######## design 1 ########
==> design_1/gate_families.png <==
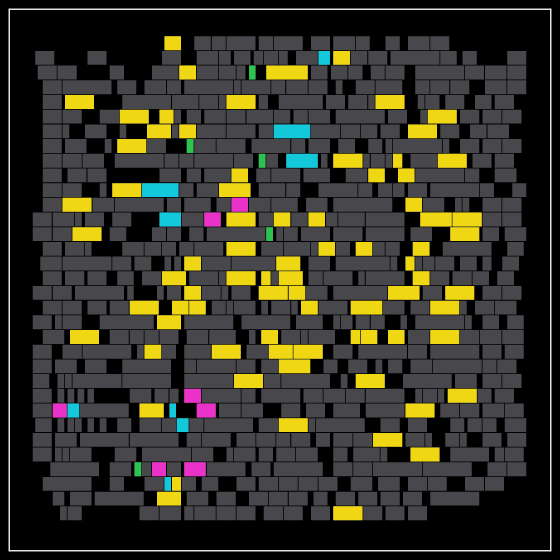

File: config.mk
export PLATFORM = sky130hd
export DESIGN_NAME = wb_stage_pipe
export DESIGN_NICKNAME = d
export VERILOG_FILES = /design/src/rtl/core_pkg.sv /design/src/rtl/load_align.sv /design/src/rtl/wb_stage_pipe.sv
export SDC_FILE = /design/constraint.sdc
export NUM_CORES = 1
export LEC_CHECK = 0
export CORE_MARGIN = 4
export CORE_UTILIZATION = 40
export DETAILED_ROUTE_END_ITERATION = 8
export PLACE_DENSITY = 0.88
export SLEW_MARGIN = 20
export SYNTH_ARGS = -nofsm -noshare
export SYNTH_HDL_FRONTEND = slang
export SYNTH_HIERARCHICAL = 1
export SYNTH_SLANG_ARGS = --single-unit
File: constraint.sdc
create_clock -name clk -period 0.8 [get_ports clk]
set_input_delay 0.12 -clock clk [delete_from_list [all_inputs] [get_ports clk]]
set_output_delay 0.12 -clock clk [all_outputs]
set_load 0.02 [all_outputs]
File: src/rtl/core_pkg.sv
// core_pkg: shared writeback-select, load-format encodings and default widths
package core_pkg;
  localparam int WORD_SIZE_DEFAULT = 32;
  localparam int REG_SIZE_DEFAULT = 5;
  localparam logic [1:0] WB_SEL_ALU = 2'b00;
  localparam logic [1:0] WB_SEL_MEM = 2'b01;
  localparam logic [1:0] WB_SEL_PC4 = 2'b10;
  localparam logic [1:0] WB_SEL_IMM = 2'b11;
  localparam logic [2:0] MEM_SIZE_LB = 3'b000;
  localparam logic [2:0] MEM_SIZE_LH = 3'b001;
  localparam logic [2:0] MEM_SIZE_LW = 3'b010;
  localparam logic [2:0] MEM_SIZE_LBU = 3'b100;
  localparam logic [2:0] MEM_SIZE_LHU = 3'b101;
endpackage

File: src/rtl/load_align.sv
// load_align: picks the byte/half/word lane of a load and sign- or zero-extends it
module load_align
  import core_pkg::*;
#(
  parameter int WORD_SIZE = WORD_SIZE_DEFAULT
) (
  input  logic [WORD_SIZE-1:0] read_data,
  input  logic [1:0]           off,
  input  logic [2:0]           mem_size,
  output logic [WORD_SIZE-1:0] data,
  output logic                 misalign
);
  logic [7:0]  b;
  logic [15:0] h;
  logic [31:0] w;
  // lane select, extension and alignment check; unknown sizes yield zero
  always_comb begin
    b = read_data[{off, 3'b000} +: 8];
    h = read_data[{off[1], 4'b0000} +: 16];
    w = read_data[31:0];
    data = mem_size == MEM_SIZE_LB  ? WORD_SIZE'($signed(b)) :
           mem_size == MEM_SIZE_LH  ? WORD_SIZE'($signed(h)) :
           mem_size == MEM_SIZE_LW  ? WORD_SIZE'($signed(w)) :
           mem_size == MEM_SIZE_LBU ? WORD_SIZE'(b) :
           mem_size == MEM_SIZE_LHU ? WORD_SIZE'(h) : '0;
    misalign = ((mem_size == MEM_SIZE_LH || mem_size == MEM_SIZE_LHU) && off[0]) ||
               (mem_size == MEM_SIZE_LW && off != 2'b00);
  end
endmodule

File: src/rtl/wb_stage_pipe.sv
// wb_stage_pipe: registered writeback stage with result mux, load formatting, stall and flush
module wb_stage_pipe
  import core_pkg::*;
#(
  parameter int WORD_SIZE = WORD_SIZE_DEFAULT,
  parameter int REG_SIZE  = REG_SIZE_DEFAULT
) (
  input  logic                 clk,
  input  logic                 rst_n,
  input  logic                 in_valid,
  output logic                 in_ready,
  input  logic                 stall,
  input  logic                 flush,
  input  logic                 reg_write,
  input  logic [1:0]           wb_sel,
  input  logic [2:0]           mem_size,
  input  logic [WORD_SIZE-1:0] alu_result,
  input  logic [WORD_SIZE-1:0] read_data,
  input  logic [WORD_SIZE-1:0] pc_plus4,
  input  logic [WORD_SIZE-1:0] imm,
  input  logic [REG_SIZE-1:0]  dest_reg,
  output logic                 wb_valid,
  output logic                 wb_we,
  output logic [REG_SIZE-1:0]  wb_rd,
  output logic [WORD_SIZE-1:0] wb_data,
  output logic                 misalign_err
);
  logic [WORD_SIZE-1:0] load_data, sel_data, data_d, data_q;
  logic [REG_SIZE-1:0]  rd_d, rd_q;
  logic load_mis, mis, cap;
  logic valid_d, valid_q, we_d, we_q, err_d, err_q;

  load_align #(.WORD_SIZE(WORD_SIZE)) u_align (
    .read_data(read_data),
    .off      (alu_result[1:0]),
    .mem_size (mem_size),
    .data     (load_data),
    .misalign (load_mis)
  );

  assign in_ready = !stall;

  // next-state: flush kills the slot, stall holds it, otherwise capture the new payload
  always_comb begin
    sel_data = wb_sel == WB_SEL_ALU ? alu_result :
               wb_sel == WB_SEL_MEM ? load_data :
               wb_sel == WB_SEL_PC4 ? pc_plus4 : imm;
    mis = in_valid && wb_sel == WB_SEL_MEM && load_mis;
    cap = in_ready && !flush;
    valid_d = flush ? 1'b0 : cap ? in_valid : valid_q;
    we_d = flush ? 1'b0 : cap ? (in_valid && reg_write && dest_reg != '0 && !mis) : we_q;
    err_d = flush ? 1'b0 : cap ? mis : err_q;
    rd_d = cap ? dest_reg : rd_q;
    data_d = cap ? sel_data : data_q;
  end

  // pipeline register, cleared asynchronously
  always_ff @(posedge clk or negedge rst_n) begin
    if (!rst_n) begin
      valid_q <= 1'b0;
      we_q <= 1'b0;
      err_q <= 1'b0;
      rd_q <= '0;
      data_q <= '0;
    end else begin
      valid_q <= valid_d;
      we_q <= we_d;
      err_q <= err_d;
      rd_q <= rd_d;
      data_q <= data_d;
    end
  end

  assign wb_valid = valid_q;
  assign wb_we = we_q;
  assign wb_rd = rd_q;
  assign wb_data = data_q;
  assign misalign_err = err_q;
endmodule

######## design 2 ########
--- src/rtl/clock_pkg.sv ---
// Shared types and helpers for the time-of-day / alarm slice.
//   alarm_state_t   : alarm FSM states
//   BCD_W, SEC_W    : digit and seconds widths
//   SECS_PER_MIN    : seconds in one minute
//   bcd_time_valid  : legality check for an HH:MM BCD time (00:00..23:59)
package clock_pkg;

  typedef enum logic [1:0] {
    DISARMED,
    ARMED,
    RINGING,
    SNOOZE
  } alarm_state_t;

  localparam int unsigned BCD_W        = 4;
  localparam int unsigned SEC_W        = 6;
  localparam int unsigned SECS_PER_MIN = 60;

  function automatic logic bcd_time_valid(input logic [BCD_W-1:0] h2,
                                          input logic [BCD_W-1:0] h1,
                                          input logic [BCD_W-1:0] m2,
                                          input logic [BCD_W-1:0] m1);
    return (h2 <= 4'd2) && (h1 <= 4'd9) && (m2 <= 4'd5) && (m1 <= 4'd9) &&
           ((h2 < 4'd2) || (h1 <= 4'd3));
  endfunction

endpackage

--- src/rtl/alarm_ctrl_if.sv ---
// User-interface bundle of the alarm controller: alarm programming and
// control pulses toward the controller, status back to the display layer.
//   master : UI / display side (drives controls, reads status)
//   slave  : alarm_ctrl side
interface alarm_ctrl_if;
  import clock_pkg::*;

  logic             set_load;
  logic [BCD_W-1:0] AH2, AH1, AM2, AM1;
  logic             arm_toggle;
  logic             snooze;
  logic             stop;

  logic             armed;
  logic             ringing;
  logic             buzzer;
  logic             set_err;
  logic [2:0]       snooze_left;
  logic [15:0]      alarm_time;

  modport master (
    output set_load, AH2, AH1, AM2, AM1, arm_toggle, snooze, stop,
    input  armed, ringing, buzzer, set_err, snooze_left, alarm_time
  );

  modport slave (
    input  set_load, AH2, AH1, AM2, AM1, arm_toggle, snooze, stop,
    output armed, ringing, buzzer, set_err, snooze_left, alarm_time
  );

endinterface

--- src/rtl/alarm_time_reg.sv ---
// Alarm time storage with validation of the candidate digits.
//   clk, rst          : clock, async active-high reset
//   set_load          : pulse, latch candidate digits if they form a legal time
//   AH2/AH1/AM2/AM1   : candidate alarm time, BCD
//   load_ok           : combinational, set_load with legal digits (FSM uses it)
//   alarm_time        : stored {H2,H1,M2,M1}, 00:00 after reset
//   set_err           : registered one-cycle pulse after a rejected set_load
module alarm_time_reg
  import clock_pkg::*;
(
  input  logic             clk,
  input  logic             rst,
  input  logic             set_load,
  input  logic [BCD_W-1:0] AH2,
  input  logic [BCD_W-1:0] AH1,
  input  logic [BCD_W-1:0] AM2,
  input  logic [BCD_W-1:0] AM1,
  output logic             load_ok,
  output logic [15:0]      alarm_time,
  output logic             set_err
);

  logic valid;

  always_comb begin
    valid   = bcd_time_valid(AH2, AH1, AM2, AM1);
    load_ok = set_load & valid;
  end

  always_ff @(posedge clk or posedge rst) begin
    if (rst) begin
      alarm_time <= '0;
      set_err    <= 1'b0;
    end else begin
      set_err <= set_load & ~valid;
      if (load_ok) alarm_time <= {AH2, AH1, AM2, AM1};
    end
  end

endmodule

--- src/rtl/alarm_ctrl.sv ---
// Alarm controller: compares the running time against a stored alarm time
// and sequences DISARMED / ARMED / RINGING / SNOOZE, driving buzzer and
// status for the UI.
//   clk, rst        : clock, async active-high reset
//   sec_tick        : one-cycle pulse when the time inputs take a new second
//   H2,H1,M2,M1     : current time, BCD
//   Sec             : current seconds, binary 0..59
//   ui (slave)      : set_load/alarm digits/arm_toggle/snooze/stop in,
//                     armed/ringing/buzzer/set_err/snooze_left/alarm_time out
// All outputs are registered.
module alarm_ctrl
  import clock_pkg::*;
#(
  parameter int unsigned SNOOZE_MIN     = 5,
  parameter int unsigned RING_TIMEOUT_S = 60,
  parameter int unsigned MAX_SNOOZES    = 3
) (
  input  logic             clk,
  input  logic             rst,
  input  logic             sec_tick,
  input  logic [BCD_W-1:0] H2,
  input  logic [BCD_W-1:0] H1,
  input  logic [BCD_W-1:0] M2,
  input  logic [BCD_W-1:0] M1,
  input  logic [SEC_W-1:0] Sec,
  alarm_ctrl_if.slave      ui
);

  localparam logic [11:0] SNZ_LOAD  = 12'(SNOOZE_MIN * SECS_PER_MIN);
  localparam logic [7:0]  RING_LAST = 8'(RING_TIMEOUT_S - 1);
  localparam logic [2:0]  SNZ_MAX   = 3'(MAX_SNOOZES);

  alarm_state_t state_q, state_d;
  logic [2:0]   left_q, left_d;
  logic [7:0]   ring_q, ring_d;
  logic [11:0]  snz_q, snz_d;
  logic         buzz_q, buzz_d;
  logic         armed_q, ringing_q;

  logic         load_ok;
  logic [15:0]  alarm_time;
  logic         set_err;
  logic         match;

  alarm_time_reg u_time_reg (
    .clk        (clk),
    .rst        (rst),
    .set_load   (ui.set_load),
    .AH2        (ui.AH2),
    .AH1        (ui.AH1),
    .AM2        (ui.AM2),
    .AM1        (ui.AM1),
    .load_ok    (load_ok),
    .alarm_time (alarm_time),
    .set_err    (set_err)
  );

  always_comb begin
    match = sec_tick && (Sec == '0) && ({H2, H1, M2, M1} == alarm_time);
  end

  always_ff @(posedge clk or posedge rst) begin
    if (rst) begin
      state_q   <= DISARMED;
      left_q    <= SNZ_MAX;
      ring_q    <= '0;
      snz_q     <= '0;
      buzz_q    <= 1'b0;
      armed_q   <= 1'b0;
      ringing_q <= 1'b0;
    end else begin
      state_q   <= state_d;
      left_q    <= left_d;
      ring_q    <= ring_d;
      snz_q     <= snz_d;
      buzz_q    <= buzz_d;
      armed_q   <= (state_d != DISARMED);
      ringing_q <= (state_d == RINGING);
    end
  end

  // A valid set_load ranks just below arm_toggle: it pulls RINGING/SNOOZE
  // back to ARMED and in ARMED suppresses a same-cycle match (the alarm
  // time is being replaced). A rejected set_load leaves the FSM alone.
  always_comb begin
    state_d = state_q;
    left_d  = left_q;
    ring_d  = ring_q;
    snz_d   = snz_q;
    unique case (state_q)
      DISARMED: begin
        if (ui.arm_toggle) state_d = ARMED;
      end
      ARMED: begin
        if (ui.arm_toggle) begin
          state_d = DISARMED;
        end else if (load_ok) begin
          state_d = ARMED;
        end else if (match) begin
          state_d = RINGING;
          left_d  = SNZ_MAX;
          ring_d  = '0;
        end
      end
      RINGING: begin
        if (ui.arm_toggle) begin
          state_d = DISARMED;
        end else if (load_ok || ui.stop) begin
          state_d = ARMED;
        end else if (ui.snooze) begin
          if (left_q != '0) begin
            state_d = SNOOZE;
            left_d  = left_q - 3'd1;
            snz_d   = SNZ_LOAD;
          end else begin
            state_d = ARMED;
          end
        end else if (sec_tick) begin
          if (ring_q == RING_LAST) state_d = ARMED;
          else                     ring_d  = ring_q + 8'd1;
        end
      end
      SNOOZE: begin
        if (ui.arm_toggle) begin
          state_d = DISARMED;
        end else if (load_ok || ui.stop) begin
          state_d = ARMED;
        end else if (sec_tick) begin
          snz_d = snz_q - 12'd1;
          if (snz_q == 12'd1) begin
            state_d = RINGING;
            ring_d  = '0;
          end
        end
      end
      default: state_d = DISARMED;
    endcase

    // Buzzer only runs while staying in RINGING; entry and exit force it low.
    buzz_d = ((state_q == RINGING) && (state_d == RINGING)) ? (buzz_q ^ sec_tick) : 1'b0;
  end

  assign ui.armed       = armed_q;
  assign ui.ringing     = ringing_q;
  assign ui.buzzer      = buzz_q;
  assign ui.set_err     = set_err;
  assign ui.snooze_left = left_q;
  assign ui.alarm_time  = alarm_time;

endmodule

--- src/flat_wrapper.sv ---
// flat-port wrapper written by rule: the top's interface ports become plain ports
module alarm_ctrl_flat import clock_pkg::*;
#(
  parameter int unsigned SNOOZE_MIN     = 5,
  parameter int unsigned RING_TIMEOUT_S = 60,
  parameter int unsigned MAX_SNOOZES    = 3
)
  (clk, rst, sec_tick, H2, H1, M2, M1, Sec, ui_set_load, ui_AH2, ui_AH1, ui_AM2, ui_AM1, ui_arm_toggle, ui_snooze, ui_stop, ui_armed, ui_ringing, ui_buzzer, ui_set_err, ui_snooze_left, ui_alarm_time);
  alarm_ctrl_if ui_i ();
  input  logic clk;
  input  logic rst;
  input  logic sec_tick;
  input  logic [BCD_W-1:0] H2;
  input  logic [BCD_W-1:0] H1;
  input  logic [BCD_W-1:0] M2;
  input  logic [BCD_W-1:0] M1;
  input  logic [SEC_W-1:0] Sec;
  input wire logic [$bits(ui_i.set_load)-1:0] ui_set_load;
  input wire logic [$bits(ui_i.AH2)-1:0] ui_AH2;
  input wire logic [$bits(ui_i.AH1)-1:0] ui_AH1;
  input wire logic [$bits(ui_i.AM2)-1:0] ui_AM2;
  input wire logic [$bits(ui_i.AM1)-1:0] ui_AM1;
  input wire logic [$bits(ui_i.arm_toggle)-1:0] ui_arm_toggle;
  input wire logic [$bits(ui_i.snooze)-1:0] ui_snooze;
  input wire logic [$bits(ui_i.stop)-1:0] ui_stop;
  output wire logic [$bits(ui_i.armed)-1:0] ui_armed;
  output wire logic [$bits(ui_i.ringing)-1:0] ui_ringing;
  output wire logic [$bits(ui_i.buzzer)-1:0] ui_buzzer;
  output wire logic [$bits(ui_i.set_err)-1:0] ui_set_err;
  output wire logic [$bits(ui_i.snooze_left)-1:0] ui_snooze_left;
  output wire logic [$bits(ui_i.alarm_time)-1:0] ui_alarm_time;
  assign ui_i.set_load = ui_set_load;
  assign ui_i.AH2 = ui_AH2;
  assign ui_i.AH1 = ui_AH1;
  assign ui_i.AM2 = ui_AM2;
  assign ui_i.AM1 = ui_AM1;
  assign ui_i.arm_toggle = ui_arm_toggle;
  assign ui_i.snooze = ui_snooze;
  assign ui_i.stop = ui_stop;
  assign ui_armed = ui_i.armed;
  assign ui_ringing = ui_i.ringing;
  assign ui_buzzer = ui_i.buzzer;
  assign ui_set_err = ui_i.set_err;
  assign ui_snooze_left = ui_i.snooze_left;
  assign ui_alarm_time = ui_i.alarm_time;
  alarm_ctrl #(.SNOOZE_MIN(SNOOZE_MIN), .RING_TIMEOUT_S(RING_TIMEOUT_S), .MAX_SNOOZES(MAX_SNOOZES)) u_core (.clk(clk), .rst(rst), .sec_tick(sec_tick), .H2(H2), .H1(H1), .M2(M2), .M1(M1), .Sec(Sec), .ui(ui_i));
endmodule
--- config.mk ---
export PLATFORM = sky130hd
export DESIGN_NAME = alarm_ctrl_flat
export DESIGN_NICKNAME = d
export VERILOG_FILES = /design/src/rtl/clock_pkg.sv /design/src/rtl/alarm_ctrl_if.sv /design/src/rtl/alarm_time_reg.sv /design/src/rtl/alarm_ctrl.sv /design/src/flat_wrapper.sv
export SDC_FILE = /design/constraint.sdc
export NUM_CORES = 1
export LEC_CHECK = 0
export CAP_MARGIN = 20
export CORE_ASPECT_RATIO = 1.5
export CORE_MARGIN = 5
export CORE_UTILIZATION = 52
export CTS_CLUSTER_DIAMETER = 100
export DETAILED_ROUTE_END_ITERATION = 10
export PLACE_DENSITY = 0.85
export SLEW_MARGIN = 15
export SYNTH_ARGS = -nofsm -noshare
export SYNTH_HDL_FRONTEND = slang
export SYNTH_SLANG_ARGS = --single-unit
--- constraint.sdc ---
create_clock -name clk -period 4.5 [get_ports clk]
set_clock_uncertainty 0.05 [all_clocks]
set_input_delay 0.9 -clock clk [delete_from_list [all_inputs] [get_ports clk]]
set_output_delay 0.9 -clock clk [all_outputs]
set_load 0.02 [all_outputs]
######## design 3 ########
[src/rtl/prod_accum_pkg.sv]
// prod_accum_pkg: shared types and default sizes for the product accumulator.
// Contents: state_t (IDLE/ACCUM/HOLD), P_W_DEF, N_DEF, ACC_W_DEF.
package prod_accum_pkg;

    typedef enum logic [1:0] {
        IDLE  = 2'd0,
        ACCUM = 2'd1,
        HOLD  = 2'd2
    } state_t;

    localparam int P_W_DEF   = 8;
    localparam int N_DEF     = 4;
    localparam int ACC_W_DEF = 10;

endpackage

[src/rtl/prod_accum_add.sv]
// prod_accum_add: combinational acc + zero-extended p_in with carry out.
// Ports: acc, p_in in; sum, carry out. PROD_ACCUM_SAT_EN clamps sum on carry.
module prod_accum_add
    import prod_accum_pkg::*;
#(
    parameter int P_W   = P_W_DEF,
    parameter int ACC_W = ACC_W_DEF
) (
    input  logic [ACC_W-1:0] acc,
    input  logic [P_W-1:0]   p_in,
    output logic [ACC_W-1:0] sum,
    output logic             carry
);

    logic [ACC_W:0] full;

    assign full  = {1'b0, acc} + {{(ACC_W + 1 - P_W){1'b0}}, p_in};
    assign carry = full[ACC_W];

`ifdef PROD_ACCUM_SAT_EN
    // Addends are unsigned, so once clamped at the maximum every
    // further add either carries again or adds zero: the clamp holds.
    assign sum = carry ? {ACC_W{1'b1}} : full[ACC_W-1:0];
`else
    assign sum = full[ACC_W-1:0];
`endif

endmodule

[src/rtl/prod_accum.sv]
// prod_accum: sums N products per frame, presents sum/ovf on a valid/ready port.
// Ports: clk, rst_n, clr, in_valid/in_ready/p_in, out_valid/out_ready,
// acc_out, ovf, beat_cnt. Option macro: PROD_ACCUM_SAT_EN (saturating sum).
module prod_accum
    import prod_accum_pkg::*;
#(
    parameter int P_W   = P_W_DEF,
    parameter int N     = N_DEF,
    parameter int ACC_W = ACC_W_DEF,
    localparam int CNT_W = (N > 1) ? $clog2(N) : 1
) (
    input  logic             clk,
    input  logic             rst_n,
    input  logic             clr,
    input  logic             in_valid,
    output logic             in_ready,
    input  logic [P_W-1:0]   p_in,
    output logic             out_valid,
    input  logic             out_ready,
    output logic [ACC_W-1:0] acc_out,
    output logic             ovf,
    output logic [CNT_W-1:0] beat_cnt
);

    localparam logic [CNT_W-1:0] LAST = CNT_W'(N - 1);

    state_t            state_q, state_d;
    logic [ACC_W-1:0]  acc_q, acc_d;
    logic [ACC_W-1:0]  res_q, res_d;
    logic [CNT_W-1:0]  cnt_q, cnt_d;
    logic              ovf_q, ovf_d;
    logic              sticky_q, sticky_d;
    logic              valid_q, valid_d;
    logic [ACC_W-1:0]  sum;
    logic              carry;

    prod_accum_add #(
        .P_W   (P_W),
        .ACC_W (ACC_W)
    ) u_add (
        .acc   (acc_q),
        .p_in  (p_in),
        .sum   (sum),
        .carry (carry)
    );

    assign in_ready  = (state_q != HOLD);
    assign out_valid = valid_q;
    assign acc_out   = res_q;
    assign ovf       = ovf_q;
    assign beat_cnt  = cnt_q;

    always_comb begin
        state_d  = state_q;
        acc_d    = acc_q;
        res_d    = res_q;
        cnt_d    = cnt_q;
        ovf_d    = ovf_q;
        sticky_d = sticky_q;
        valid_d  = valid_q;
        if (clr) begin
            // Abort drops any same-cycle beat; last result stays visible.
            state_d  = IDLE;
            acc_d    = '0;
            cnt_d    = '0;
            ovf_d    = 1'b0;
            sticky_d = 1'b0;
            valid_d  = 1'b0;
        end else begin
            unique case (state_q)
                IDLE, ACCUM: begin
                    if (in_valid) begin
                        if (cnt_q == LAST) begin
                            res_d    = sum;
                            ovf_d    = sticky_q | carry;
                            valid_d  = 1'b1;
                            acc_d    = '0;
                            cnt_d    = '0;
                            sticky_d = 1'b0;
                            state_d  = HOLD;
                        end else begin
                            acc_d    = sum;
                            cnt_d    = cnt_q + 1'b1;
                            sticky_d = sticky_q | carry;
                            state_d  = ACCUM;
                        end
                    end
                end
                HOLD: begin
                    if (out_ready) begin
                        valid_d = 1'b0;
                        state_d = IDLE;
                    end
                end
                default: begin
                    state_d = IDLE;
                end
            endcase
        end
    end

    always_ff @(posedge clk or negedge rst_n) begin
        if (!rst_n) begin
            state_q  <= IDLE;
            acc_q    <= '0;
            res_q    <= '0;
            cnt_q    <= '0;
            ovf_q    <= 1'b0;
            sticky_q <= 1'b0;
            valid_q  <= 1'b0;
        end else begin
            state_q  <= state_d;
            acc_q    <= acc_d;
            res_q    <= res_d;
            cnt_q    <= cnt_d;
            ovf_q    <= ovf_d;
            sticky_q <= sticky_d;
            valid_q  <= valid_d;
        end
    end

endmodule
[config.mk]
export PLATFORM = sky130hd
export DESIGN_NAME = prod_accum
export DESIGN_NICKNAME = d
export VERILOG_FILES = /design/src/rtl/prod_accum_pkg.sv /design/src/rtl/prod_accum_add.sv /design/src/rtl/prod_accum.sv
export SDC_FILE = /design/constraint.sdc
export NUM_CORES = 1
export LEC_CHECK = 0
export ABC_AREA = 1
export CAP_MARGIN = 40
export CORE_ASPECT_RATIO = 0.9
export CORE_MARGIN = 1
export CORE_UTILIZATION = 38
export DETAILED_ROUTE_END_ITERATION = 12
export PLACE_DENSITY = 0.62
export SYNTH_ARGS = -nofsm -noshare
export SYNTH_HDL_FRONTEND = slang
export SYNTH_SLANG_ARGS = --single-unit
[constraint.sdc]
create_clock -name clk -period 1.6 [get_ports clk]
set_input_delay 0.16 -clock clk [delete_from_list [all_inputs] [get_ports clk]]
set_output_delay 0.16 -clock clk [all_outputs]
set_load 0.02 [all_outputs]
==> design_3/registers.png <==
Scale bar: 20 um.
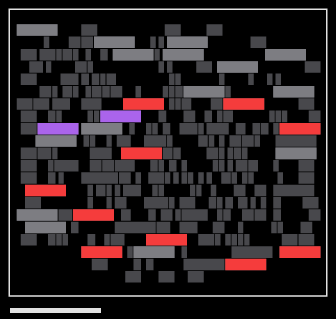
beat_cnt -> purple  # placed flops 2
acc_q -> red  # placed flops 10
not colored = 15

==> results.txt, design 3 <==
Flow results.

- The run finished, with violations left.
- The final reports fail on negative setup slack.
- The total grt overflow is 0.
- Among all cell classes, the greatest summed area belongs to combinational gates.
- Counting flops with a built-in enable in the synthesized netlist gives 0.
- The proportion of netlist area held by the largest area contributor is 0.432.
- The stage delay of the slowest cell on the critical path is 0.39 ns.
- Counting every net in the synthesized netlist gives 221.
- Per the TritonCTS log, the buffer count is 3.
- The floorplan step defined a die boundary enclosing 0.00438 mm2.
- The adder and majority gate portion of the synthesized area is 0.0847.
- The post-synthesis sequential element count is 27.
- Walking the critical path from launch to capture passes 10 cell instances.
- The I/O pin count is 28.
- The script extracted a total leakage power of 1.12 nW.
- The final timing report gives a worst setup slack of -0.0177 ns.
- Max fanout on the critical path was recorded as 3.
- The final timing report counts setup violations totalling 2.
-- design 3: per-layer routing --
metal  up-vias  part of all wire  GRT usage
met5         -                 0          0
met4         0            0.0057     0.0300
met3         2             0.035     0.0387
li1        724                 -          -
met1       644              0.54      0.262
met2        24              0.42      0.258
-- design 3: report_power, final --
group / internal [mW] / leakage (nW) / switching, mW
logic: 0.354 / 0.735 / 0.371
clock network: 0.179 / 0.0228 / 0.235
registers: 0.771 / 0.361 / 0.0642
total: 1.30 / 1.12 / 0.671
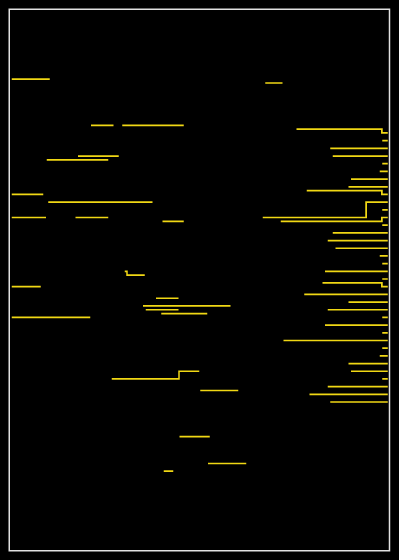
(design_2/met3.png)
nets with wire on the layer = 54
wire length on this layer = 446 um
share of all routed wire = 7.1%
main direction = horizontal
longest straight run = 18.2 um

==> results.txt, design 2 <==
Flow results.

- In the layout the commonest cells are 67 x clkdlybuf4s50_1, 43 x dfrtp_1, 17 x nand2_1, 14 x a21oi_1, 14 x nor2_1.
- In the final layout, flip-flops and latches occupy 0.00113 mm2.
- The routability congestion estimate from global placement is 0.865.
- The area overhead of the layout relative to synthesis is 33.1%.
- Across all stage logs, warnings added up to 28.
- The global routing usage on met2 is 0.385.
- The mean post-synth cell area is 10.2 um2.
- Per the detail_route report, routed wire per instance is 16.3 um.
- The sum of internal, switching and leakage power is 1.03 mW.
- Post-route period utilization is reported as 0.664.
- For reference, the final report shows the hold violation count at 0.
- For reference, the clock transition at the flip-flops on the worst setup and hold paths is 0.09 ns.
- The cell seen most often among critical-path stages is nor3_1.
- The longest clock path from root to sink contains 2 buffers.
- The flow ran to the end, and the final reports show no timing, DRC or antenna violations.
- The worst register-to-register path has a depth of 7.
- The utilization after layout is 0.708.
- The main area contributors are dfrtp_1 42%, mux2_2 5.8%, xor2_1 4.1%.
- The proportion of layout cells with a drive suffix above 1 is 0.125.
- The number of standard cells reported by yosys is 249.
- The area fraction of the largest cell type after synthesis is 0.424.
- The met3 routed wirelength is 445 um.
- The global routing met1 resource utilization is 0.240.
- The library cell used as clock root buffer is clkbuf_8.
[design 2: where the power goes]
group / switching [mW] / total, mW / leakage, nW / internal [mW]
sequential: 0.0318 / 0.473 / 0.605 / 0.441
combinational: 0.125 / 0.265 / 0.783 / 0.140
clock: 0.134 / 0.295 / 0.0540 / 0.161
total: 0.291 / 1.03 / 1.44 / 0.742
[design 2: worst max-delay path: cells and delay by family]
family                    cells  cell delay, ns
AOI/OAI and AO/OA             2            1.00
and+or+nand+nor               3            0.56
buffers and inverters         1            0.46
xor gates and xnor gates      1            0.18
==> design_1/final_congestion.png <==
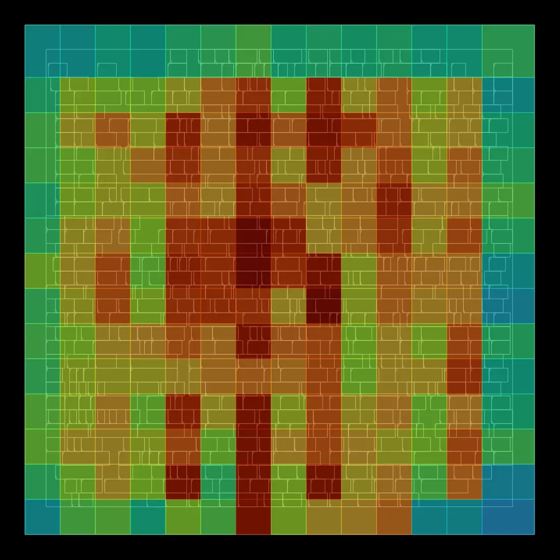
routing usage on met2: 0.504
met1 GRT Util: 0.334

Notes on design_1/gate_families.png above:
NOR gates -> cyan  # cells 9
inverting AOI/OAI gates -> yellow  # cells 77
inverters -> green  # cells 5
AND and OR gates -> magenta  # cells 7

==> results.txt, design 1 <==
Flow results.

- The flow ran to the end, but the final reports show violations.
- The checks that failed: negative setup slack.
- In this run the top signal layer used is met4.
- The final report lists the setup-violating endpoint count as 75.
- The combinational share of power is 0.490.
- The finished layout reports a core utilization of 0.818.
- Per the synthesis report, the adder-cell share of the synthesized area is 0.
- The worst setup path is of the input port to flip-flop kind.
- The setup slack after layout is -0.404 ns.
- The beginning of the critical path is alu_result[1].
- The gate family responsible for the most delay along the worst path is multiplexers.
- The kind of end point of the critical path is a flip-flop.
- The wire length on met1 is 5690 um.
- The worst-case reg-to-reg setup slack stands at -0.12 ns.
- For this sky-water flow run, the detailed-routed wirelength per cell is reported as 21.4 um.
- The dominant register cell is dfrtp_1.
- The post-detailed-route via-to-cell ratio is 5.62.
- The minimum period implied by the final worst setup slack is 1.20 ns.
design 1: cells by family after synthesis:
| group | Yosys count |
|---|---|
| and+or+nand+nor | 102 |
| muxes | 89 |
| AOI/OAI and AO/OA | 77 |
| DFF | 40 |
| buffers and inverters | 34 |
design 1: final cells by class:
class,instances,area (um2)
Clock inverter,2,60.1
Tap cell,105,131
Timing Repair Buffer,289,2900
Multi-Input combinational cell,268,2540
Clock buffer,5,68.8
Inverter,5,18.8
Sequential cell,40,1000
Fill cell,503,1500
design 1: registers in the layout, indices dropped and copies added, names as in the netlist:
signal,flops
wb_data,32
wb_we,1
misalign_err,1
wb_valid,1
wb_rd,5

######## design 4 ########
==> design_4/met3.png <==
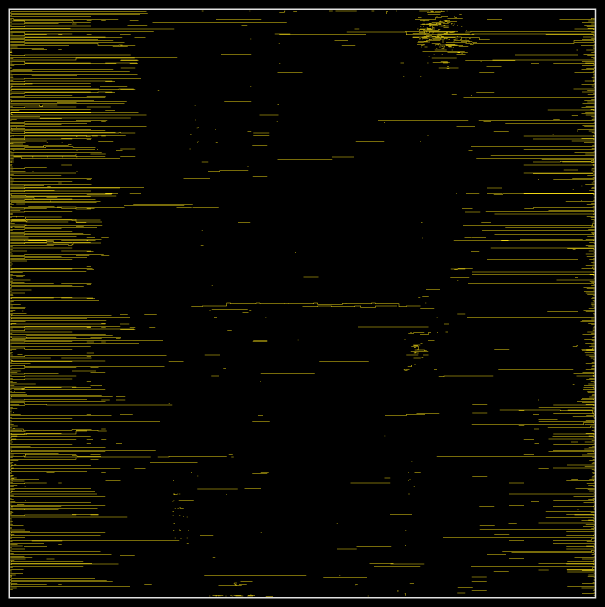

### src/rtl/pipe_phy_responder.sv
// pipe_phy_responder: PHY-side link partner for the PIPE interface.
// Answers receiver-detect, PowerDown and Rate requests with PhyStatus/RxStatus
// handshakes and loops the transmit datapath back onto the receive datapath
// with one registered cycle of latency.
// Optional feature macro: PIPE_PHY_ERR_INJECT_EN adds the err_inject input,
// which flips looped RxData bit 0 and reports a decode error on RxStatus.
module pipe_phy_responder #(
  parameter int LANESNUMBER  = 16,
  parameter int MAXPIPEWIDTH = 32,
  parameter int DETECT_LAT   = 4,
  parameter int PD_LAT       = 2,
  parameter int RATE_LAT     = 8,
  parameter int RESET_LAT    = 3
) (
  input  logic                                     CLK,
  input  logic                                     reset,
  input  logic [MAXPIPEWIDTH*LANESNUMBER-1:0]      TxData,
  input  logic [LANESNUMBER-1:0]                   TxDataValid,
  input  logic [(MAXPIPEWIDTH/8)*LANESNUMBER-1:0]  TxDataK,
  input  logic [LANESNUMBER-1:0]                   TxElecIdle,
  input  logic [LANESNUMBER-1:0]                   TxDetectRx_Loopback,
  input  logic [4*LANESNUMBER-1:0]                 PowerDown,
  input  logic [3:0]                               Rate,
  input  logic [LANESNUMBER-1:0]                   rx_present,
  output logic [MAXPIPEWIDTH*LANESNUMBER-1:0]      RxData,
  output logic [LANESNUMBER-1:0]                   RxDataValid,
  output logic [(MAXPIPEWIDTH/8)*LANESNUMBER-1:0]  RxDataK,
  output logic [LANESNUMBER-1:0]                   RxValid,
  output logic [LANESNUMBER-1:0]                   RxElectricalIdle,
  output logic [3*LANESNUMBER-1:0]                 RxStatus,
  output logic [LANESNUMBER-1:0]                   PhyStatus
`ifdef PIPE_PHY_ERR_INJECT_EN
  ,
  input  logic [LANESNUMBER-1:0]                   err_inject
`endif
);

  localparam int DW = MAXPIPEWIDTH * LANESNUMBER;
  localparam int KW = (MAXPIPEWIDTH / 8) * LANESNUMBER;

  // Counter reload values: a state lasts reload+1 cycles before expiring.
  localparam logic [7:0] RST_CNT  = 8'(RESET_LAT - 1);
  localparam logic [7:0] DET_CNT  = 8'(DETECT_LAT - 1);
  localparam logic [7:0] PD_CNT   = 8'(PD_LAT - 1);
  localparam logic [7:0] RATE_CNT = 8'(RATE_LAT - 1);

  localparam logic [3:0] PD_P1 = 4'd2;

  typedef enum logic [2:0] {
    RST_HOLD = 3'd0,
    IDLE     = 3'd1,
    DETECT   = 3'd2,
    CHANGE   = 3'd3,
    REPORT   = 3'd4
  } stateT;

  stateT                   state, stateNext;
  logic [7:0]              cnt, cntNext;
  logic [LANESNUMBER-1:0]  detMask, detMaskNext;
  logic [LANESNUMBER-1:0]  rptMask, rptMaskNext;
  logic [3:0]              prevPd, prevPdNext;
  logic [3:0]              prevRate, prevRateNext;
  logic [LANESNUMBER-1:0]  phyNext;
  logic [3*LANESNUMBER-1:0] rxStatusNext;

  logic [3:0]              pd0;
  logic [LANESNUMBER-1:0]  detLanes;
  logic                    detReq;
  logic                    pdChg;
  logic                    rateChg;
  logic                    unusedPdFields;

  // Lane 0 PowerDown governs every lane; the other lane fields are ignored.
  assign pd0            = PowerDown[3:0];
  assign unusedPdFields = ^PowerDown[4*LANESNUMBER-1:4];
  assign detLanes       = TxDetectRx_Loopback & TxElecIdle;
  assign detReq         = (|detLanes) && (pd0 == PD_P1);
  assign pdChg          = (pd0 != prevPd);
  assign rateChg        = (Rate != prevRate);

  logic [LANESNUMBER-1:0] errLanes;
  logic [DW-1:0]          errMask;
`ifdef PIPE_PHY_ERR_INJECT_EN
  assign errLanes = err_inject;
  // Error injection only touches bit 0 of each lane's looped data.
  always_comb begin
    errMask = '0;
    for (int l = 0; l < LANESNUMBER; l++) begin
      errMask[l*MAXPIPEWIDTH] = err_inject[l];
    end
  end
`else
  assign errLanes = '0;
  assign errMask  = '0;
`endif

  // Handshake FSM state and captured request context.
  always_ff @(posedge CLK) begin
    if (reset) begin
      state     <= RST_HOLD;
      cnt       <= RST_CNT;
      detMask   <= '0;
      rptMask   <= '0;
      prevPd    <= pd0;
      prevRate  <= Rate;
      PhyStatus <= '1;
      RxStatus  <= '0;
    end else begin
      state     <= stateNext;
      cnt       <= cntNext;
      detMask   <= detMaskNext;
      rptMask   <= rptMaskNext;
      prevPd    <= prevPdNext;
      prevRate  <= prevRateNext;
      PhyStatus <= phyNext;
      RxStatus  <= rxStatusNext;
    end
  end

  // Next-state, counter and registered-output decode.
  always_comb begin
    stateNext    = state;
    cntNext      = cnt;
    detMaskNext  = detMask;
    rptMaskNext  = rptMask;
    prevPdNext   = prevPd;
    prevRateNext = prevRate;
    phyNext      = '0;
    rxStatusNext = '0;

    case (state)
      RST_HOLD: begin
        if (cnt == 8'd0) stateNext = IDLE;
        else             cntNext   = cnt - 8'd1;
      end
      IDLE: begin
        // Detect wins; a pending change is picked up once we return here.
        if (detReq) begin
          stateNext   = DETECT;
          cntNext     = DET_CNT;
          detMaskNext = detLanes;
        end else if (pdChg || rateChg) begin
          stateNext    = CHANGE;
          cntNext      = rateChg ? RATE_CNT : PD_CNT;
          prevPdNext   = pd0;
          prevRateNext = Rate;
        end
      end
      DETECT: begin
        if (cnt == 8'd0) begin
          stateNext   = REPORT;
          rptMaskNext = detMask & rx_present;
        end else begin
          cntNext = cnt - 8'd1;
        end
      end
      CHANGE: begin
        if (cnt == 8'd0) begin
          stateNext   = REPORT;
          rptMaskNext = '0;
        end else begin
          cntNext = cnt - 8'd1;
        end
      end
      REPORT:  stateNext = IDLE;
      default: stateNext = RST_HOLD;
    endcase

    // Outputs lag the state by one register so the pulse lands one cycle
    // after the counter expires.
    if (state == RST_HOLD || state == REPORT) phyNext = '1;

    for (int l = 0; l < LANESNUMBER; l++) begin
      if (state == REPORT)
        rxStatusNext[3*l +: 3] = rptMask[l] ? 3'b011 : 3'b000;
      else if (errLanes[l])
        rxStatusNext[3*l +: 3] = 3'b100;
    end
  end

  // Loopback path: one registered cycle from Tx to Rx, independent of the FSM.
  always_ff @(posedge CLK) begin
    if (reset) begin
      RxData           <= '0;
      RxDataK          <= '0;
      RxDataValid      <= '0;
      RxValid          <= '0;
      RxElectricalIdle <= '1;
    end else begin
      RxData           <= TxData ^ errMask;
      RxDataK          <= TxDataK;
      RxDataValid      <= TxDataValid & ~TxElecIdle;
      RxValid          <= ~TxElecIdle;
      RxElectricalIdle <= TxElecIdle;
    end
  end

  logic [KW-1:0] unusedKw;
  assign unusedKw = '0;

endmodule

### config.mk
export PLATFORM = sky130hd
export DESIGN_NAME = pipe_phy_responder
export DESIGN_NICKNAME = d
export VERILOG_FILES = /design/src/rtl/pipe_phy_responder.sv
export SDC_FILE = /design/constraint.sdc
export NUM_CORES = 1
export LEC_CHECK = 0
export CORE_AREA = 2 2 548 550
export DETAILED_ROUTE_END_ITERATION = 10
export DIE_AREA = 0 0 550 552
export RECOVER_POWER = 25
export SYNTH_ARGS = -nofsm -noshare
export SYNTH_HDL_FRONTEND = slang
export SYNTH_SLANG_ARGS = --single-unit
### constraint.sdc
create_clock -name CLK -period 2.1 [get_ports CLK]
set_clock_uncertainty 0.15 [all_clocks]
set_input_delay 0.315 -clock CLK [delete_from_list [all_inputs] [get_ports CLK]]
set_output_delay 0.315 -clock CLK [all_outputs]
set_load 0.05 [all_outputs]
######## design 5 ########
===== src/rtl/nx_stream_packer_if.sv =====
// Ctrl/mesh outbound message inputs plus the packed 64-bit host-facing stream.
// master = packer side (drives readies and the outbound beat); slave = core/host side.
interface nx_stream_packer_if #(
  parameter int AXI4_DATA_WIDTH = 64,
  parameter int AXI4_ID_WIDTH   = 1
);
  localparam int AXI4_STRB_WIDTH = AXI4_DATA_WIDTH / 8;

  logic [30:0]                  ctrl_data;
  logic                         ctrl_valid;
  logic                         ctrl_ready;
  logic [30:0]                  mesh_data;
  logic                         mesh_valid;
  logic                         mesh_ready;
  logic [AXI4_DATA_WIDTH-1:0]   outbound_tdata;
  logic [AXI4_STRB_WIDTH-1:0]   outbound_tkeep;
  logic [AXI4_STRB_WIDTH-1:0]   outbound_tstrb;
  logic [AXI4_ID_WIDTH-1:0]     outbound_tid;
  logic                         outbound_tlast;
  logic                         outbound_tvalid;
  logic                         outbound_tready;
  logic                         idle;

  modport master (
    input  ctrl_data, ctrl_valid, mesh_data, mesh_valid, outbound_tready,
    output ctrl_ready, mesh_ready, outbound_tdata, outbound_tkeep, outbound_tstrb,
           outbound_tid, outbound_tlast, outbound_tvalid, idle
  );

  modport slave (
    output ctrl_data, ctrl_valid, mesh_data, mesh_valid, outbound_tready,
    input  ctrl_ready, mesh_ready, outbound_tdata, outbound_tkeep, outbound_tstrb,
           outbound_tid, outbound_tlast, outbound_tvalid, idle
  );
endinterface


===== src/rtl/nx_stream_packer.sv =====
// Round-robin packs ctrl/mesh messages as {is_ctrl,payload} slots, two per beat; lone slot flushed after FLUSH_CYCLES.
// Pair -> tvalid one cycle after the second accept; while a beat stalls on tready both sources see ready low.
module nx_stream_packer #(
  parameter int AXI4_DATA_WIDTH = 64,
  parameter int AXI4_STRB_WIDTH = AXI4_DATA_WIDTH / 8,
  parameter int AXI4_ID_WIDTH   = 1,
  parameter int FLUSH_CYCLES    = 8,
  parameter int MAX_BURST       = 16
) (
  input  logic               clk,
  input  logic               rstn,
  nx_stream_packer_if.master bus
);
  localparam int SLOT_W = AXI4_DATA_WIDTH / 2;
  localparam int TMR_W  = (FLUSH_CYCLES > 1) ? $clog2(FLUSH_CYCLES) : 1;
  localparam int CNT_W  = (MAX_BURST > 1) ? $clog2(MAX_BURST) : 1;
  localparam logic [TMR_W-1:0] TMR_LAST = TMR_W'(FLUSH_CYCLES - 1);
  localparam logic [CNT_W-1:0] CNT_LAST = CNT_W'(MAX_BURST - 1);
  localparam logic [AXI4_STRB_WIDTH-1:0] KEEP_FULL = '1;
  localparam logic [AXI4_STRB_WIDTH-1:0] KEEP_LOWER =
    {{(AXI4_STRB_WIDTH/2){1'b0}}, {(AXI4_STRB_WIDTH/2){1'b1}}};

  typedef struct packed {
    logic              is_ctrl;
    logic [SLOT_W-2:0] payload;
  } slot_t;

  typedef enum logic [1:0] {IDLE, HALF, SEND} state_t;

  state_t                     state;
  logic [TMR_W-1:0]           timer;
  logic [CNT_W-1:0]           beat_cnt;
  logic                       rr_ctrl;
  logic [AXI4_DATA_WIDTH-1:0] tdata_q;
  logic [AXI4_STRB_WIDTH-1:0] tkeep_q;
  logic                       tlast_q;
  logic                       tvalid_q;

  logic  grant_ctrl;
  logic  grant_mesh;
  logic  accept_allowed;
  logic  take;
  slot_t slot;

  // Only one source can be granted per cycle; rr_ctrl only matters when both are valid.
  always_comb begin
    grant_ctrl     = bus.ctrl_valid && (!bus.mesh_valid || rr_ctrl);
    grant_mesh     = bus.mesh_valid && !grant_ctrl;
    accept_allowed = (state != SEND) || bus.outbound_tready;
    take           = (grant_ctrl || grant_mesh) && accept_allowed;
    slot.is_ctrl   = grant_ctrl;
    slot.payload   = grant_ctrl ? bus.ctrl_data : bus.mesh_data;
  end

  assign bus.ctrl_ready      = grant_ctrl && accept_allowed;
  assign bus.mesh_ready      = grant_mesh && accept_allowed;
  assign bus.outbound_tdata  = tdata_q;
  assign bus.outbound_tkeep  = tkeep_q;
  assign bus.outbound_tstrb  = tkeep_q;
  assign bus.outbound_tid    = {AXI4_ID_WIDTH{1'b0}};
  assign bus.outbound_tlast  = tlast_q;
  assign bus.outbound_tvalid = tvalid_q;
  assign bus.idle            = (state == IDLE) && !bus.ctrl_valid && !bus.mesh_valid;

  always_ff @(posedge clk or negedge rstn) begin
    if (!rstn) begin
      state    <= IDLE;
      timer    <= '0;
      beat_cnt <= '0;
      rr_ctrl  <= 1'b1;
      tdata_q  <= '0;
      tkeep_q  <= '0;
      tlast_q  <= 1'b0;
      tvalid_q <= 1'b0;
    end else begin
      if (take) begin
        rr_ctrl <= !grant_ctrl;
      end

      case (state)
        IDLE: begin
          if (take) begin
            tdata_q[SLOT_W-1:0] <= slot;
            timer               <= '0;
            state               <= HALF;
          end
        end

        HALF: begin
          if (take) begin
            tdata_q[AXI4_DATA_WIDTH-1:SLOT_W] <= slot;
            tkeep_q  <= KEEP_FULL;
            tlast_q  <= (beat_cnt == CNT_LAST);
            tvalid_q <= 1'b1;
            state    <= SEND;
          end else if (timer == TMR_LAST) begin
            // Flushed half beats always close the packet.
            tdata_q[AXI4_DATA_WIDTH-1:SLOT_W] <= '0;
            tkeep_q  <= KEEP_LOWER;
            tlast_q  <= 1'b1;
            tvalid_q <= 1'b1;
            state    <= SEND;
          end else begin
            timer <= timer + 1'b1;
          end
        end

        SEND: begin
          if (bus.outbound_tready) begin
            beat_cnt <= tlast_q ? '0 : beat_cnt + 1'b1;
            tvalid_q <= 1'b0;
            if (take) begin
              tdata_q[SLOT_W-1:0] <= slot;
              timer               <= '0;
              state               <= HALF;
            end else begin
              state <= IDLE;
            end
          end
        end

        default: begin
          state    <= IDLE;
          tvalid_q <= 1'b0;
        end
      endcase
    end
  end
endmodule


===== src/flat_wrapper.sv =====
// flat-port wrapper written by rule: the top's interface ports become plain ports
module nx_stream_packer_flat 
#(
  parameter int AXI4_DATA_WIDTH = 64,
  parameter int AXI4_STRB_WIDTH = AXI4_DATA_WIDTH / 8,
  parameter int AXI4_ID_WIDTH   = 1,
  parameter int FLUSH_CYCLES    = 8,
  parameter int MAX_BURST       = 16
)
  (clk, rstn, bus_ctrl_data, bus_ctrl_valid, bus_mesh_data, bus_mesh_valid, bus_outbound_tready, bus_ctrl_ready, bus_mesh_ready, bus_outbound_tdata, bus_outbound_tkeep, bus_outbound_tstrb, bus_outbound_tid, bus_outbound_tlast, bus_outbound_tvalid, bus_idle);
  nx_stream_packer_if #(.AXI4_DATA_WIDTH(AXI4_DATA_WIDTH), .AXI4_ID_WIDTH(AXI4_ID_WIDTH)) bus_i ();
  input  logic clk;
  input  logic rstn;
  input wire logic [$bits(bus_i.ctrl_data)-1:0] bus_ctrl_data;
  input wire logic [$bits(bus_i.ctrl_valid)-1:0] bus_ctrl_valid;
  input wire logic [$bits(bus_i.mesh_data)-1:0] bus_mesh_data;
  input wire logic [$bits(bus_i.mesh_valid)-1:0] bus_mesh_valid;
  input wire logic [$bits(bus_i.outbound_tready)-1:0] bus_outbound_tready;
  output wire logic [$bits(bus_i.ctrl_ready)-1:0] bus_ctrl_ready;
  output wire logic [$bits(bus_i.mesh_ready)-1:0] bus_mesh_ready;
  output wire logic [$bits(bus_i.outbound_tdata)-1:0] bus_outbound_tdata;
  output wire logic [$bits(bus_i.outbound_tkeep)-1:0] bus_outbound_tkeep;
  output wire logic [$bits(bus_i.outbound_tstrb)-1:0] bus_outbound_tstrb;
  output wire logic [$bits(bus_i.outbound_tid)-1:0] bus_outbound_tid;
  output wire logic [$bits(bus_i.outbound_tlast)-1:0] bus_outbound_tlast;
  output wire logic [$bits(bus_i.outbound_tvalid)-1:0] bus_outbound_tvalid;
  output wire logic [$bits(bus_i.idle)-1:0] bus_idle;
  assign bus_i.ctrl_data = bus_ctrl_data;
  assign bus_i.ctrl_valid = bus_ctrl_valid;
  assign bus_i.mesh_data = bus_mesh_data;
  assign bus_i.mesh_valid = bus_mesh_valid;
  assign bus_i.outbound_tready = bus_outbound_tready;
  assign bus_ctrl_ready = bus_i.ctrl_ready;
  assign bus_mesh_ready = bus_i.mesh_ready;
  assign bus_outbound_tdata = bus_i.outbound_tdata;
  assign bus_outbound_tkeep = bus_i.outbound_tkeep;
  assign bus_outbound_tstrb = bus_i.outbound_tstrb;
  assign bus_outbound_tid = bus_i.outbound_tid;
  assign bus_outbound_tlast = bus_i.outbound_tlast;
  assign bus_outbound_tvalid = bus_i.outbound_tvalid;
  assign bus_idle = bus_i.idle;
  nx_stream_packer #(.AXI4_DATA_WIDTH(AXI4_DATA_WIDTH), .AXI4_STRB_WIDTH(AXI4_STRB_WIDTH), .AXI4_ID_WIDTH(AXI4_ID_WIDTH), .FLUSH_CYCLES(FLUSH_CYCLES), .MAX_BURST(MAX_BURST)) u_core (.clk(clk), .rstn(rstn), .bus(bus_i));
endmodule

===== config.mk =====
export PLATFORM = sky130hd
export DESIGN_NAME = nx_stream_packer_flat
export DESIGN_NICKNAME = d
export VERILOG_FILES = /design/src/rtl/nx_stream_packer_if.sv /design/src/rtl/nx_stream_packer.sv /design/src/flat_wrapper.sv
export SDC_FILE = /design/constraint.sdc
export NUM_CORES = 1
export LEC_CHECK = 0
export ABC_AREA = 1
export CAP_MARGIN = 10
export CORE_MARGIN = 5
export CORE_UTILIZATION = 48
export CTS_BUF_LIST = sky130_fd_sc_hd__clkbuf_4
export CTS_CLUSTER_DIAMETER = 60
export DETAILED_ROUTE_END_ITERATION = 16
export GPL_TIMING_DRIVEN = 0
export PLACE_DENSITY = 0.93
export SETUP_SLACK_MARGIN = 0.5
export SLEW_MARGIN = 20
export SYNTH_ARGS = -nofsm -noshare
export SYNTH_HDL_FRONTEND = slang
export SYNTH_SLANG_ARGS = --single-unit

===== constraint.sdc =====
create_clock -name clk -period 2.5 [get_ports clk]
set_clock_uncertainty 0.2 [all_clocks]
set_input_delay 0.375 -clock clk [delete_from_list [all_inputs] [get_ports clk]]
set_output_delay 0.375 -clock clk [all_outputs]
set_load 0.02 [all_outputs]

######## design 6 ########
**src/rtl/mem_access_stage.sv**
```systemverilog
// mem_access_stage -- execute/memory stage of the Troy WideWord pipeline.
//
// Takes the decoded bundle from the ID/EX register. ALU-only ops are passed
// to the writeback registers after one cycle. Memory ops run a 128-bit
// data-memory access over a req/ack handshake. While an access is
// outstanding, the stage holds upstream back with stall_out.
//
// Ports (summary):
//   clk, reset                  clock, synchronous active-high reset
//   valid_in .. instruction_in  decoded bundle from ID/EX
//   stall_out                   upstream hold request (combinational)
//   dmem_req/we/addr/be/wdata   registered data-memory request
//   dmem_ack, dmem_rdata        memory completion and read data
//   valid_out .. instruction_out  registered writeback bundle for MEM/WB
//   err_timeout                 sticky flag: an access was aborted
//   stall_cnt                   stall-cycle counter
//
// Optional feature: define DMEM_STALL_CNT_EN to build the 32-bit stall-cycle
// counter. When it is not defined, stall_cnt is tied to zero.

module mem_access_stage #(
  parameter int TIMEOUT_CYCLES = 255
) (
  input  logic         clk,
  input  logic         reset,
  input  logic         valid_in,
  input  logic         memEn_in,
  input  logic         memWrEn_in,
  input  logic [20:0]  memAddr_in,
  input  logic [15:0]  wbyteen_in,
  input  logic [127:0] wrdata_in,
  input  logic [127:0] alu_result_in,
  input  logic         regwren_in,
  input  logic [4:0]   rwraddrd_in,
  input  logic         reginmuxop_in,
  input  logic [31:0]  instruction_in,
  output logic         stall_out,
  output logic         dmem_req,
  output logic         dmem_we,
  output logic [20:0]  dmem_addr,
  output logic [15:0]  dmem_be,
  output logic [127:0] dmem_wdata,
  input  logic         dmem_ack,
  input  logic [127:0] dmem_rdata,
  output logic         valid_out,
  output logic         regwren_out,
  output logic [4:0]   rwraddrd_out,
  output logic [127:0] wbdata_out,
  output logic [31:0]  instruction_out,
  output logic         err_timeout,
  output logic [31:0]  stall_cnt
);

  typedef enum logic {IDLE = 1'b0, ACCESS = 1'b1} state_t;

  localparam logic [7:0] TO_LAST = 8'(TIMEOUT_CYCLES - 1);

  state_t         state_q, state_d;
  logic [7:0]     cnt_q, cnt_d;
  logic           req_q, req_d, we_q, we_d;
  logic [20:0]    addr_q, addr_d;
  logic [15:0]    be_q, be_d;
  logic [127:0]   wdata_q, wdata_d;
  // Bundle fields captured at accept, for presentation after the access.
  logic           cap_regwren_q, cap_regwren_d, cap_mux_q, cap_mux_d;
  logic [4:0]     cap_rd_q, cap_rd_d;
  logic [31:0]    cap_instr_q, cap_instr_d;
  logic [127:0]   cap_alu_q, cap_alu_d;
  logic           valid_q, valid_d, regwren_q, regwren_d, err_q, err_d;
  logic [4:0]     rd_q, rd_d;
  logic [127:0]   wb_q, wb_d;
  logic [31:0]    instr_q, instr_d;
  logic           timeout_hit_s;

  // An ack in the same cycle as the last allowed count wins over the abort.
  assign timeout_hit_s = (state_q == ACCESS) && (cnt_q == TO_LAST) && !dmem_ack;
  assign stall_out = (state_q == IDLE) ? (valid_in & memEn_in)
                                       : !(dmem_ack | timeout_hit_s);

  // Next-state and next-output logic for the IDLE/ACCESS controller.
  always_comb begin
    state_d = state_q;  cnt_d = cnt_q;
    req_d = req_q;  we_d = we_q;  addr_d = addr_q;  be_d = be_q;  wdata_d = wdata_q;
    cap_regwren_d = cap_regwren_q;  cap_mux_d = cap_mux_q;  cap_rd_d = cap_rd_q;
    cap_instr_d = cap_instr_q;  cap_alu_d = cap_alu_q;
    valid_d = valid_q;  regwren_d = regwren_q;  rd_d = rd_q;  wb_d = wb_q;
    instr_d = instr_q;  err_d = err_q;
    case (state_q)
      IDLE: begin
        cnt_d = 8'd0;
        if (valid_in && memEn_in) begin
          state_d = ACCESS;
          req_d = 1'b1;
          we_d = memWrEn_in;
          addr_d = memAddr_in;
          be_d = memWrEn_in ? wbyteen_in : 16'hFFFF;
          wdata_d = wrdata_in;
          cap_regwren_d = regwren_in;
          cap_mux_d = reginmuxop_in;
          cap_rd_d = rwraddrd_in;
          cap_instr_d = instruction_in;
          cap_alu_d = alu_result_in;
          valid_d = 1'b0;
        end else if (valid_in) begin
          valid_d = 1'b1;
          regwren_d = regwren_in;
          rd_d = rwraddrd_in;
          instr_d = instruction_in;
          wb_d = alu_result_in;
        end else begin
          valid_d = 1'b0;
          regwren_d = 1'b0;
        end
      end
      ACCESS: begin
        valid_d = 1'b0;
        if (dmem_ack) begin
          state_d = IDLE;
          req_d = 1'b0;
          cnt_d = 8'd0;
          valid_d = 1'b1;
          regwren_d = cap_regwren_q;
          rd_d = cap_rd_q;
          instr_d = cap_instr_q;
          wb_d = cap_mux_q ? dmem_rdata : cap_alu_q;
        end else if (timeout_hit_s) begin
          state_d = IDLE;
          req_d = 1'b0;
          cnt_d = 8'd0;
          err_d = 1'b1;
          valid_d = 1'b1;
          regwren_d = 1'b0;
          rd_d = cap_rd_q;
          instr_d = cap_instr_q;
          wb_d = 128'd0;
        end else begin
          cnt_d = cnt_q + 8'd1;
        end
      end
      default: begin
        state_d = IDLE;
        req_d = 1'b0;
        cnt_d = 8'd0;
      end
    endcase
  end

  // State and output registers, cleared by the synchronous reset.
  always_ff @(posedge clk) begin
    if (reset) begin
      state_q <= IDLE;  cnt_q <= 8'd0;
      req_q <= 1'b0;  we_q <= 1'b0;  addr_q <= 21'd0;  be_q <= 16'd0;  wdata_q <= 128'd0;
      cap_regwren_q <= 1'b0;  cap_mux_q <= 1'b0;  cap_rd_q <= 5'd0;
      cap_instr_q <= 32'd0;  cap_alu_q <= 128'd0;
      valid_q <= 1'b0;  regwren_q <= 1'b0;  rd_q <= 5'd0;  wb_q <= 128'd0;
      instr_q <= 32'd0;  err_q <= 1'b0;
    end else begin
      state_q <= state_d;  cnt_q <= cnt_d;
      req_q <= req_d;  we_q <= we_d;  addr_q <= addr_d;  be_q <= be_d;  wdata_q <= wdata_d;
      cap_regwren_q <= cap_regwren_d;  cap_mux_q <= cap_mux_d;  cap_rd_q <= cap_rd_d;
      cap_instr_q <= cap_instr_d;  cap_alu_q <= cap_alu_d;
      valid_q <= valid_d;  regwren_q <= regwren_d;  rd_q <= rd_d;  wb_q <= wb_d;
      instr_q <= instr_d;  err_q <= err_d;
    end
  end

  assign dmem_req = req_q;
  assign dmem_we = we_q;
  assign dmem_addr = addr_q;
  assign dmem_be = be_q;
  assign dmem_wdata = wdata_q;
  assign valid_out = valid_q;
  assign regwren_out = regwren_q;
  assign rwraddrd_out = rd_q;
  assign wbdata_out = wb_q;
  assign instruction_out = instr_q;
  assign err_timeout = err_q;

`ifdef DMEM_STALL_CNT_EN
  logic [31:0] stall_cnt_q;

  // Count every cycle in which upstream is held. The counter wraps naturally.
  always_ff @(posedge clk) begin
    if (reset) begin
      stall_cnt_q <= 32'd0;
    end else if (stall_out) begin
      stall_cnt_q <= stall_cnt_q + 32'd1;
    end else begin
      stall_cnt_q <= stall_cnt_q;
    end
  end

  assign stall_cnt = stall_cnt_q;
`else
  assign stall_cnt = 32'd0;
`endif

endmodule

```
**config.mk**
```make
export PLATFORM = sky130hd
export DESIGN_NAME = mem_access_stage
export DESIGN_NICKNAME = d
export VERILOG_FILES = /design/src/rtl/mem_access_stage.sv
export SDC_FILE = /design/constraint.sdc
export NUM_CORES = 1
export LEC_CHECK = 0
export CAP_MARGIN = 20
export CORE_AREA = 3 3 325 327
export CTS_CLUSTER_SIZE = 8
export DETAILED_ROUTE_END_ITERATION = 10
export DIE_AREA = 0 0 328 330
export PLACE_DENSITY = 0.45
export SLEW_MARGIN = 5
export SYNTH_ARGS = -nofsm -noshare
export SYNTH_HDL_FRONTEND = slang
export SYNTH_SLANG_ARGS = --single-unit
```
**constraint.sdc**
```tcl
create_clock -name clk -period 4.6 [get_ports clk]
set_input_delay 1.38 -clock clk [delete_from_list [all_inputs] [get_ports clk]]
set_output_delay 1.38 -clock clk [all_outputs]
set_load 0.02 [all_outputs]
```
==> design_4/registers.png <==
Scale bar: 200 um.
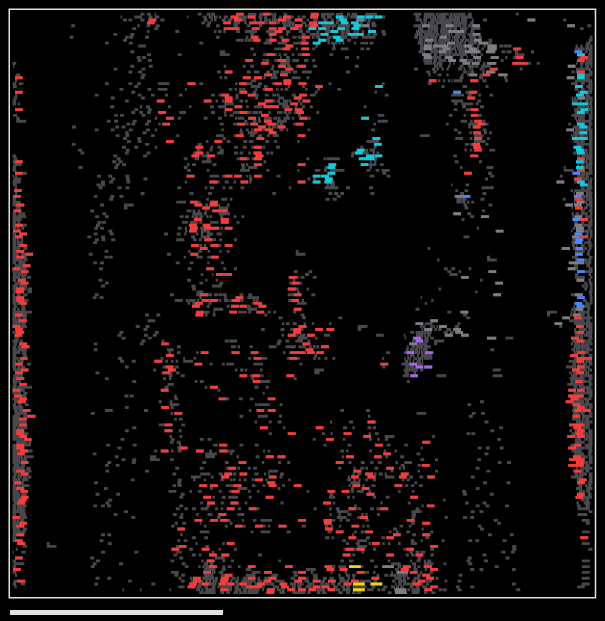
RxDataK -> cyan  # placed flops 64
RxElectricalIdle -> blue  # placed flops 16
RxData -> red  # placed flops 512, where all over the die
prevRate -> yellow  # placed flops 4, where bottom center
cnt -> purple  # placed flops 8

==> design_4/met2.png <==
Scale bar: 200 um.
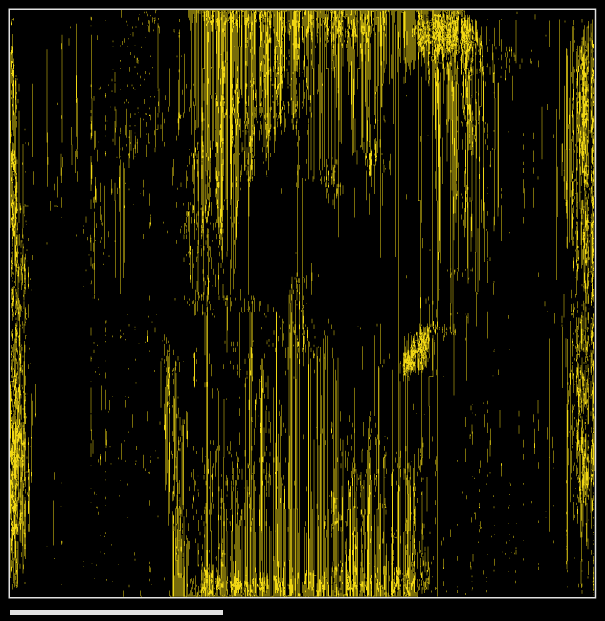
share of all routed wire = 40%
main direction = vertical
nets with wire on the layer = 3,957

## Picture notes: design_4/met3.png
share of all routed wire = 14%
nets with wire on the layer = 996
wire length on this layer = 30.8 mm
longest straight run = 159 um
main direction = horizontal

==> results.txt, design 4 <==
Flow results.

- Adding up every negative setup slack in the final design gives 0 ns.
- The via count of the first global-routing pass was 22,400.
- The first detailed-routing pass ran for 6 iterations.
- The flow ran to the end, and the final reports show no timing, DRC or antenna violations.
- Multi-input combinational cells in the finished layout were counted as 828.
- The cell sequence reported for the critical path is xor2_2 > nor4_4 > buf_4 > nand3_2 > o21a_1 > a311oi_1.
- The endpoint of the worst hold path is reported as detMask[5].
- The total of clock buffers placed in the layout is 124.
- The sequential area share after synthesis is 0.705.
- The leakage power of the design is 18.0 nW.
- The fraction of cell area in sequential cells is reported as 0.295.
- The sequential share of power is 0.348.
- The area share of buffers outside the clock network is 0.410.
- The routed via count is 21,400.
- Across all hold checks on the routed design, the worst slack comes to 0.0930 ns.
- The minimum period implied by the final worst setup slack is 2.05 ns.
- The first global-routing pass estimated 267,000 um of wire.
- Detailed placement ended at an HPWL of 194,000 um.
- The normalized max-slew margin is 0.131.
- Sequential power for this build is 14.3 mW.
- In this run the maximum-capacitance check reported violations numbering 0.
-- design 4: sequential cells by signal (all words and copies together), names as in the netlist --
register	cells
PhyStatus	1
RxData	512
RxDataK	64
RxDataValid	16
RxElectricalIdle	16
RxStatus	16
RxValid	16
cnt	8
detMask	16
prevPd	4
prevRate	4
rptMask	16
state	3
-- design 4: metal layers --
metal  GRT usage  routed length [um]  vias up  share of wire
met3      0.0876               30800      601           0.14
met1       0.162               89000     9650           0.41
met2       0.203               87800     1496           0.40
met4      0.0537               10100      246          0.046
met5           0                1570        -         0.0072
li1            -                   -     9376              -
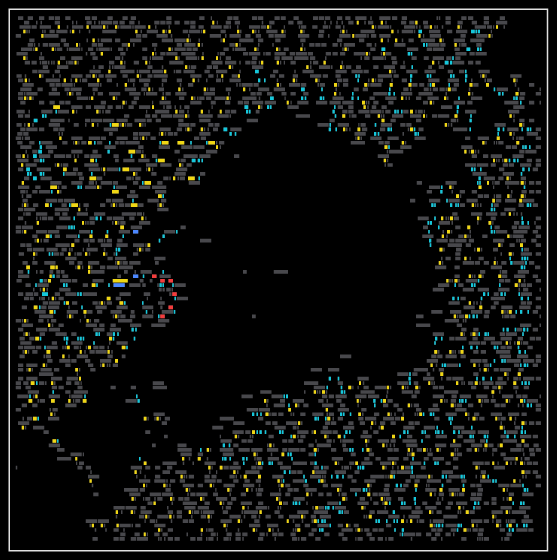
(design_6/gate_families.png)
AND-OR and OR-AND gates -> blue  # cells 3
NOR gates -> cyan  # cells 486, where all over the die
inverting AOI/OAI gates -> yellow  # cells 488, where all over the die
XOR/XNOR gates -> red  # cells 6

==> results.txt, design 6 <==
Flow results.

- The I/O pin count is 834.
- The clock H-tree reported by CTS has 3 levels.
- After detailed routing, the average wire length per cell comes to 19.7 um.
- The clock network consumes a total of 4.98 mW.
- The sequential area share after synthesis is 0.486.
- The power report attributes to the combinational group a share of 0.181.
- In the final layout, the share of cells above drive strength 1 is 0.0460.
- The tap cell count is 1,380.
- Entering global routing, the biggest net connects 132 pins.
- Compared with the post-synthesis result, the final layout area differs by 53.7%.
- A synthesized cell averages 7.84 um2.
- The beginning of the critical path is memEn_in.
- The run finished with clean final reports.
- The mux cell area share after synthesis is 0.0784.
- Once detailed placement completed, the half-perimeter wirelength came to 66,000 um.
- The data arrival time reported for the critical path is 3.05 ns.
- The die extent in y is 330 um.
- The placed instance area is 0.0303 mm2.
- The switching part of the total is 0.280.
- The clock tree has to reach 511 sinks.
- The initial standard-cell utilization of the core is 0.204.
- The total wirelength of the detailed-routed design is 94,800 um.
- The routed layout reports a DRC error count of 0.
- Per the OpenROAD timing report, the critical path contains 5 cells.
design 6: cell usage after synthesis (22+ instances only):
library cell | number | share of area
buf_2 | 100 | 0.024
a21oi_1 | 319 | 0.076
dfxtp_1 | 511 | 0.49
nor2_1 | 322 | 0.057
a211oi_1 | 22 | 0.0078
o22ai_1 | 128 | 0.038
inv_1 | 130 | 0.023
nor3_1 | 146 | 0.035
nand2_1 | 641 | 0.11
buf_4 | 46 | 0.016
mux2i_1 | 165 | 0.078
clkbuf_1 | 92 | 0.016
==> design_5/final_congestion.png <==
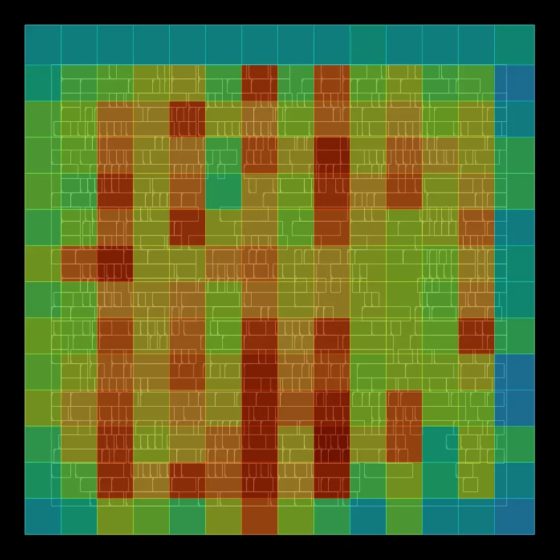
fin util: 0.777
global-route usage over all layers: 0.222

==> results.txt, design 5 <==
Flow results.

- The run finished with clean final reports.
- The kind of end point of the critical path is a primary output.
- Per the post-route antenna check, the number of violating nets is 0.
- Once layout is complete, the cells apart from fillers number 748.
- The number of antenna repair diodes is 0.
- Max fanout on the critical path was recorded as 5.
- Per the cell usage report, the commonest logic cells after layout are 290 x nand2_1, 75 x dfrtp_1, 63 x clkdlybuf4s50_1, 50 x dlymetal6s2s_1, 34 x dlygate4sd2_1.
- The mux cell area share after synthesis is 0.
- The first-pass iteration count of the detailed router is 4.
- The type of the most critical hold path is input port to asynchronous set/reset pin.
- The leakage power in the latest report is 3.54 nW.
- The switching power is 2.88 mW.
- The critical path in this run is classified as flip-flop to primary output.
- Setup repair after global routing could not meet its margin everywhere.
- Clock tree synthesis selected as its root buffer the cell clkbuf_4.
- The H-tree generated during clock tree synthesis spans 3 levels.
- The finished design was reported to have a net count of 714.
==> design 5: layout make-up <==
type,count,area share
Tap cell,99,0.0217
Clock inverter,7,0.0171
Inverter,17,0.0112
Multi-Input combinational cell,341,0.251
Timing Repair Buffer,163,0.298
Clock buffer,9,0.0119
Buffer,34,0.0464
Sequential cell,78,0.343
==> design 5: metal layers <==
layer	track usage	vias up	part of all wire
li1	-	1753	-
met1	0.272	1711	0.41
met2	0.384	145	0.50
met3	0.0617	19	0.066
met4	0.0650	0	0.016
met5	0	-	0

######## design 7 ########
==> design_7/registers.png <==
Scale bar: 20 um.
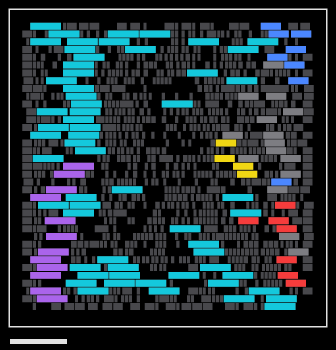

--- config.mk ---
export PLATFORM = sky130hd
export DESIGN_NAME = player_plot_sequencer_flat
export DESIGN_NICKNAME = d
export VERILOG_FILES = /design/src/rtl/player_plot_sequencer_if.sv /design/src/rtl/player_plot_sequencer.sv /design/src/flat_wrapper.sv
export SDC_FILE = /design/constraint.sdc
export NUM_CORES = 1
export LEC_CHECK = 0
export ABC_AREA = 1
export CAP_MARGIN = 5
export CORE_MARGIN = 4
export CORE_UTILIZATION = 58
export CTS_CLUSTER_SIZE = 8
export DETAILED_ROUTE_END_ITERATION = 8
export GPL_TIMING_DRIVEN = 0
export PLACE_DENSITY = 0.86
export SYNTH_ARGS = -nofsm -noshare
export SYNTH_HDL_FRONTEND = slang
export SYNTH_SLANG_ARGS = --single-unit
--- constraint.sdc ---
create_clock -name CLOCK_50 -period 9.1 [get_ports CLOCK_50]
set_clock_uncertainty 0.2 [all_clocks]
set_input_delay 1.82 -clock CLOCK_50 [delete_from_list [all_inputs] [get_ports CLOCK_50]]
set_output_delay 1.82 -clock CLOCK_50 [all_outputs]
set_load 0.02 [all_outputs]
--- src/rtl/player_plot_sequencer_if.sv ---
// Plot-request bundle between the movement logic (master) and the plot sequencer (slave).
// The sequencer's plot side feeds the vga_adapter plot port.
interface player_plot_sequencer_if #(
    parameter int NUM_PLAYERS = 4,
    parameter int X_W         = 8,
    parameter int Y_W         = 7,
    parameter int COLOUR_W    = 3
);
    logic                                enable;
    logic                                update;
    logic [NUM_PLAYERS-1:0]              active;
    logic [NUM_PLAYERS*(X_W+Y_W)-1:0]    pos;
    logic [NUM_PLAYERS*COLOUR_W-1:0]     colours;
    logic [X_W-1:0]                      x;
    logic [Y_W-1:0]                      y;
    logic [COLOUR_W-1:0]                 colour;
    logic                                plot;
    logic                                busy;
    logic                                frame_done;
    logic [NUM_PLAYERS-1:0]              collision;

    modport master (
        output enable, update, active, pos, colours,
        input  x, y, colour, plot, busy, frame_done, collision
    );

    modport slave (
        input  enable, update, active, pos, colours,
        output x, y, colour, plot, busy, frame_done, collision
    );
endinterface

--- src/rtl/player_plot_sequencer.sv ---
// Snapshots player positions on each movement tick and walks them in index order,
// issuing one plot request per eligible player and reporting same-cell collisions.
module player_plot_sequencer #(
    parameter int NUM_PLAYERS    = 4,
    parameter int X_W            = 8,
    parameter int Y_W            = 7,
    parameter int COLOUR_W       = 3,
    parameter int SKIP_UNCHANGED = 0
) (
    input  logic CLOCK_50,
    input  logic resetn,
    player_plot_sequencer_if.slave bus
);
    localparam int PW    = X_W + Y_W;
    localparam int IDX_W = (NUM_PLAYERS > 1) ? $clog2(NUM_PLAYERS) : 1;

    typedef enum logic [1:0] {
        IDLE = 2'd0,
        SCAN = 2'd1,
        DONE = 2'd2
    } state_t;

    state_t                 state_r;
    state_t                 state_s;
    logic [IDX_W-1:0]       idx_r;
    logic                   pending_r;
    logic [PW-1:0]          snap_pos_r    [NUM_PLAYERS];
    logic [COLOUR_W-1:0]    snap_colour_r [NUM_PLAYERS];
    logic [NUM_PLAYERS-1:0] snap_active_r;
    logic [PW-1:0]          last_pos_r    [NUM_PLAYERS];
    logic [NUM_PLAYERS-1:0] last_valid_r;

    logic [X_W-1:0]         x_r;
    logic [Y_W-1:0]         y_r;
    logic [COLOUR_W-1:0]    colour_r;
    logic                   plot_r;
    logic                   busy_r;
    logic                   frame_done_r;
    logic [NUM_PLAYERS-1:0] collision_r;

    logic                   last_idx_s;
    logic                   take_snap_s;
    logic                   eligible_s;
    logic [NUM_PLAYERS-1:0] collision_s;

    assign last_idx_s = (idx_r == IDX_W'(NUM_PLAYERS - 1));

    // State register
    always_ff @(posedge CLOCK_50) begin
        if (!resetn) begin
            state_r <= IDLE;
        end else begin
            state_r <= state_s;
        end
    end

    // Next-state logic; DONE chains straight into a new sweep when work is queued
    always_comb begin
        state_s = state_r;
        case (state_r)
            IDLE: begin
                if (bus.update && bus.enable) state_s = SCAN;
                else                          state_s = IDLE;
            end
            SCAN: begin
                if (last_idx_s) state_s = DONE;
                else            state_s = SCAN;
            end
            DONE: begin
                if (pending_r || bus.update) state_s = SCAN;
                else                         state_s = IDLE;
            end
            default: state_s = IDLE;
        endcase
    end

    // Output decode: snapshot strobe, per-player eligibility, collision map
    always_comb begin
        take_snap_s = 1'b0;
        eligible_s  = 1'b0;
        collision_s = '0;
        case (state_r)
            IDLE: take_snap_s = bus.update && bus.enable;
            DONE: take_snap_s = pending_r || bus.update;
            SCAN: begin
                if (SKIP_UNCHANGED != 0) begin
                    eligible_s = snap_active_r[idx_r] &&
                                 !(last_valid_r[idx_r] && (last_pos_r[idx_r] == snap_pos_r[idx_r]));
                end else begin
                    eligible_s = snap_active_r[idx_r];
                end
            end
            default: take_snap_s = 1'b0;
        endcase
        for (int i = 0; i < NUM_PLAYERS; i++) begin
            for (int j = 0; j < NUM_PLAYERS; j++) begin
                collision_s[i] = collision_s[i] |
                    ((j != i) && snap_active_r[i] && snap_active_r[j] &&
                     (snap_pos_r[j] == snap_pos_r[i]));
            end
        end
    end

    // Sweep datapath: snapshot, index, coalescing flag, last-plotted memory
    always_ff @(posedge CLOCK_50) begin
        if (!resetn) begin
            idx_r         <= '0;
            pending_r     <= 1'b0;
            snap_active_r <= '0;
            last_valid_r  <= '0;
            for (int i = 0; i < NUM_PLAYERS; i++) begin
                snap_pos_r[i]    <= '0;
                snap_colour_r[i] <= '0;
                last_pos_r[i]    <= '0;
            end
        end else begin
            if (take_snap_s) begin
                idx_r         <= '0;
                snap_active_r <= bus.active;
                for (int i = 0; i < NUM_PLAYERS; i++) begin
                    snap_pos_r[i]    <= bus.pos[i*PW +: PW];
                    snap_colour_r[i] <= bus.colours[i*COLOUR_W +: COLOUR_W];
                end
            end else if (state_r == SCAN) begin
                idx_r <= last_idx_s ? '0 : idx_r + 1'b1;
            end
            if (state_r == SCAN && bus.update) begin
                pending_r <= 1'b1;
            end else if (state_r == DONE) begin
                pending_r <= 1'b0;
            end
            if (eligible_s && (SKIP_UNCHANGED != 0)) begin
                last_pos_r[idx_r]   <= snap_pos_r[idx_r];
                last_valid_r[idx_r] <= 1'b1;
            end
        end
    end

    // Registered plot-port outputs
    always_ff @(posedge CLOCK_50) begin
        if (!resetn) begin
            x_r          <= '0;
            y_r          <= '0;
            colour_r     <= '0;
            plot_r       <= 1'b0;
            busy_r       <= 1'b0;
            frame_done_r <= 1'b0;
            collision_r  <= '0;
        end else begin
            plot_r       <= eligible_s;
            busy_r       <= (state_s != IDLE);
            frame_done_r <= (state_r == DONE);
            if (eligible_s) begin
                x_r      <= snap_pos_r[idx_r][PW-1:Y_W];
                y_r      <= snap_pos_r[idx_r][Y_W-1:0];
                colour_r <= snap_colour_r[idx_r];
            end
            if (state_r == DONE) begin
                collision_r <= collision_s;
            end
        end
    end

    assign bus.x          = x_r;
    assign bus.y          = y_r;
    assign bus.colour     = colour_r;
    assign bus.plot       = plot_r;
    assign bus.busy       = busy_r;
    assign bus.frame_done = frame_done_r;
    assign bus.collision  = collision_r;
endmodule

--- src/flat_wrapper.sv ---
// flat-port wrapper written by rule: the top's interface ports become plain ports
module player_plot_sequencer_flat 
#(
    parameter int NUM_PLAYERS    = 4,
    parameter int X_W            = 8,
    parameter int Y_W            = 7,
    parameter int COLOUR_W       = 3,
    parameter int SKIP_UNCHANGED = 0
)
  (CLOCK_50, resetn, bus_enable, bus_update, bus_active, bus_pos, bus_colours, bus_x, bus_y, bus_colour, bus_plot, bus_busy, bus_frame_done, bus_collision);
  player_plot_sequencer_if #(.NUM_PLAYERS(NUM_PLAYERS), .X_W(X_W), .Y_W(Y_W), .COLOUR_W(COLOUR_W)) bus_i ();
  input  logic CLOCK_50;
  input  logic resetn;
  input wire logic [$bits(bus_i.enable)-1:0] bus_enable;
  input wire logic [$bits(bus_i.update)-1:0] bus_update;
  input wire logic [$bits(bus_i.active)-1:0] bus_active;
  input wire logic [$bits(bus_i.pos)-1:0] bus_pos;
  input wire logic [$bits(bus_i.colours)-1:0] bus_colours;
  output wire logic [$bits(bus_i.x)-1:0] bus_x;
  output wire logic [$bits(bus_i.y)-1:0] bus_y;
  output wire logic [$bits(bus_i.colour)-1:0] bus_colour;
  output wire logic [$bits(bus_i.plot)-1:0] bus_plot;
  output wire logic [$bits(bus_i.busy)-1:0] bus_busy;
  output wire logic [$bits(bus_i.frame_done)-1:0] bus_frame_done;
  output wire logic [$bits(bus_i.collision)-1:0] bus_collision;
  assign bus_i.enable = bus_enable;
  assign bus_i.update = bus_update;
  assign bus_i.active = bus_active;
  assign bus_i.pos = bus_pos;
  assign bus_i.colours = bus_colours;
  assign bus_x = bus_i.x;
  assign bus_y = bus_i.y;
  assign bus_colour = bus_i.colour;
  assign bus_plot = bus_i.plot;
  assign bus_busy = bus_i.busy;
  assign bus_frame_done = bus_i.frame_done;
  assign bus_collision = bus_i.collision;
  player_plot_sequencer #(.NUM_PLAYERS(NUM_PLAYERS), .X_W(X_W), .Y_W(Y_W), .COLOUR_W(COLOUR_W), .SKIP_UNCHANGED(SKIP_UNCHANGED)) u_core (.CLOCK_50(CLOCK_50), .resetn(resetn), .bus(bus_i));
endmodule
######## design 8 ########
### config.mk
export PLATFORM = sky130hd
export DESIGN_NAME = serial_pattern_tx_flat
export DESIGN_NICKNAME = d
export VERILOG_FILES = /design/src/rtl/serial_pattern_tx_if.sv /design/src/rtl/serial_pattern_tx.sv /design/src/flat_wrapper.sv
export SDC_FILE = /design/constraint.sdc
export NUM_CORES = 1
export LEC_CHECK = 0
export ABC_AREA = 1
export CAP_MARGIN = 20
export CORE_ASPECT_RATIO = 1.2
export CORE_MARGIN = 2
export CORE_UTILIZATION = 25
export DETAILED_ROUTE_END_ITERATION = 7
export PLACE_DENSITY = 0.46
export SYNTH_ARGS = -nofsm -noshare
export SYNTH_HDL_FRONTEND = slang
export SYNTH_SLANG_ARGS = --single-unit
### constraint.sdc
create_clock -name clk -period 1.4 [get_ports clk]
set_input_delay 0.42 -clock clk [delete_from_list [all_inputs] [get_ports clk]]
set_output_delay 0.42 -clock clk [all_outputs]
set_load 0.005 [all_outputs]
### src/rtl/serial_pattern_tx_if.sv
// Handshake and serial-output bundle between a pattern source and serial_pattern_tx.
// The master side requests jobs and observes the line; the slave side is the transmitter.
interface serial_pattern_tx_if #(
  parameter int WIDTH = 5,
  parameter int CNT_W = 4
);
  logic             start;
  logic [WIDTH-1:0] pattern;
  logic [CNT_W-1:0] reps;
  logic             ready;
  logic             j;
  logic             active;
  logic             done;

  modport master (
    output start, pattern, reps,
    input  ready, j, active, done
  );

  modport slave (
    input  start, pattern, reps,
    output ready, j, active, done
  );
endinterface

### src/rtl/serial_pattern_tx.sv
// Bit-serial pattern transmitter: sends a latched pattern MSB-first, reps times,
// with GAP zero cycles between repetitions, then pulses done for one cycle.
//
// state   | meaning
// IDLE    | ready for a job, line low
// SHIFT   | a pattern bit is on j
// GAP     | zero-fill between repetitions
// DONE    | one-cycle end-of-job pulse
module serial_pattern_tx #(
  parameter int WIDTH = 5,
  parameter int CNT_W = 4,
  parameter int GAP   = 0
) (
  input  logic                clk,
  input  logic                rst,
  serial_pattern_tx_if.slave  bus
);

  localparam int IDX_W = $clog2(WIDTH);
  localparam int GAP_W = (GAP > 1) ? $clog2(GAP) : 1;

  localparam logic [1:0] S_IDLE  = 2'd0;
  localparam logic [1:0] S_SHIFT = 2'd1;
  localparam logic [1:0] S_GAP   = 2'd2;
  localparam logic [1:0] S_DONE  = 2'd3;

  localparam logic [IDX_W-1:0] IDX_TOP = IDX_W'(WIDTH - 1);
  localparam logic [GAP_W-1:0] GAP_TOP = GAP_W'((GAP > 0) ? GAP - 1 : 0);
  localparam logic [CNT_W-1:0] REP_ONE = CNT_W'(1);

  logic [1:0]       state_q, state_d;
  logic [WIDTH-1:0] shreg_q, shreg_d;
  logic [IDX_W-1:0] idx_q,   idx_d;
  logic [CNT_W-1:0] rep_q,   rep_d;
  logic [GAP_W-1:0] gap_q,   gap_d;
  logic             j_q,     j_d;

  always_comb begin
    state_d = state_q;
    shreg_d = shreg_q;
    idx_d   = idx_q;
    rep_d   = rep_q;
    gap_d   = gap_q;
    case (state_q)
      S_IDLE: begin
        if (bus.start) begin
          shreg_d = bus.pattern;
          rep_d   = bus.reps;
          idx_d   = IDX_TOP;
          state_d = (bus.reps == '0) ? S_DONE : S_SHIFT;
        end
      end
      S_SHIFT: begin
        if (idx_q == '0) begin
          rep_d = rep_q - REP_ONE;
          idx_d = IDX_TOP;
          if (rep_q == REP_ONE) begin
            state_d = S_DONE;
          end else if (GAP > 0) begin
            state_d = S_GAP;
            gap_d   = GAP_TOP;
          end
        end else begin
          idx_d = idx_q - IDX_W'(1);
        end
      end
      S_GAP: begin
        if (gap_q == '0) state_d = S_SHIFT;
        else             gap_d   = gap_q - GAP_W'(1);
      end
      default: state_d = S_IDLE;
    endcase
  end

  // j is registered from the next state so the line never sees input glitches.
  assign j_d = (state_d == S_SHIFT) && shreg_d[idx_d];

  always_ff @(posedge clk) begin
    if (rst) begin
      state_q <= S_IDLE;
      shreg_q <= '0;
      idx_q   <= '0;
      rep_q   <= '0;
      gap_q   <= '0;
      j_q     <= 1'b0;
    end else begin
      state_q <= state_d;
      shreg_q <= shreg_d;
      idx_q   <= idx_d;
      rep_q   <= rep_d;
      gap_q   <= gap_d;
      j_q     <= j_d;
    end
  end

  assign bus.ready  = (state_q == S_IDLE);
  assign bus.active = (state_q == S_SHIFT);
  assign bus.done   = (state_q == S_DONE);
  assign bus.j      = j_q;

endmodule

### src/flat_wrapper.sv
// flat-port wrapper written by rule: the top's interface ports become plain ports
module serial_pattern_tx_flat 
#(
  parameter int WIDTH = 5,
  parameter int CNT_W = 4,
  parameter int GAP   = 0
)
  (clk, rst, bus_start, bus_pattern, bus_reps, bus_ready, bus_j, bus_active, bus_done);
  serial_pattern_tx_if #(.WIDTH(WIDTH), .CNT_W(CNT_W)) bus_i ();
  input  logic clk;
  input  logic rst;
  input wire logic [$bits(bus_i.start)-1:0] bus_start;
  input wire logic [$bits(bus_i.pattern)-1:0] bus_pattern;
  input wire logic [$bits(bus_i.reps)-1:0] bus_reps;
  output wire logic [$bits(bus_i.ready)-1:0] bus_ready;
  output wire logic [$bits(bus_i.j)-1:0] bus_j;
  output wire logic [$bits(bus_i.active)-1:0] bus_active;
  output wire logic [$bits(bus_i.done)-1:0] bus_done;
  assign bus_i.start = bus_start;
  assign bus_i.pattern = bus_pattern;
  assign bus_i.reps = bus_reps;
  assign bus_ready = bus_i.ready;
  assign bus_j = bus_i.j;
  assign bus_active = bus_i.active;
  assign bus_done = bus_i.done;
  serial_pattern_tx #(.WIDTH(WIDTH), .CNT_W(CNT_W), .GAP(GAP)) u_core (.clk(clk), .rst(rst), .bus(bus_i));
endmodule
==> design_7/gate_families.png <==
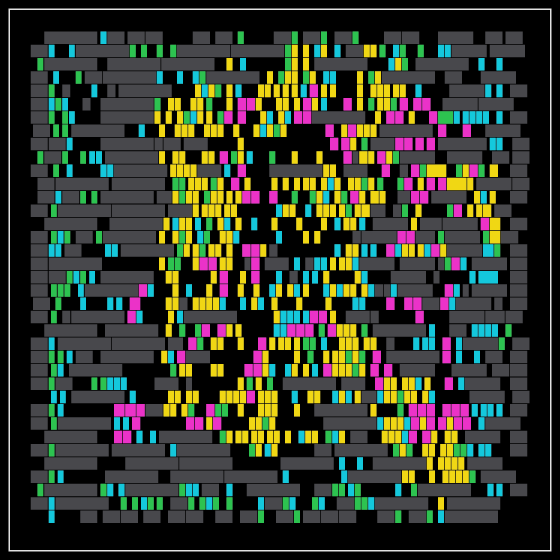
NAND gates -> yellow  # cells 327
NOR gates -> cyan  # cells 191, where all over the die
inverting AOI/OAI gates -> magenta  # cells 112
inverters -> green  # cells 147, where all over the die

Notes on design_7/registers.png above:
u_core.bus.collision -> yellow  # placed flops 4
u_core.snap_colour_r -> purple  # placed flops 12
u_core.bus.y -> red  # placed flops 7
u_core.bus.x -> blue  # placed flops 8, where upper right
u_core.snap_pos_r -> cyan  # placed flops 60
not colored = 15

==> results.txt, design 7 <==
Flow results.

- The layout report lists the clock-cell share of area as 0.0240.
- The dominant cell by count in the synthesized netlist is nand2_1.
- The synthesis stat section lists a flop and latch total of 106.
- The final timing summary puts the cycle share of the worst path at 0.388.
- On the reported timing paths, the clock transition at the registers reads 0.09 ns.
- The switching component of the power was reported as 304 uW.
- The internal power summed over all cells is 733 uW.
- The via count of the first global-routing pass is 5,269.
- Per the synthesis report, the simple-gate share of the synthesized area is 0.325.
- The power report attributes to the sequential group a share of 0.549.
- Looking at the global route congestion table, the highest-usage layer is met2.
- Per the detailed placement report, the placed cell area equals 0.00731 mm2.
- met3 track demand over resource after global routing is 0.0524.
- Sequential cells placed in the final layout were counted as 106.
- The flow ran to the end, and the final reports show no timing, DRC or antenna violations.
- The critical path goes through clkdlybuf4s50_1 > nand4_1 > nand2_2 > inv_1 > nand2_4 > buf_16.
- Power attributed to combinational cells is 193 uW.
- The routed via count is 5,988.
- The global routing usage on met2 is 0.447.
- After synthesis, the chip area reported by Yosys is 0.00608 mm2.
- The area share of and-or/or-and cells after synthesis is 0.0928.
- Setup repair after global routing left no endpoint under its margin.
- The proportion of layout cells with a drive suffix above 1 is 0.0428.
- The number of synthesized flops with an enable pin is 72.
- The final count of negative-setup-slack endpoints is 0.
- The count of final hold-check violations is 0.
==> design 7: sequential cells by signal (all words and copies together), names as in the netlist <==
register	flops
u_core.snap_pos_r	60
u_core.snap_colour_r	12
u_core.bus.collision	4
u_core.bus.y	7
u_core.bus.colour	3
u_core.bus.frame_done	1
u_core.bus.x	8
u_core.pending_r	1
u_core.state_r	2
u_core.idx_r	2
u_core.bus.plot	1
u_core.bus.busy	1
u_core.snap_active_r	4
==> design_8/registers.png <==
Scale bar: 20 um.
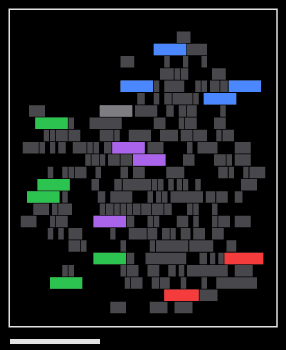
u_core.state_q -> red  # placed flops 2
u_core.shreg_q -> green  # placed flops 5
u_core.idx_q -> purple  # placed flops 3
u_core.rep_q -> blue  # placed flops 4

==> results.txt, design 8 <==
Flow results.

- The total grt overflow is 0.
- The final reports fail on design-rule violations, negative setup slack.
- nand2_1 is the most common cell in the netlist.
- Looking at the max-slew report, the worst-margin pin has a slew of 0.223 ns.
- Setup violations remaining at the end of the flow were counted as 2.
- In this run the worst path has a maximum fanout of 5.
- The routability congestion estimate from global placement is 0.786.
- The run finished, with violations left.
- The most numerous logic cell after layout is nand2_1.
- Overall routing resource usage recorded by global route was 0.118.
- The setup slack after layout is -0.0380 ns.
- Per the detailed-route log, wirelength across all metal layers totals 2350 um.
- The number of setup buffers added after CTS is 0.
- For this run, combinational gates with multiple inputs come to 92.
- The DRC violation total left in the routed layout is recorded as 1.
- Entering global routing, the biggest net connects 13 pins.
- Buffers inserted during clock tree synthesis total 3.
- The number of antenna repair diodes is 0.
- Relative to the synthesized area, the layout overhead comes to 64.4%.
- In the final run the clock tree shows a worst skew of 0.00347 ns.
- The buffer-and-inverter tally for the worst setup path is 2.
- For met1 alone, demand over resource in global routing was 0.138.
- The critical path ends at bus_ready.
- The number of cells after detailed placement is 210.
design 8: registers in the layout, indices dropped and copies added, names as in the netlist:
register and cells:
u_core.shreg_q 5, u_core.rep_q 4, u_core.idx_q 3, u_core.state_q 2, u_core.bus.j 1
design 8: cells by family after synthesis:
kind of cell               after synthesis  share of synthesized area
AOI/OAI and AO/OA                       21                      0.140
DFF                                     15                      0.331
xor gates and xnor gates                 1                    0.00967
adders and majority gates                5                     0.0691
and+or+nand+nor                         64                      0.301
buffers and inverters                   32                      0.149

######## design 9 ########
**src/rtl/fir_shift_controller_if.sv**
```systemverilog
// fir_shift_controller_if: FIFO and tap-chain handshake bundle for one FIR stage
interface fir_shift_controller_if #(
    parameter int DATA_WIDTH = 32
);
    logic [DATA_WIDTH-1:0] in_dout;
    logic                  in_empty;
    logic                  in_rd_en;
    logic [DATA_WIDTH-1:0] x_out;
    logic                  shift;
    logic [DATA_WIDTH-1:0] sum_in;
    logic [DATA_WIDTH-1:0] out_din;
    logic                  out_full;
    logic                  out_wr_en;
    logic                  busy;
    modport master (
        input  in_dout, in_empty, sum_in, out_full,
        output in_rd_en, x_out, shift, out_din, out_wr_en, busy
    );
    modport slave (
        output in_dout, in_empty, sum_in, out_full,
        input  in_rd_en, x_out, shift, out_din, out_wr_en, busy
    );
endinterface

```
**src/rtl/fir_shift_controller.sv**
```systemverilog
// fir_shift_controller: pops FWFT samples into the tap chain, waits for the sum, writes decimated results
module fir_shift_controller #(
    parameter int DATA_WIDTH  = 32,
    parameter int DECIMATION  = 1,
    parameter int SUM_LATENCY = 1
) (
    input logic clock,
    input logic reset,
    fir_shift_controller_if.master bus
);
    localparam int WW = $clog2(SUM_LATENCY + 1);
    localparam int DW = $clog2(DECIMATION + 1);
    typedef enum logic [1:0] {IDLE, SHIFT, WAIT, EMIT} state_t;
    state_t                state;
    logic [DATA_WIDTH-1:0] x_reg;
    logic [WW-1:0]         wait_cnt;
    logic [DW-1:0]         decim_cnt;
    logic                  last;
    logic                  rd;
    logic                  wr;
    assign last = decim_cnt == DW'(DECIMATION - 1);
    // FIFO strobes are combinational so each handshake lands in the cycle that decides it; reset masks them
    always_comb begin
        rd            = !reset && state == IDLE && !bus.in_empty;
        wr            = !reset && state == EMIT && last && !bus.out_full;
        bus.in_rd_en  = rd;
        bus.out_wr_en = wr;
        bus.out_din   = wr ? bus.sum_in : '0;
        bus.shift     = state == SHIFT;
        bus.busy      = state != IDLE;
        bus.x_out     = x_reg;
    end
    // Walk one sample through pop, chain shift, adder settle and decimated emit
    always_ff @(posedge clock or posedge reset) begin
        if (reset) begin
            state     <= IDLE;
            x_reg     <= '0;
            wait_cnt  <= '0;
            decim_cnt <= '0;
        end else begin
            case (state)
                IDLE: if (!bus.in_empty) begin
                    x_reg <= bus.in_dout;
                    state <= SHIFT;
                end
                SHIFT: begin
                    wait_cnt <= WW'(SUM_LATENCY - 1);
                    state    <= WAIT;
                end
                WAIT: if (wait_cnt == '0) state <= EMIT;
                      else wait_cnt <= wait_cnt - WW'(1);
                EMIT: if (!last) begin
                    decim_cnt <= decim_cnt + DW'(1);
                    state     <= IDLE;
                end else if (!bus.out_full) begin
                    decim_cnt <= '0;
                    state     <= IDLE;
                end
                default: state <= IDLE;
            endcase
        end
    end
endmodule
```
**src/flat_wrapper.sv**
```systemverilog
// flat-port wrapper written by rule: the top's interface ports become plain ports
module fir_shift_controller_flat 
#(
    parameter int DATA_WIDTH  = 32,
    parameter int DECIMATION  = 1,
    parameter int SUM_LATENCY = 1
)
  (clock, reset, bus_in_dout, bus_in_empty, bus_sum_in, bus_out_full, bus_in_rd_en, bus_x_out, bus_shift, bus_out_din, bus_out_wr_en, bus_busy);
  fir_shift_controller_if #(.DATA_WIDTH(DATA_WIDTH)) bus_i ();
  input logic clock;
  input logic reset;
  input wire logic [$bits(bus_i.in_dout)-1:0] bus_in_dout;
  input wire logic [$bits(bus_i.in_empty)-1:0] bus_in_empty;
  input wire logic [$bits(bus_i.sum_in)-1:0] bus_sum_in;
  input wire logic [$bits(bus_i.out_full)-1:0] bus_out_full;
  output wire logic [$bits(bus_i.in_rd_en)-1:0] bus_in_rd_en;
  output wire logic [$bits(bus_i.x_out)-1:0] bus_x_out;
  output wire logic [$bits(bus_i.shift)-1:0] bus_shift;
  output wire logic [$bits(bus_i.out_din)-1:0] bus_out_din;
  output wire logic [$bits(bus_i.out_wr_en)-1:0] bus_out_wr_en;
  output wire logic [$bits(bus_i.busy)-1:0] bus_busy;
  assign bus_i.in_dout = bus_in_dout;
  assign bus_i.in_empty = bus_in_empty;
  assign bus_i.sum_in = bus_sum_in;
  assign bus_i.out_full = bus_out_full;
  assign bus_in_rd_en = bus_i.in_rd_en;
  assign bus_x_out = bus_i.x_out;
  assign bus_shift = bus_i.shift;
  assign bus_out_din = bus_i.out_din;
  assign bus_out_wr_en = bus_i.out_wr_en;
  assign bus_busy = bus_i.busy;
  fir_shift_controller #(.DATA_WIDTH(DATA_WIDTH), .DECIMATION(DECIMATION), .SUM_LATENCY(SUM_LATENCY)) u_core (.clock(clock), .reset(reset), .bus(bus_i));
endmodule
```
**config.mk**
```make
export PLATFORM = sky130hd
export DESIGN_NAME = fir_shift_controller_flat
export DESIGN_NICKNAME = d
export VERILOG_FILES = /design/src/rtl/fir_shift_controller_if.sv /design/src/rtl/fir_shift_controller.sv /design/src/flat_wrapper.sv
export SDC_FILE = /design/constraint.sdc
export NUM_CORES = 1
export LEC_CHECK = 0
export CORE_ASPECT_RATIO = 1.5
export CORE_MARGIN = 2
export CORE_UTILIZATION = 33
export CTS_CLUSTER_DIAMETER = 40
export DETAILED_ROUTE_END_ITERATION = 6
export PLACE_DENSITY = 0.9
export SYNTH_ARGS = -nofsm -noshare
export SYNTH_HDL_FRONTEND = slang
export SYNTH_SLANG_ARGS = --single-unit
```
**constraint.sdc**
```tcl
create_clock -name clock -period 2.1 [get_ports clock]
set_clock_uncertainty 0.05 [all_clocks]
set_input_delay 0.21 -clock clock [delete_from_list [all_inputs] [get_ports clock]]
set_output_delay 0.21 -clock clock [all_outputs]
set_load 0.01 [all_outputs]
```
######## design 10 ########
File: config.mk
export PLATFORM = sky130hd
export DESIGN_NAME = code_epl_shiftreg
export DESIGN_NICKNAME = d
export VERILOG_FILES = /design/src/rtl/code_epl_shiftreg_pkg.sv /design/src/rtl/code_epl_shiftreg_epoch_counter.sv /design/src/rtl/code_epl_shiftreg.sv
export SDC_FILE = /design/constraint.sdc
export NUM_CORES = 1
export LEC_CHECK = 0
export ABC_AREA = 1
export CORE_MARGIN = 2
export CORE_UTILIZATION = 25
export CTS_CLUSTER_DIAMETER = 200
export DETAILED_ROUTE_END_ITERATION = 7
export HOLD_SLACK_MARGIN = 0.05
export PLACE_DENSITY_LB_ADDON = 0.1
export SYNTH_ARGS = -nofsm -noshare
export SYNTH_HDL_FRONTEND = slang
export SYNTH_SLANG_ARGS = --single-unit
File: constraint.sdc
create_clock -name clock -period 3.8 [get_ports clock]
set_input_delay 0.76 -clock clock [delete_from_list [all_inputs] [get_ports clock]]
set_output_delay 0.76 -clock clock [all_outputs]
set_load 0.01 [all_outputs]
File: src/rtl/code_epl_shiftreg_pkg.sv
// Shared baseband helpers: default constants, spacing clamp and counter width.
package code_epl_shiftreg_pkg;

    localparam int unsigned DEPTH_DEF     = 8;
    localparam int unsigned SPC_W_DEF     = 2;
    localparam int unsigned EPOCH_LEN_DEF = 1023;
    localparam int unsigned SPC_DEF_DEF   = 1;

    // Width of the chip index within one epoch.
    function automatic int unsigned cnt_width(input int unsigned epoch_len);
        return $clog2(epoch_len);
    endfunction

    // Effective tap distance: zero means one chip, and late must stay inside the register.
    function automatic int unsigned eff_spacing(input int unsigned spc, input int unsigned depth);
        int unsigned max_spc;
        max_spc = (depth - 1) / 2;
        if (spc == 0) begin
            return 1;
        end
        if (spc > max_spc) begin
            return max_spc;
        end
        return spc;
    endfunction

endpackage

File: src/rtl/code_epl_shiftreg_epoch_counter.sv
// Chip index counter with wrap at EPOCH_LEN and a registered one-cycle epoch pulse.
module epoch_counter #(
    parameter int unsigned EPOCH_LEN = 1023,
    parameter int unsigned CNT_W     = 10
) (
    input  logic             clock,
    input  logic             sclr,
    input  logic             clr,
    input  logic             inc,
    output logic [CNT_W-1:0] cnt,
    output logic             wrap_pulse
);

    localparam logic [CNT_W-1:0] LAST = CNT_W'(EPOCH_LEN - 1);

    // Clear has priority over counting so a restart never emits a stale pulse.
    always_ff @(posedge clock or posedge sclr) begin
        if (sclr) begin
            cnt        <= '0;
            wrap_pulse <= 1'b0;
        end else if (clr) begin
            cnt        <= '0;
            wrap_pulse <= 1'b0;
        end else begin
            wrap_pulse <= inc && (cnt == LAST);
            if (inc) begin
                cnt <= (cnt == LAST) ? '0 : cnt + CNT_W'(1);
            end
        end
    end

endmodule

File: src/rtl/code_epl_shiftreg.sv
// Code shift register with early/prompt/late taps, fill tracking and epoch counting.
module code_epl_shiftreg
    import code_epl_shiftreg_pkg::*;
#(
    parameter int unsigned DEPTH     = DEPTH_DEF,
    parameter int unsigned SPC_W     = SPC_W_DEF,
    parameter int unsigned EPOCH_LEN = EPOCH_LEN_DEF,
    parameter int unsigned SPC_DEF   = SPC_DEF_DEF
) (
    input  logic                                clock,
    input  logic                                sclr,
    input  logic                                enable,
    input  logic                                shiftin,
    input  logic                                sync,
    input  logic [SPC_W-1:0]                    spacing,
    output logic [DEPTH-1:0]                    q,
    output logic                                early,
    output logic                                prompt,
    output logic                                late,
    output logic                                valid,
    output logic [cnt_width(EPOCH_LEN)-1:0]     chip_cnt,
    output logic                                epoch
);

    localparam int unsigned IDX_W  = $clog2(DEPTH);
    localparam int unsigned FILL_W = $clog2(DEPTH + 1);
    localparam int unsigned CNT_W  = cnt_width(EPOCH_LEN);

    logic [SPC_W-1:0]  spacing_q;
    logic [FILL_W-1:0] fill;
    logic [FILL_W-1:0] fill_nxt;
    logic [FILL_W-1:0] fill_max;
    logic [IDX_W-1:0]  s;
    logic [IDX_W-1:0]  s2;
    int unsigned       s_int;
    logic              accept;

    assign accept = enable && !sync;

    // Tap distance only follows spacing_q, so an unsynced spacing change is invisible.
    always_comb begin
        s_int    = eff_spacing(32'(spacing_q), DEPTH);
        s        = IDX_W'(s_int);
        s2       = s << 1;
        fill_max = FILL_W'(2 * s_int + 1);
        fill_nxt = (fill < fill_max) ? fill + FILL_W'(1) : fill;
    end

    assign early  = q[0];
    assign prompt = q[s];
    assign late   = q[s2];

    always_ff @(posedge clock or posedge sclr) begin
        if (sclr) begin
            q         <= '0;
            fill      <= '0;
            valid     <= 1'b0;
            spacing_q <= SPC_W'(SPC_DEF);
        end else if (sync) begin
            q         <= '0;
            fill      <= '0;
            valid     <= 1'b0;
            spacing_q <= spacing;
        end else if (enable) begin
            q     <= {q[DEPTH-2:0], shiftin};
            fill  <= fill_nxt;
            valid <= (fill_nxt >= fill_max);
        end
    end

    epoch_counter #(
        .EPOCH_LEN (EPOCH_LEN),
        .CNT_W     (CNT_W)
    ) u_epoch_counter (
        .clock      (clock),
        .sclr       (sclr),
        .clr        (sync),
        .inc        (accept),
        .cnt        (chip_cnt),
        .wrap_pulse (epoch)
    );

endmodule

######## design 11 ########
[src/rtl/mlblock_2dflex_seq.sv]
// mlblock_2dflex_seq
// Control sequencer for one MLBlock_2Dflex tile operation.
// A job is accepted via start/busy/done. The sequencer then:
//   1. shifts the configuration word into the serial config chain (MSB first);
//   2. holds W_en to load the weight registers;
//   3. streams inputs and accumulates for acc_len non-stalled cycles;
//   4. waits out the datapath pipeline;
//   5. pulses done (and res_valid when acc_len is nonzero).
//
// Ports
//   clk, reset          clock, asynchronous active-high reset
//   start               job request, sampled only in IDLE
//   cfg_word            chain image, bit CFG_LEN-1 shifted first
//   cfg_skip            keep the current chain contents and skip CFG
//   mode, hp_en_req     captured at start, driven on configg / hp_en
//   acc_len             number of accumulate cycles
//   first_tile          captured at start, forces Res_cas_in_zero in COMPUTE
//   stall               pauses COMPUTE
//   busy, done, res_valid        job handshake
//   configg, hp_en               registered job mode
//   config_en, config_in         serial config chain drive
//   W_en, I_en, Res_en, Res_cas_in_zero   datapath enables
module mlblock_2dflex_seq #(
  parameter int CFG_LEN          = 16,
  parameter int N_OF_COFIGS_LOG2 = 2,
  parameter int W_LOAD_CYCLES    = 4,
  parameter int PIPE_LAT         = 3,
  parameter int CNT_W            = 16
) (
  input  logic                        clk,
  input  logic                        reset,
  input  logic                        start,
  input  logic [CFG_LEN-1:0]          cfg_word,
  input  logic                        cfg_skip,
  input  logic [N_OF_COFIGS_LOG2-1:0] mode,
  input  logic                        hp_en_req,
  input  logic [CNT_W-1:0]            acc_len,
  input  logic                        first_tile,
  input  logic                        stall,
  output logic                        busy,
  output logic                        done,
  output logic                        res_valid,
  output logic [N_OF_COFIGS_LOG2-1:0] configg,
  output logic                        hp_en,
  output logic                        config_en,
  output logic                        config_in,
  output logic                        W_en,
  output logic                        I_en,
  output logic                        Res_en,
  output logic                        Res_cas_in_zero
);

  localparam int SH_W = (CFG_LEN > 1)       ? $clog2(CFG_LEN)       : 1;
  localparam int WL_W = (W_LOAD_CYCLES > 1) ? $clog2(W_LOAD_CYCLES) : 1;
  localparam int DR_W = (PIPE_LAT > 1)      ? $clog2(PIPE_LAT)      : 1;

  localparam logic [SH_W-1:0] SH_INIT = SH_W'(CFG_LEN - 1);
  localparam logic [WL_W-1:0] WL_INIT = WL_W'(W_LOAD_CYCLES - 1);
  localparam logic [DR_W-1:0] DR_INIT = DR_W'((PIPE_LAT > 0) ? PIPE_LAT - 1 : 0);

  typedef enum logic [2:0] {
    IDLE    = 3'd0,
    CFG     = 3'd1,
    WLOAD   = 3'd2,
    COMPUTE = 3'd3,
    DRAIN   = 3'd4,
    DONE    = 3'd5
  } state_t;

  state_t             state, state_n;
  logic [SH_W-1:0]    sh_cnt, sh_cnt_n;
  logic [WL_W-1:0]    wl_cnt, wl_cnt_n;
  logic [DR_W-1:0]    dr_cnt, dr_cnt_n;
  logic [CNT_W-1:0]   rem, rem_n;
  logic [CFG_LEN-1:0] cfg_sr, cfg_sr_n;
  logic [CNT_W-1:0]   acc_q;
  logic               first_q;
  logic               accept;
  logic               in_compute;

  // Next-state and counter logic. Every counter is loaded on entry to its
  // state and counts down to zero, so no counter can wrap.
  always_comb begin
    state_n  = state;
    sh_cnt_n = sh_cnt;
    wl_cnt_n = wl_cnt;
    dr_cnt_n = dr_cnt;
    rem_n    = rem;
    accept   = (state == IDLE) && start;
    cfg_sr_n = cfg_sr;

    case (state)
      IDLE: begin
        if (start) begin
          state_n  = cfg_skip ? WLOAD : CFG;
          sh_cnt_n = SH_INIT;
          wl_cnt_n = WL_INIT;
          cfg_sr_n = cfg_word;
        end
      end
      CFG: begin
        cfg_sr_n = cfg_sr << 1;
        if (sh_cnt == '0) begin
          state_n  = WLOAD;
          wl_cnt_n = WL_INIT;
        end else begin
          sh_cnt_n = sh_cnt - SH_W'(1);
        end
      end
      WLOAD: begin
        if (wl_cnt == '0) begin
          if (acc_q == '0) begin
            state_n = DONE;
          end else begin
            state_n = COMPUTE;
            rem_n   = acc_q;
          end
        end else begin
          wl_cnt_n = wl_cnt - WL_W'(1);
        end
      end
      COMPUTE: begin
        if (!stall) begin
          if (rem == CNT_W'(1)) begin
            state_n  = (PIPE_LAT == 0) ? DONE : DRAIN;
            dr_cnt_n = DR_INIT;
          end else begin
            rem_n = rem - CNT_W'(1);
          end
        end
      end
      DRAIN: begin
        if (dr_cnt == '0) begin
          state_n = DONE;
        end else begin
          dr_cnt_n = dr_cnt - DR_W'(1);
        end
      end
      DONE: begin
        state_n = IDLE;
      end
      default: begin
        state_n = IDLE;
      end
    endcase
  end

  // Job data: the shift image and the latched job fields are not reset. A
  // chain interrupted by reset is left as-is and is overwritten by the next
  // job.
  always_ff @(posedge clk) begin
    cfg_sr <= cfg_sr_n;
    if (accept) begin
      acc_q   <= acc_len;
      first_q <= first_tile;
    end
  end

  // State, counters and registered outputs. The outputs are decoded from
  // the next state so that each output lines up with the state it belongs to.
  always_ff @(posedge clk or posedge reset) begin
    if (reset) begin
      state           <= IDLE;
      sh_cnt          <= '0;
      wl_cnt          <= '0;
      dr_cnt          <= '0;
      rem             <= '0;
      busy            <= 1'b0;
      done            <= 1'b0;
      res_valid       <= 1'b0;
      configg         <= '0;
      hp_en           <= 1'b0;
      config_en       <= 1'b0;
      config_in       <= 1'b0;
      W_en            <= 1'b0;
      in_compute      <= 1'b0;
      Res_cas_in_zero <= 1'b0;
    end else begin
      state           <= state_n;
      sh_cnt          <= sh_cnt_n;
      wl_cnt          <= wl_cnt_n;
      dr_cnt          <= dr_cnt_n;
      rem             <= rem_n;
      busy            <= (state_n != IDLE);
      done            <= (state_n == DONE);
      res_valid       <= (state_n == DONE) && (acc_q != '0);
      config_en       <= (state_n == CFG);
      config_in       <= (state_n == CFG) && cfg_sr_n[CFG_LEN-1];
      W_en            <= (state_n == WLOAD);
      in_compute      <= (state_n == COMPUTE);
      Res_cas_in_zero <= (state_n == COMPUTE) && first_q;
      if (accept) begin
        configg <= mode;
        hp_en   <= hp_en_req;
      end
    end
  end

  // stall gates the streaming enables combinationally, so a stalled cycle
  // neither consumes an input nor accumulates.
  assign I_en   = in_compute & ~stall;
  assign Res_en = in_compute & ~stall;

endmodule

[config.mk]
export PLATFORM = sky130hd
export DESIGN_NAME = mlblock_2dflex_seq
export DESIGN_NICKNAME = d
export VERILOG_FILES = /design/src/rtl/mlblock_2dflex_seq.sv
export SDC_FILE = /design/constraint.sdc
export NUM_CORES = 1
export LEC_CHECK = 0
export ABC_AREA = 1
export ABC_CLOCK_PERIOD_IN_PS = 1810
export CAP_MARGIN = 0
export CORE_UTILIZATION = 40
export CTS_CLUSTER_DIAMETER = 80
export CTS_CLUSTER_SIZE = 8
export DETAILED_ROUTE_END_ITERATION = 7
export MAX_ROUTING_LAYER = met4
export PLACE_DENSITY_LB_ADDON = 0.15
export SLEW_MARGIN = 25
export SYNTH_ARGS = -nofsm -noshare
export SYNTH_HDL_FRONTEND = slang
export SYNTH_SLANG_ARGS = --single-unit
[constraint.sdc]
create_clock -name clk -period 1.81 [get_ports clk]
set_input_delay 0.362 -clock clk [delete_from_list [all_inputs] [get_ports clk]]
set_output_delay 0.362 -clock clk [all_outputs]
set_load 0.02 [all_outputs]
==> design_11/final_congestion.png <==
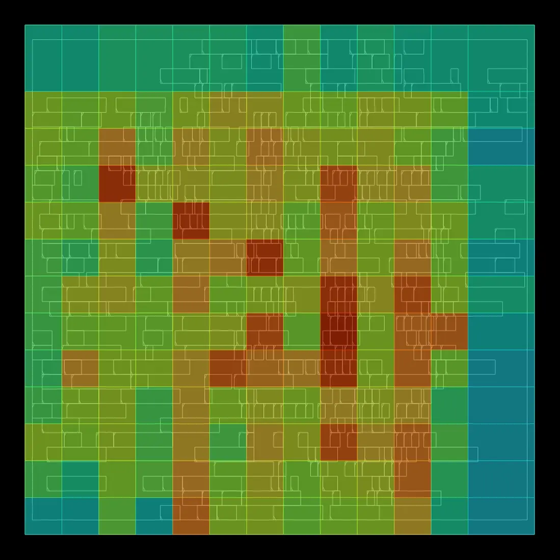
wire per inst: 13.0 um
global-route usage over all layers: 0.186
fin util: 0.532
routing usage on met2: 0.293

==> design_11/met3.png <==
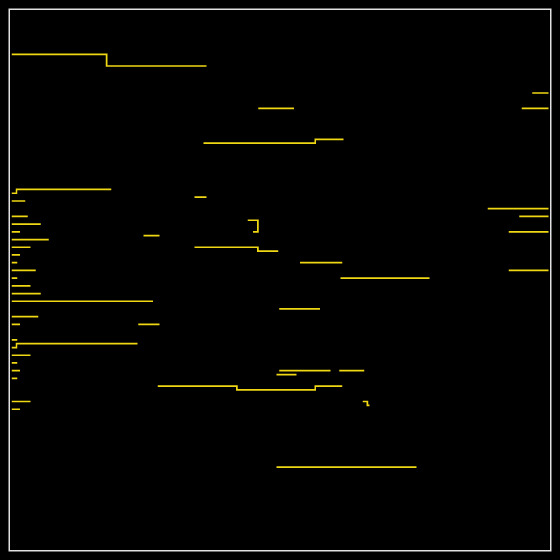
share of all routed wire = 4.8%
wire length on this layer = 350 um
longest straight run = 24.6 um
main direction = horizontal
nets with wire on the layer = 40

==> results.txt, design 11 <==
Flow results.

- The flow ran to the end, and the final reports show no timing, DRC or antenna violations.
- The number of nets in the finished design is 496.
- The total half-perimeter wirelength after legalization and detailed placement is 5300 um.
- Per the synthesis report, the AND-OR/OR-AND share of the synthesized area is 0.125.
- The worst flop-to-flop path endpoint is rem[10].
- Buffers placed on the I/O ports in this run total 52.
- The met3 capacity usage during global routing is 0.0542.
- nand2_1 is the most common cell in the netlist.
- Per the OpenROAD floorplan log, the height of the die is 95.2 um.
- The clock-pin slew on the worst setup and hold paths is 0.08 ns.
- Per STA, the highest per-stage delay on the worst path measures 0.63 ns.
- The wire length on met1 is 3350 um.
- The met3 routed wirelength is 350 um.
- According to the floorplan report, the total die area is 0.00907 mm2.
- Looking at the clock tree report, the H-tree level count equals 3.
## design 11: layout make-up
cell class              count  area share
flip-flops and latches     71       0.437
multi-input cells         250       0.293
repair buffers             68       0.153
inverters                  50      0.0436
clock buffers              11      0.0297
well taps                 105      0.0297
clock inverters             5      0.0133
## design 11: sequential cells by signal, indices dropped and copies added, names as in the netlist
signal	count
hp_en	1
res_valid	1
done	1
Res_cas_in_zero	1
config_en	1
rem	16
configg	2
first_q	1
in_compute	1
W_en	1
sh_cnt	4
cfg_sr	16
state	3
busy	1
config_in	1
dr_cnt	2
wl_cnt	2
acc_q	16
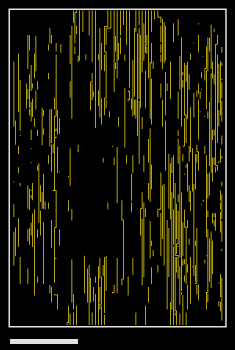
(design_9/met2.png)
Scale bar: 20 um.
main direction = vertical
nets with wire on the layer = 309
longest straight run = 35.5 um
share of all routed wire = 54%
wire length on this layer = 2,850 um

==> results.txt, design 9 <==
Flow results.

- The routed wirelength normalized by instance count is 15.8 um.
- The dominant register cell is dfrtp_1.
- The type of the most critical hold path is flip-flop to flip-flop.
- The area share of buffers outside the clock network is 0.432.
- Yosys reports that the most numerous cell types are 34 x dfrtp_1, 32 x and2_1, 30 x mux2_4, 5 x ha_1, 4 x inv_1.
- The sequential area share after synthesis is 0.489.
- The maximum root-to-sink buffer count is 2.
- STA shows the worst reg2reg path with a cell count of 6.
- In this run the power spent charging and discharging nets is 1.10 mW.
- The clock network fraction of design power is 0.125.
- After synthesis, the netlist uses 17 different library cells.
- The final report lists a non-filler cell total of 332.
- The cell type of the slowest stage on the worst timing path is dfrtp_1.
- At the floorplan stage, the core utilization is reported as 0.339.
- The die extent in y is 92.9 um.
- The stage delay of the slowest cell on the critical path is 0.39 ns.
- The library cell used as clock root buffer is clkbuf_8.
- For the worst setup path, the data required time is 1.84 ns.
- The biggest power consumer among the groups is combinational cells.
- The count of maximum capacitance violations is 0.
- The cell area power density is 1150 mW/mm2.
- The final critical-path share of the clock period is 0.990.
- The number of buffers inserted by post-CTS setup repair is 1.
- The number of antenna repair diodes is 0.
- The finished layout cell area is 0.00324 mm2.
- The setup slack after layout is 0.0211 ns.
- The leakage component of the power was reported as 1.52 nW.
- The run finished with clean final reports.
## design 9: placed cells by master, fill, tap and decap left out
master,instances
clkdlybuf4s50_1,101
dfrtp_1,34
and2_1,32
mux2_4,30
clkdlybuf4s15_1,13
clkbuf_2,12
clkbuf_8,6
dlygate4sd2_1,6
buf_4,6
inv_1,4
ha_1,4
mux2_2,3
dlymetal6s2s_1,3
buf_12,2
nor2b_4,1
nor2_1,1
a22oi_1,1
mux2i_1,1
nor3b_4,1
nor3_1,1
ha_2,1
clkbuf_16,1
## design 9: flip-flops by register name (all words and copies together), names as in the netlist
register and flops:
u_core.bus.x_out 32, u_core.state 2
==> design_10/met2.png <==
Scale bar: 20 um.
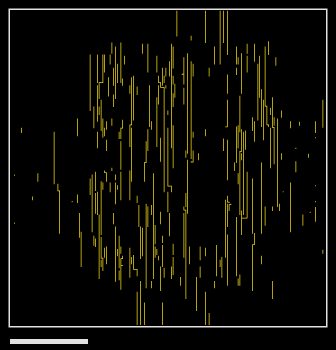
wire length on this layer = 1,430 um
nets with wire on the layer = 164
longest straight run = 26.9 um
share of all routed wire = 43%

==> results.txt, design 10 <==
Flow results.

- The run finished with clean final reports.
- The total routing usage reported by global routing is 0.110.
- Per the synthesis report, the adder-cell share of the synthesized area is 0.0512.
- Per the run report, area growth between synthesis and finish was 29.9%.
- The net count of the finished layout is 207.
- Warnings reported by Yosys during synthesis add up to 0.
- 99 cells are multi-input combinational gates.
- Summing all multi-input logic gate instances after layout gives 672 um2.
- The gate family responsible for the most delay along the worst path is buffers and inverters.
- For reference, the final report shows the hold violation count at 0.
- Counting every net in the synthesized netlist gives 175.
- The clock-pin slew on the worst setup and hold paths is 0.09 ns.
- Total power normalized to cell area comes to 323 mW/mm2.
- The design has 26 sequential cells.
- Power attributed to the clock group is 233 uW.
- The share of the synthesized netlist area taken by xor and xnor gates is 0.0350.
- The area share of and-or/or-and cells after synthesis is 0.134.
- After global routing, the most crowded layer is met2.
- On the worst path, the slowest cell contributes a delay of 0.56 ns.
==> design 10: tightest hold or removal path: cells and delay by family (launching register included) <==
family	cells	cell delay, ns
simple gates	2	0.12
flops	1	0.36
==> design 10: stage by stage <==
step | cell area (um2) | worst slack [ns]
5_1_grt | 1910 | 1.28
3_3_place_gp | 1840 | 1.72
4_1_cts | 1910 | 1.38
3_5_place_dp | 1840 | 1.69
6_report | 1910 | 1.40
2_1_floorplan | 1470 | 1.92
==> design 10: registers in the layout (all words and copies together) (netlist names) <==
register	count
u_epoch_counter.wrap_pulse	1
spacing_q	2
fill	4
u_epoch_counter.cnt	10
valid	1
q	8


## Gallery

Signal wires on met2.
(a)
Scale bar: 20 um.
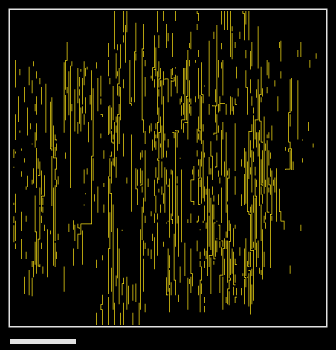
(b)
Scale bar: 20 um.
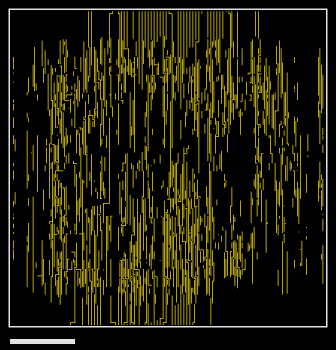
(c)
Scale bar: 100 um.
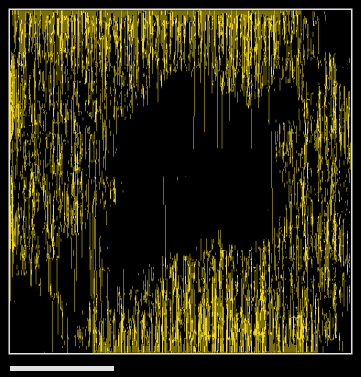
(d)
Scale bar: 20 um.
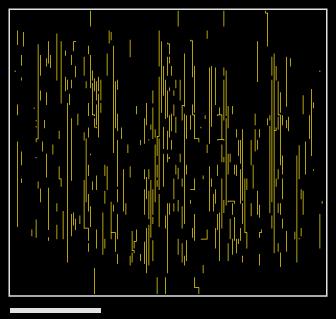
(e)
Scale bar: 20 um.
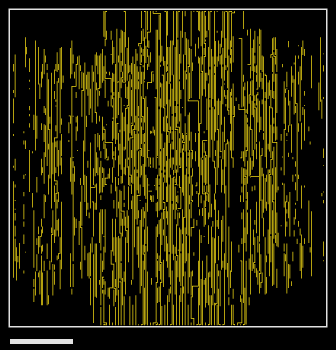
(f)
Scale bar: 20 um.
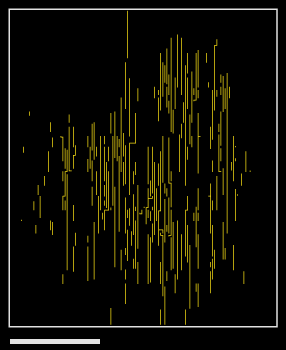
- design 5 = (b)
- design 1 = (e)
- design 8 = (f)
- design 6 = (c)
- design 11 = (a)
- design 3 = (d)
Of these, largest die: (c)


==> gallery <==
M3 wires.
panel A
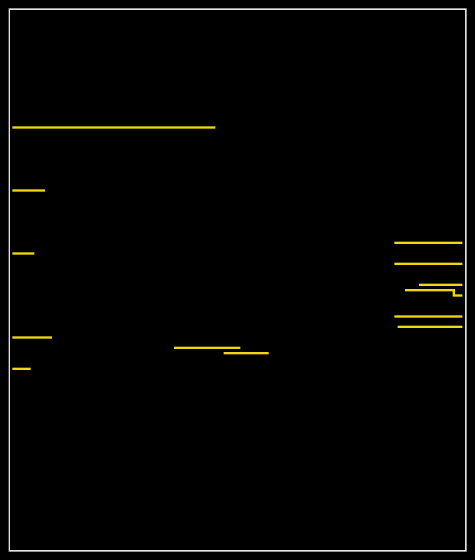
panel B
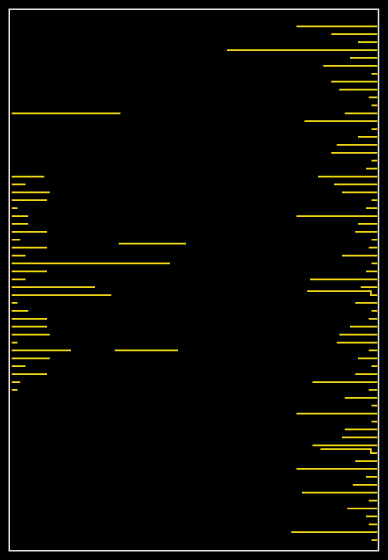
panel C
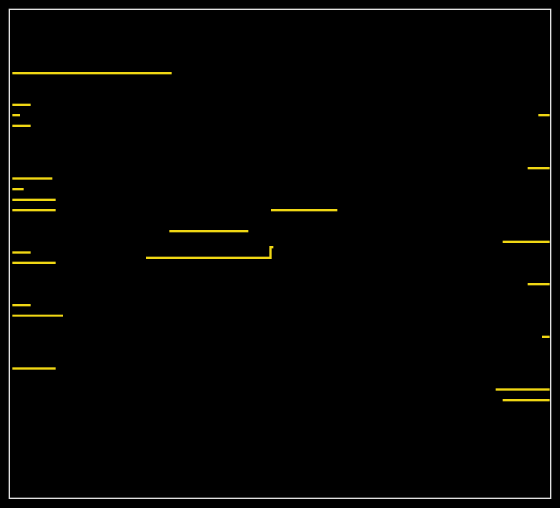
panel D
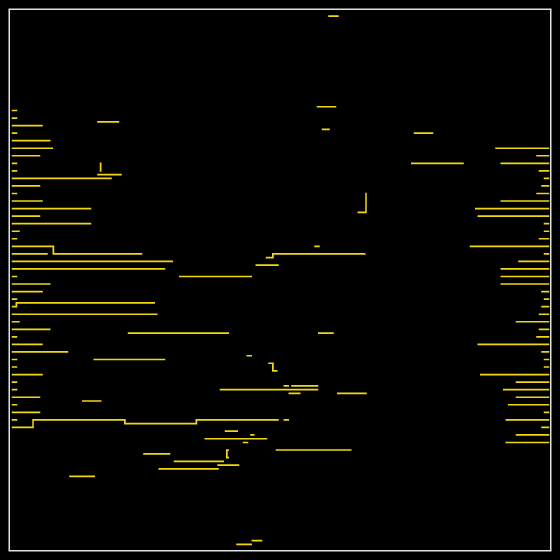
panel E
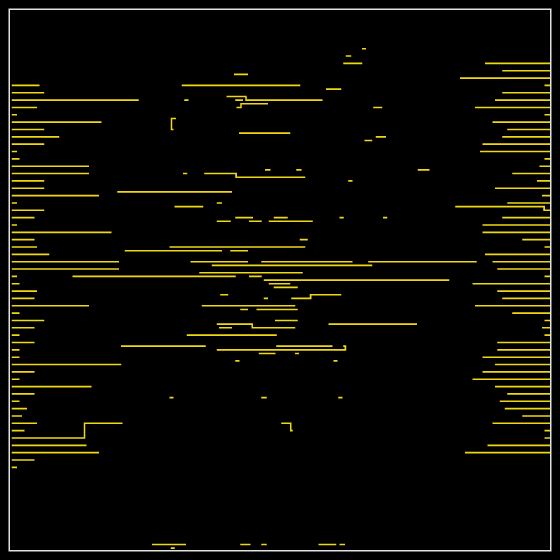
panel F
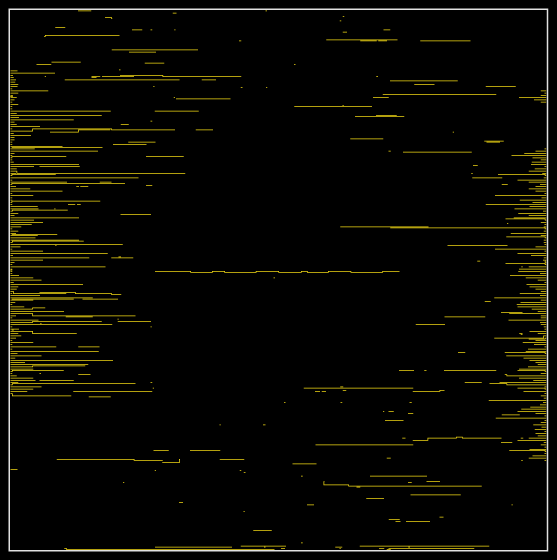
- panel C = design 3
- panel D = design 5
- panel B = design 9
- panel F = design 6
- panel A = design 8
- panel E = design 1

Key to panel F:
longest straight run = 127 um
share of all routed wire = 7.4%

No activity file was given, so power comes from the tool's default toggle rates.
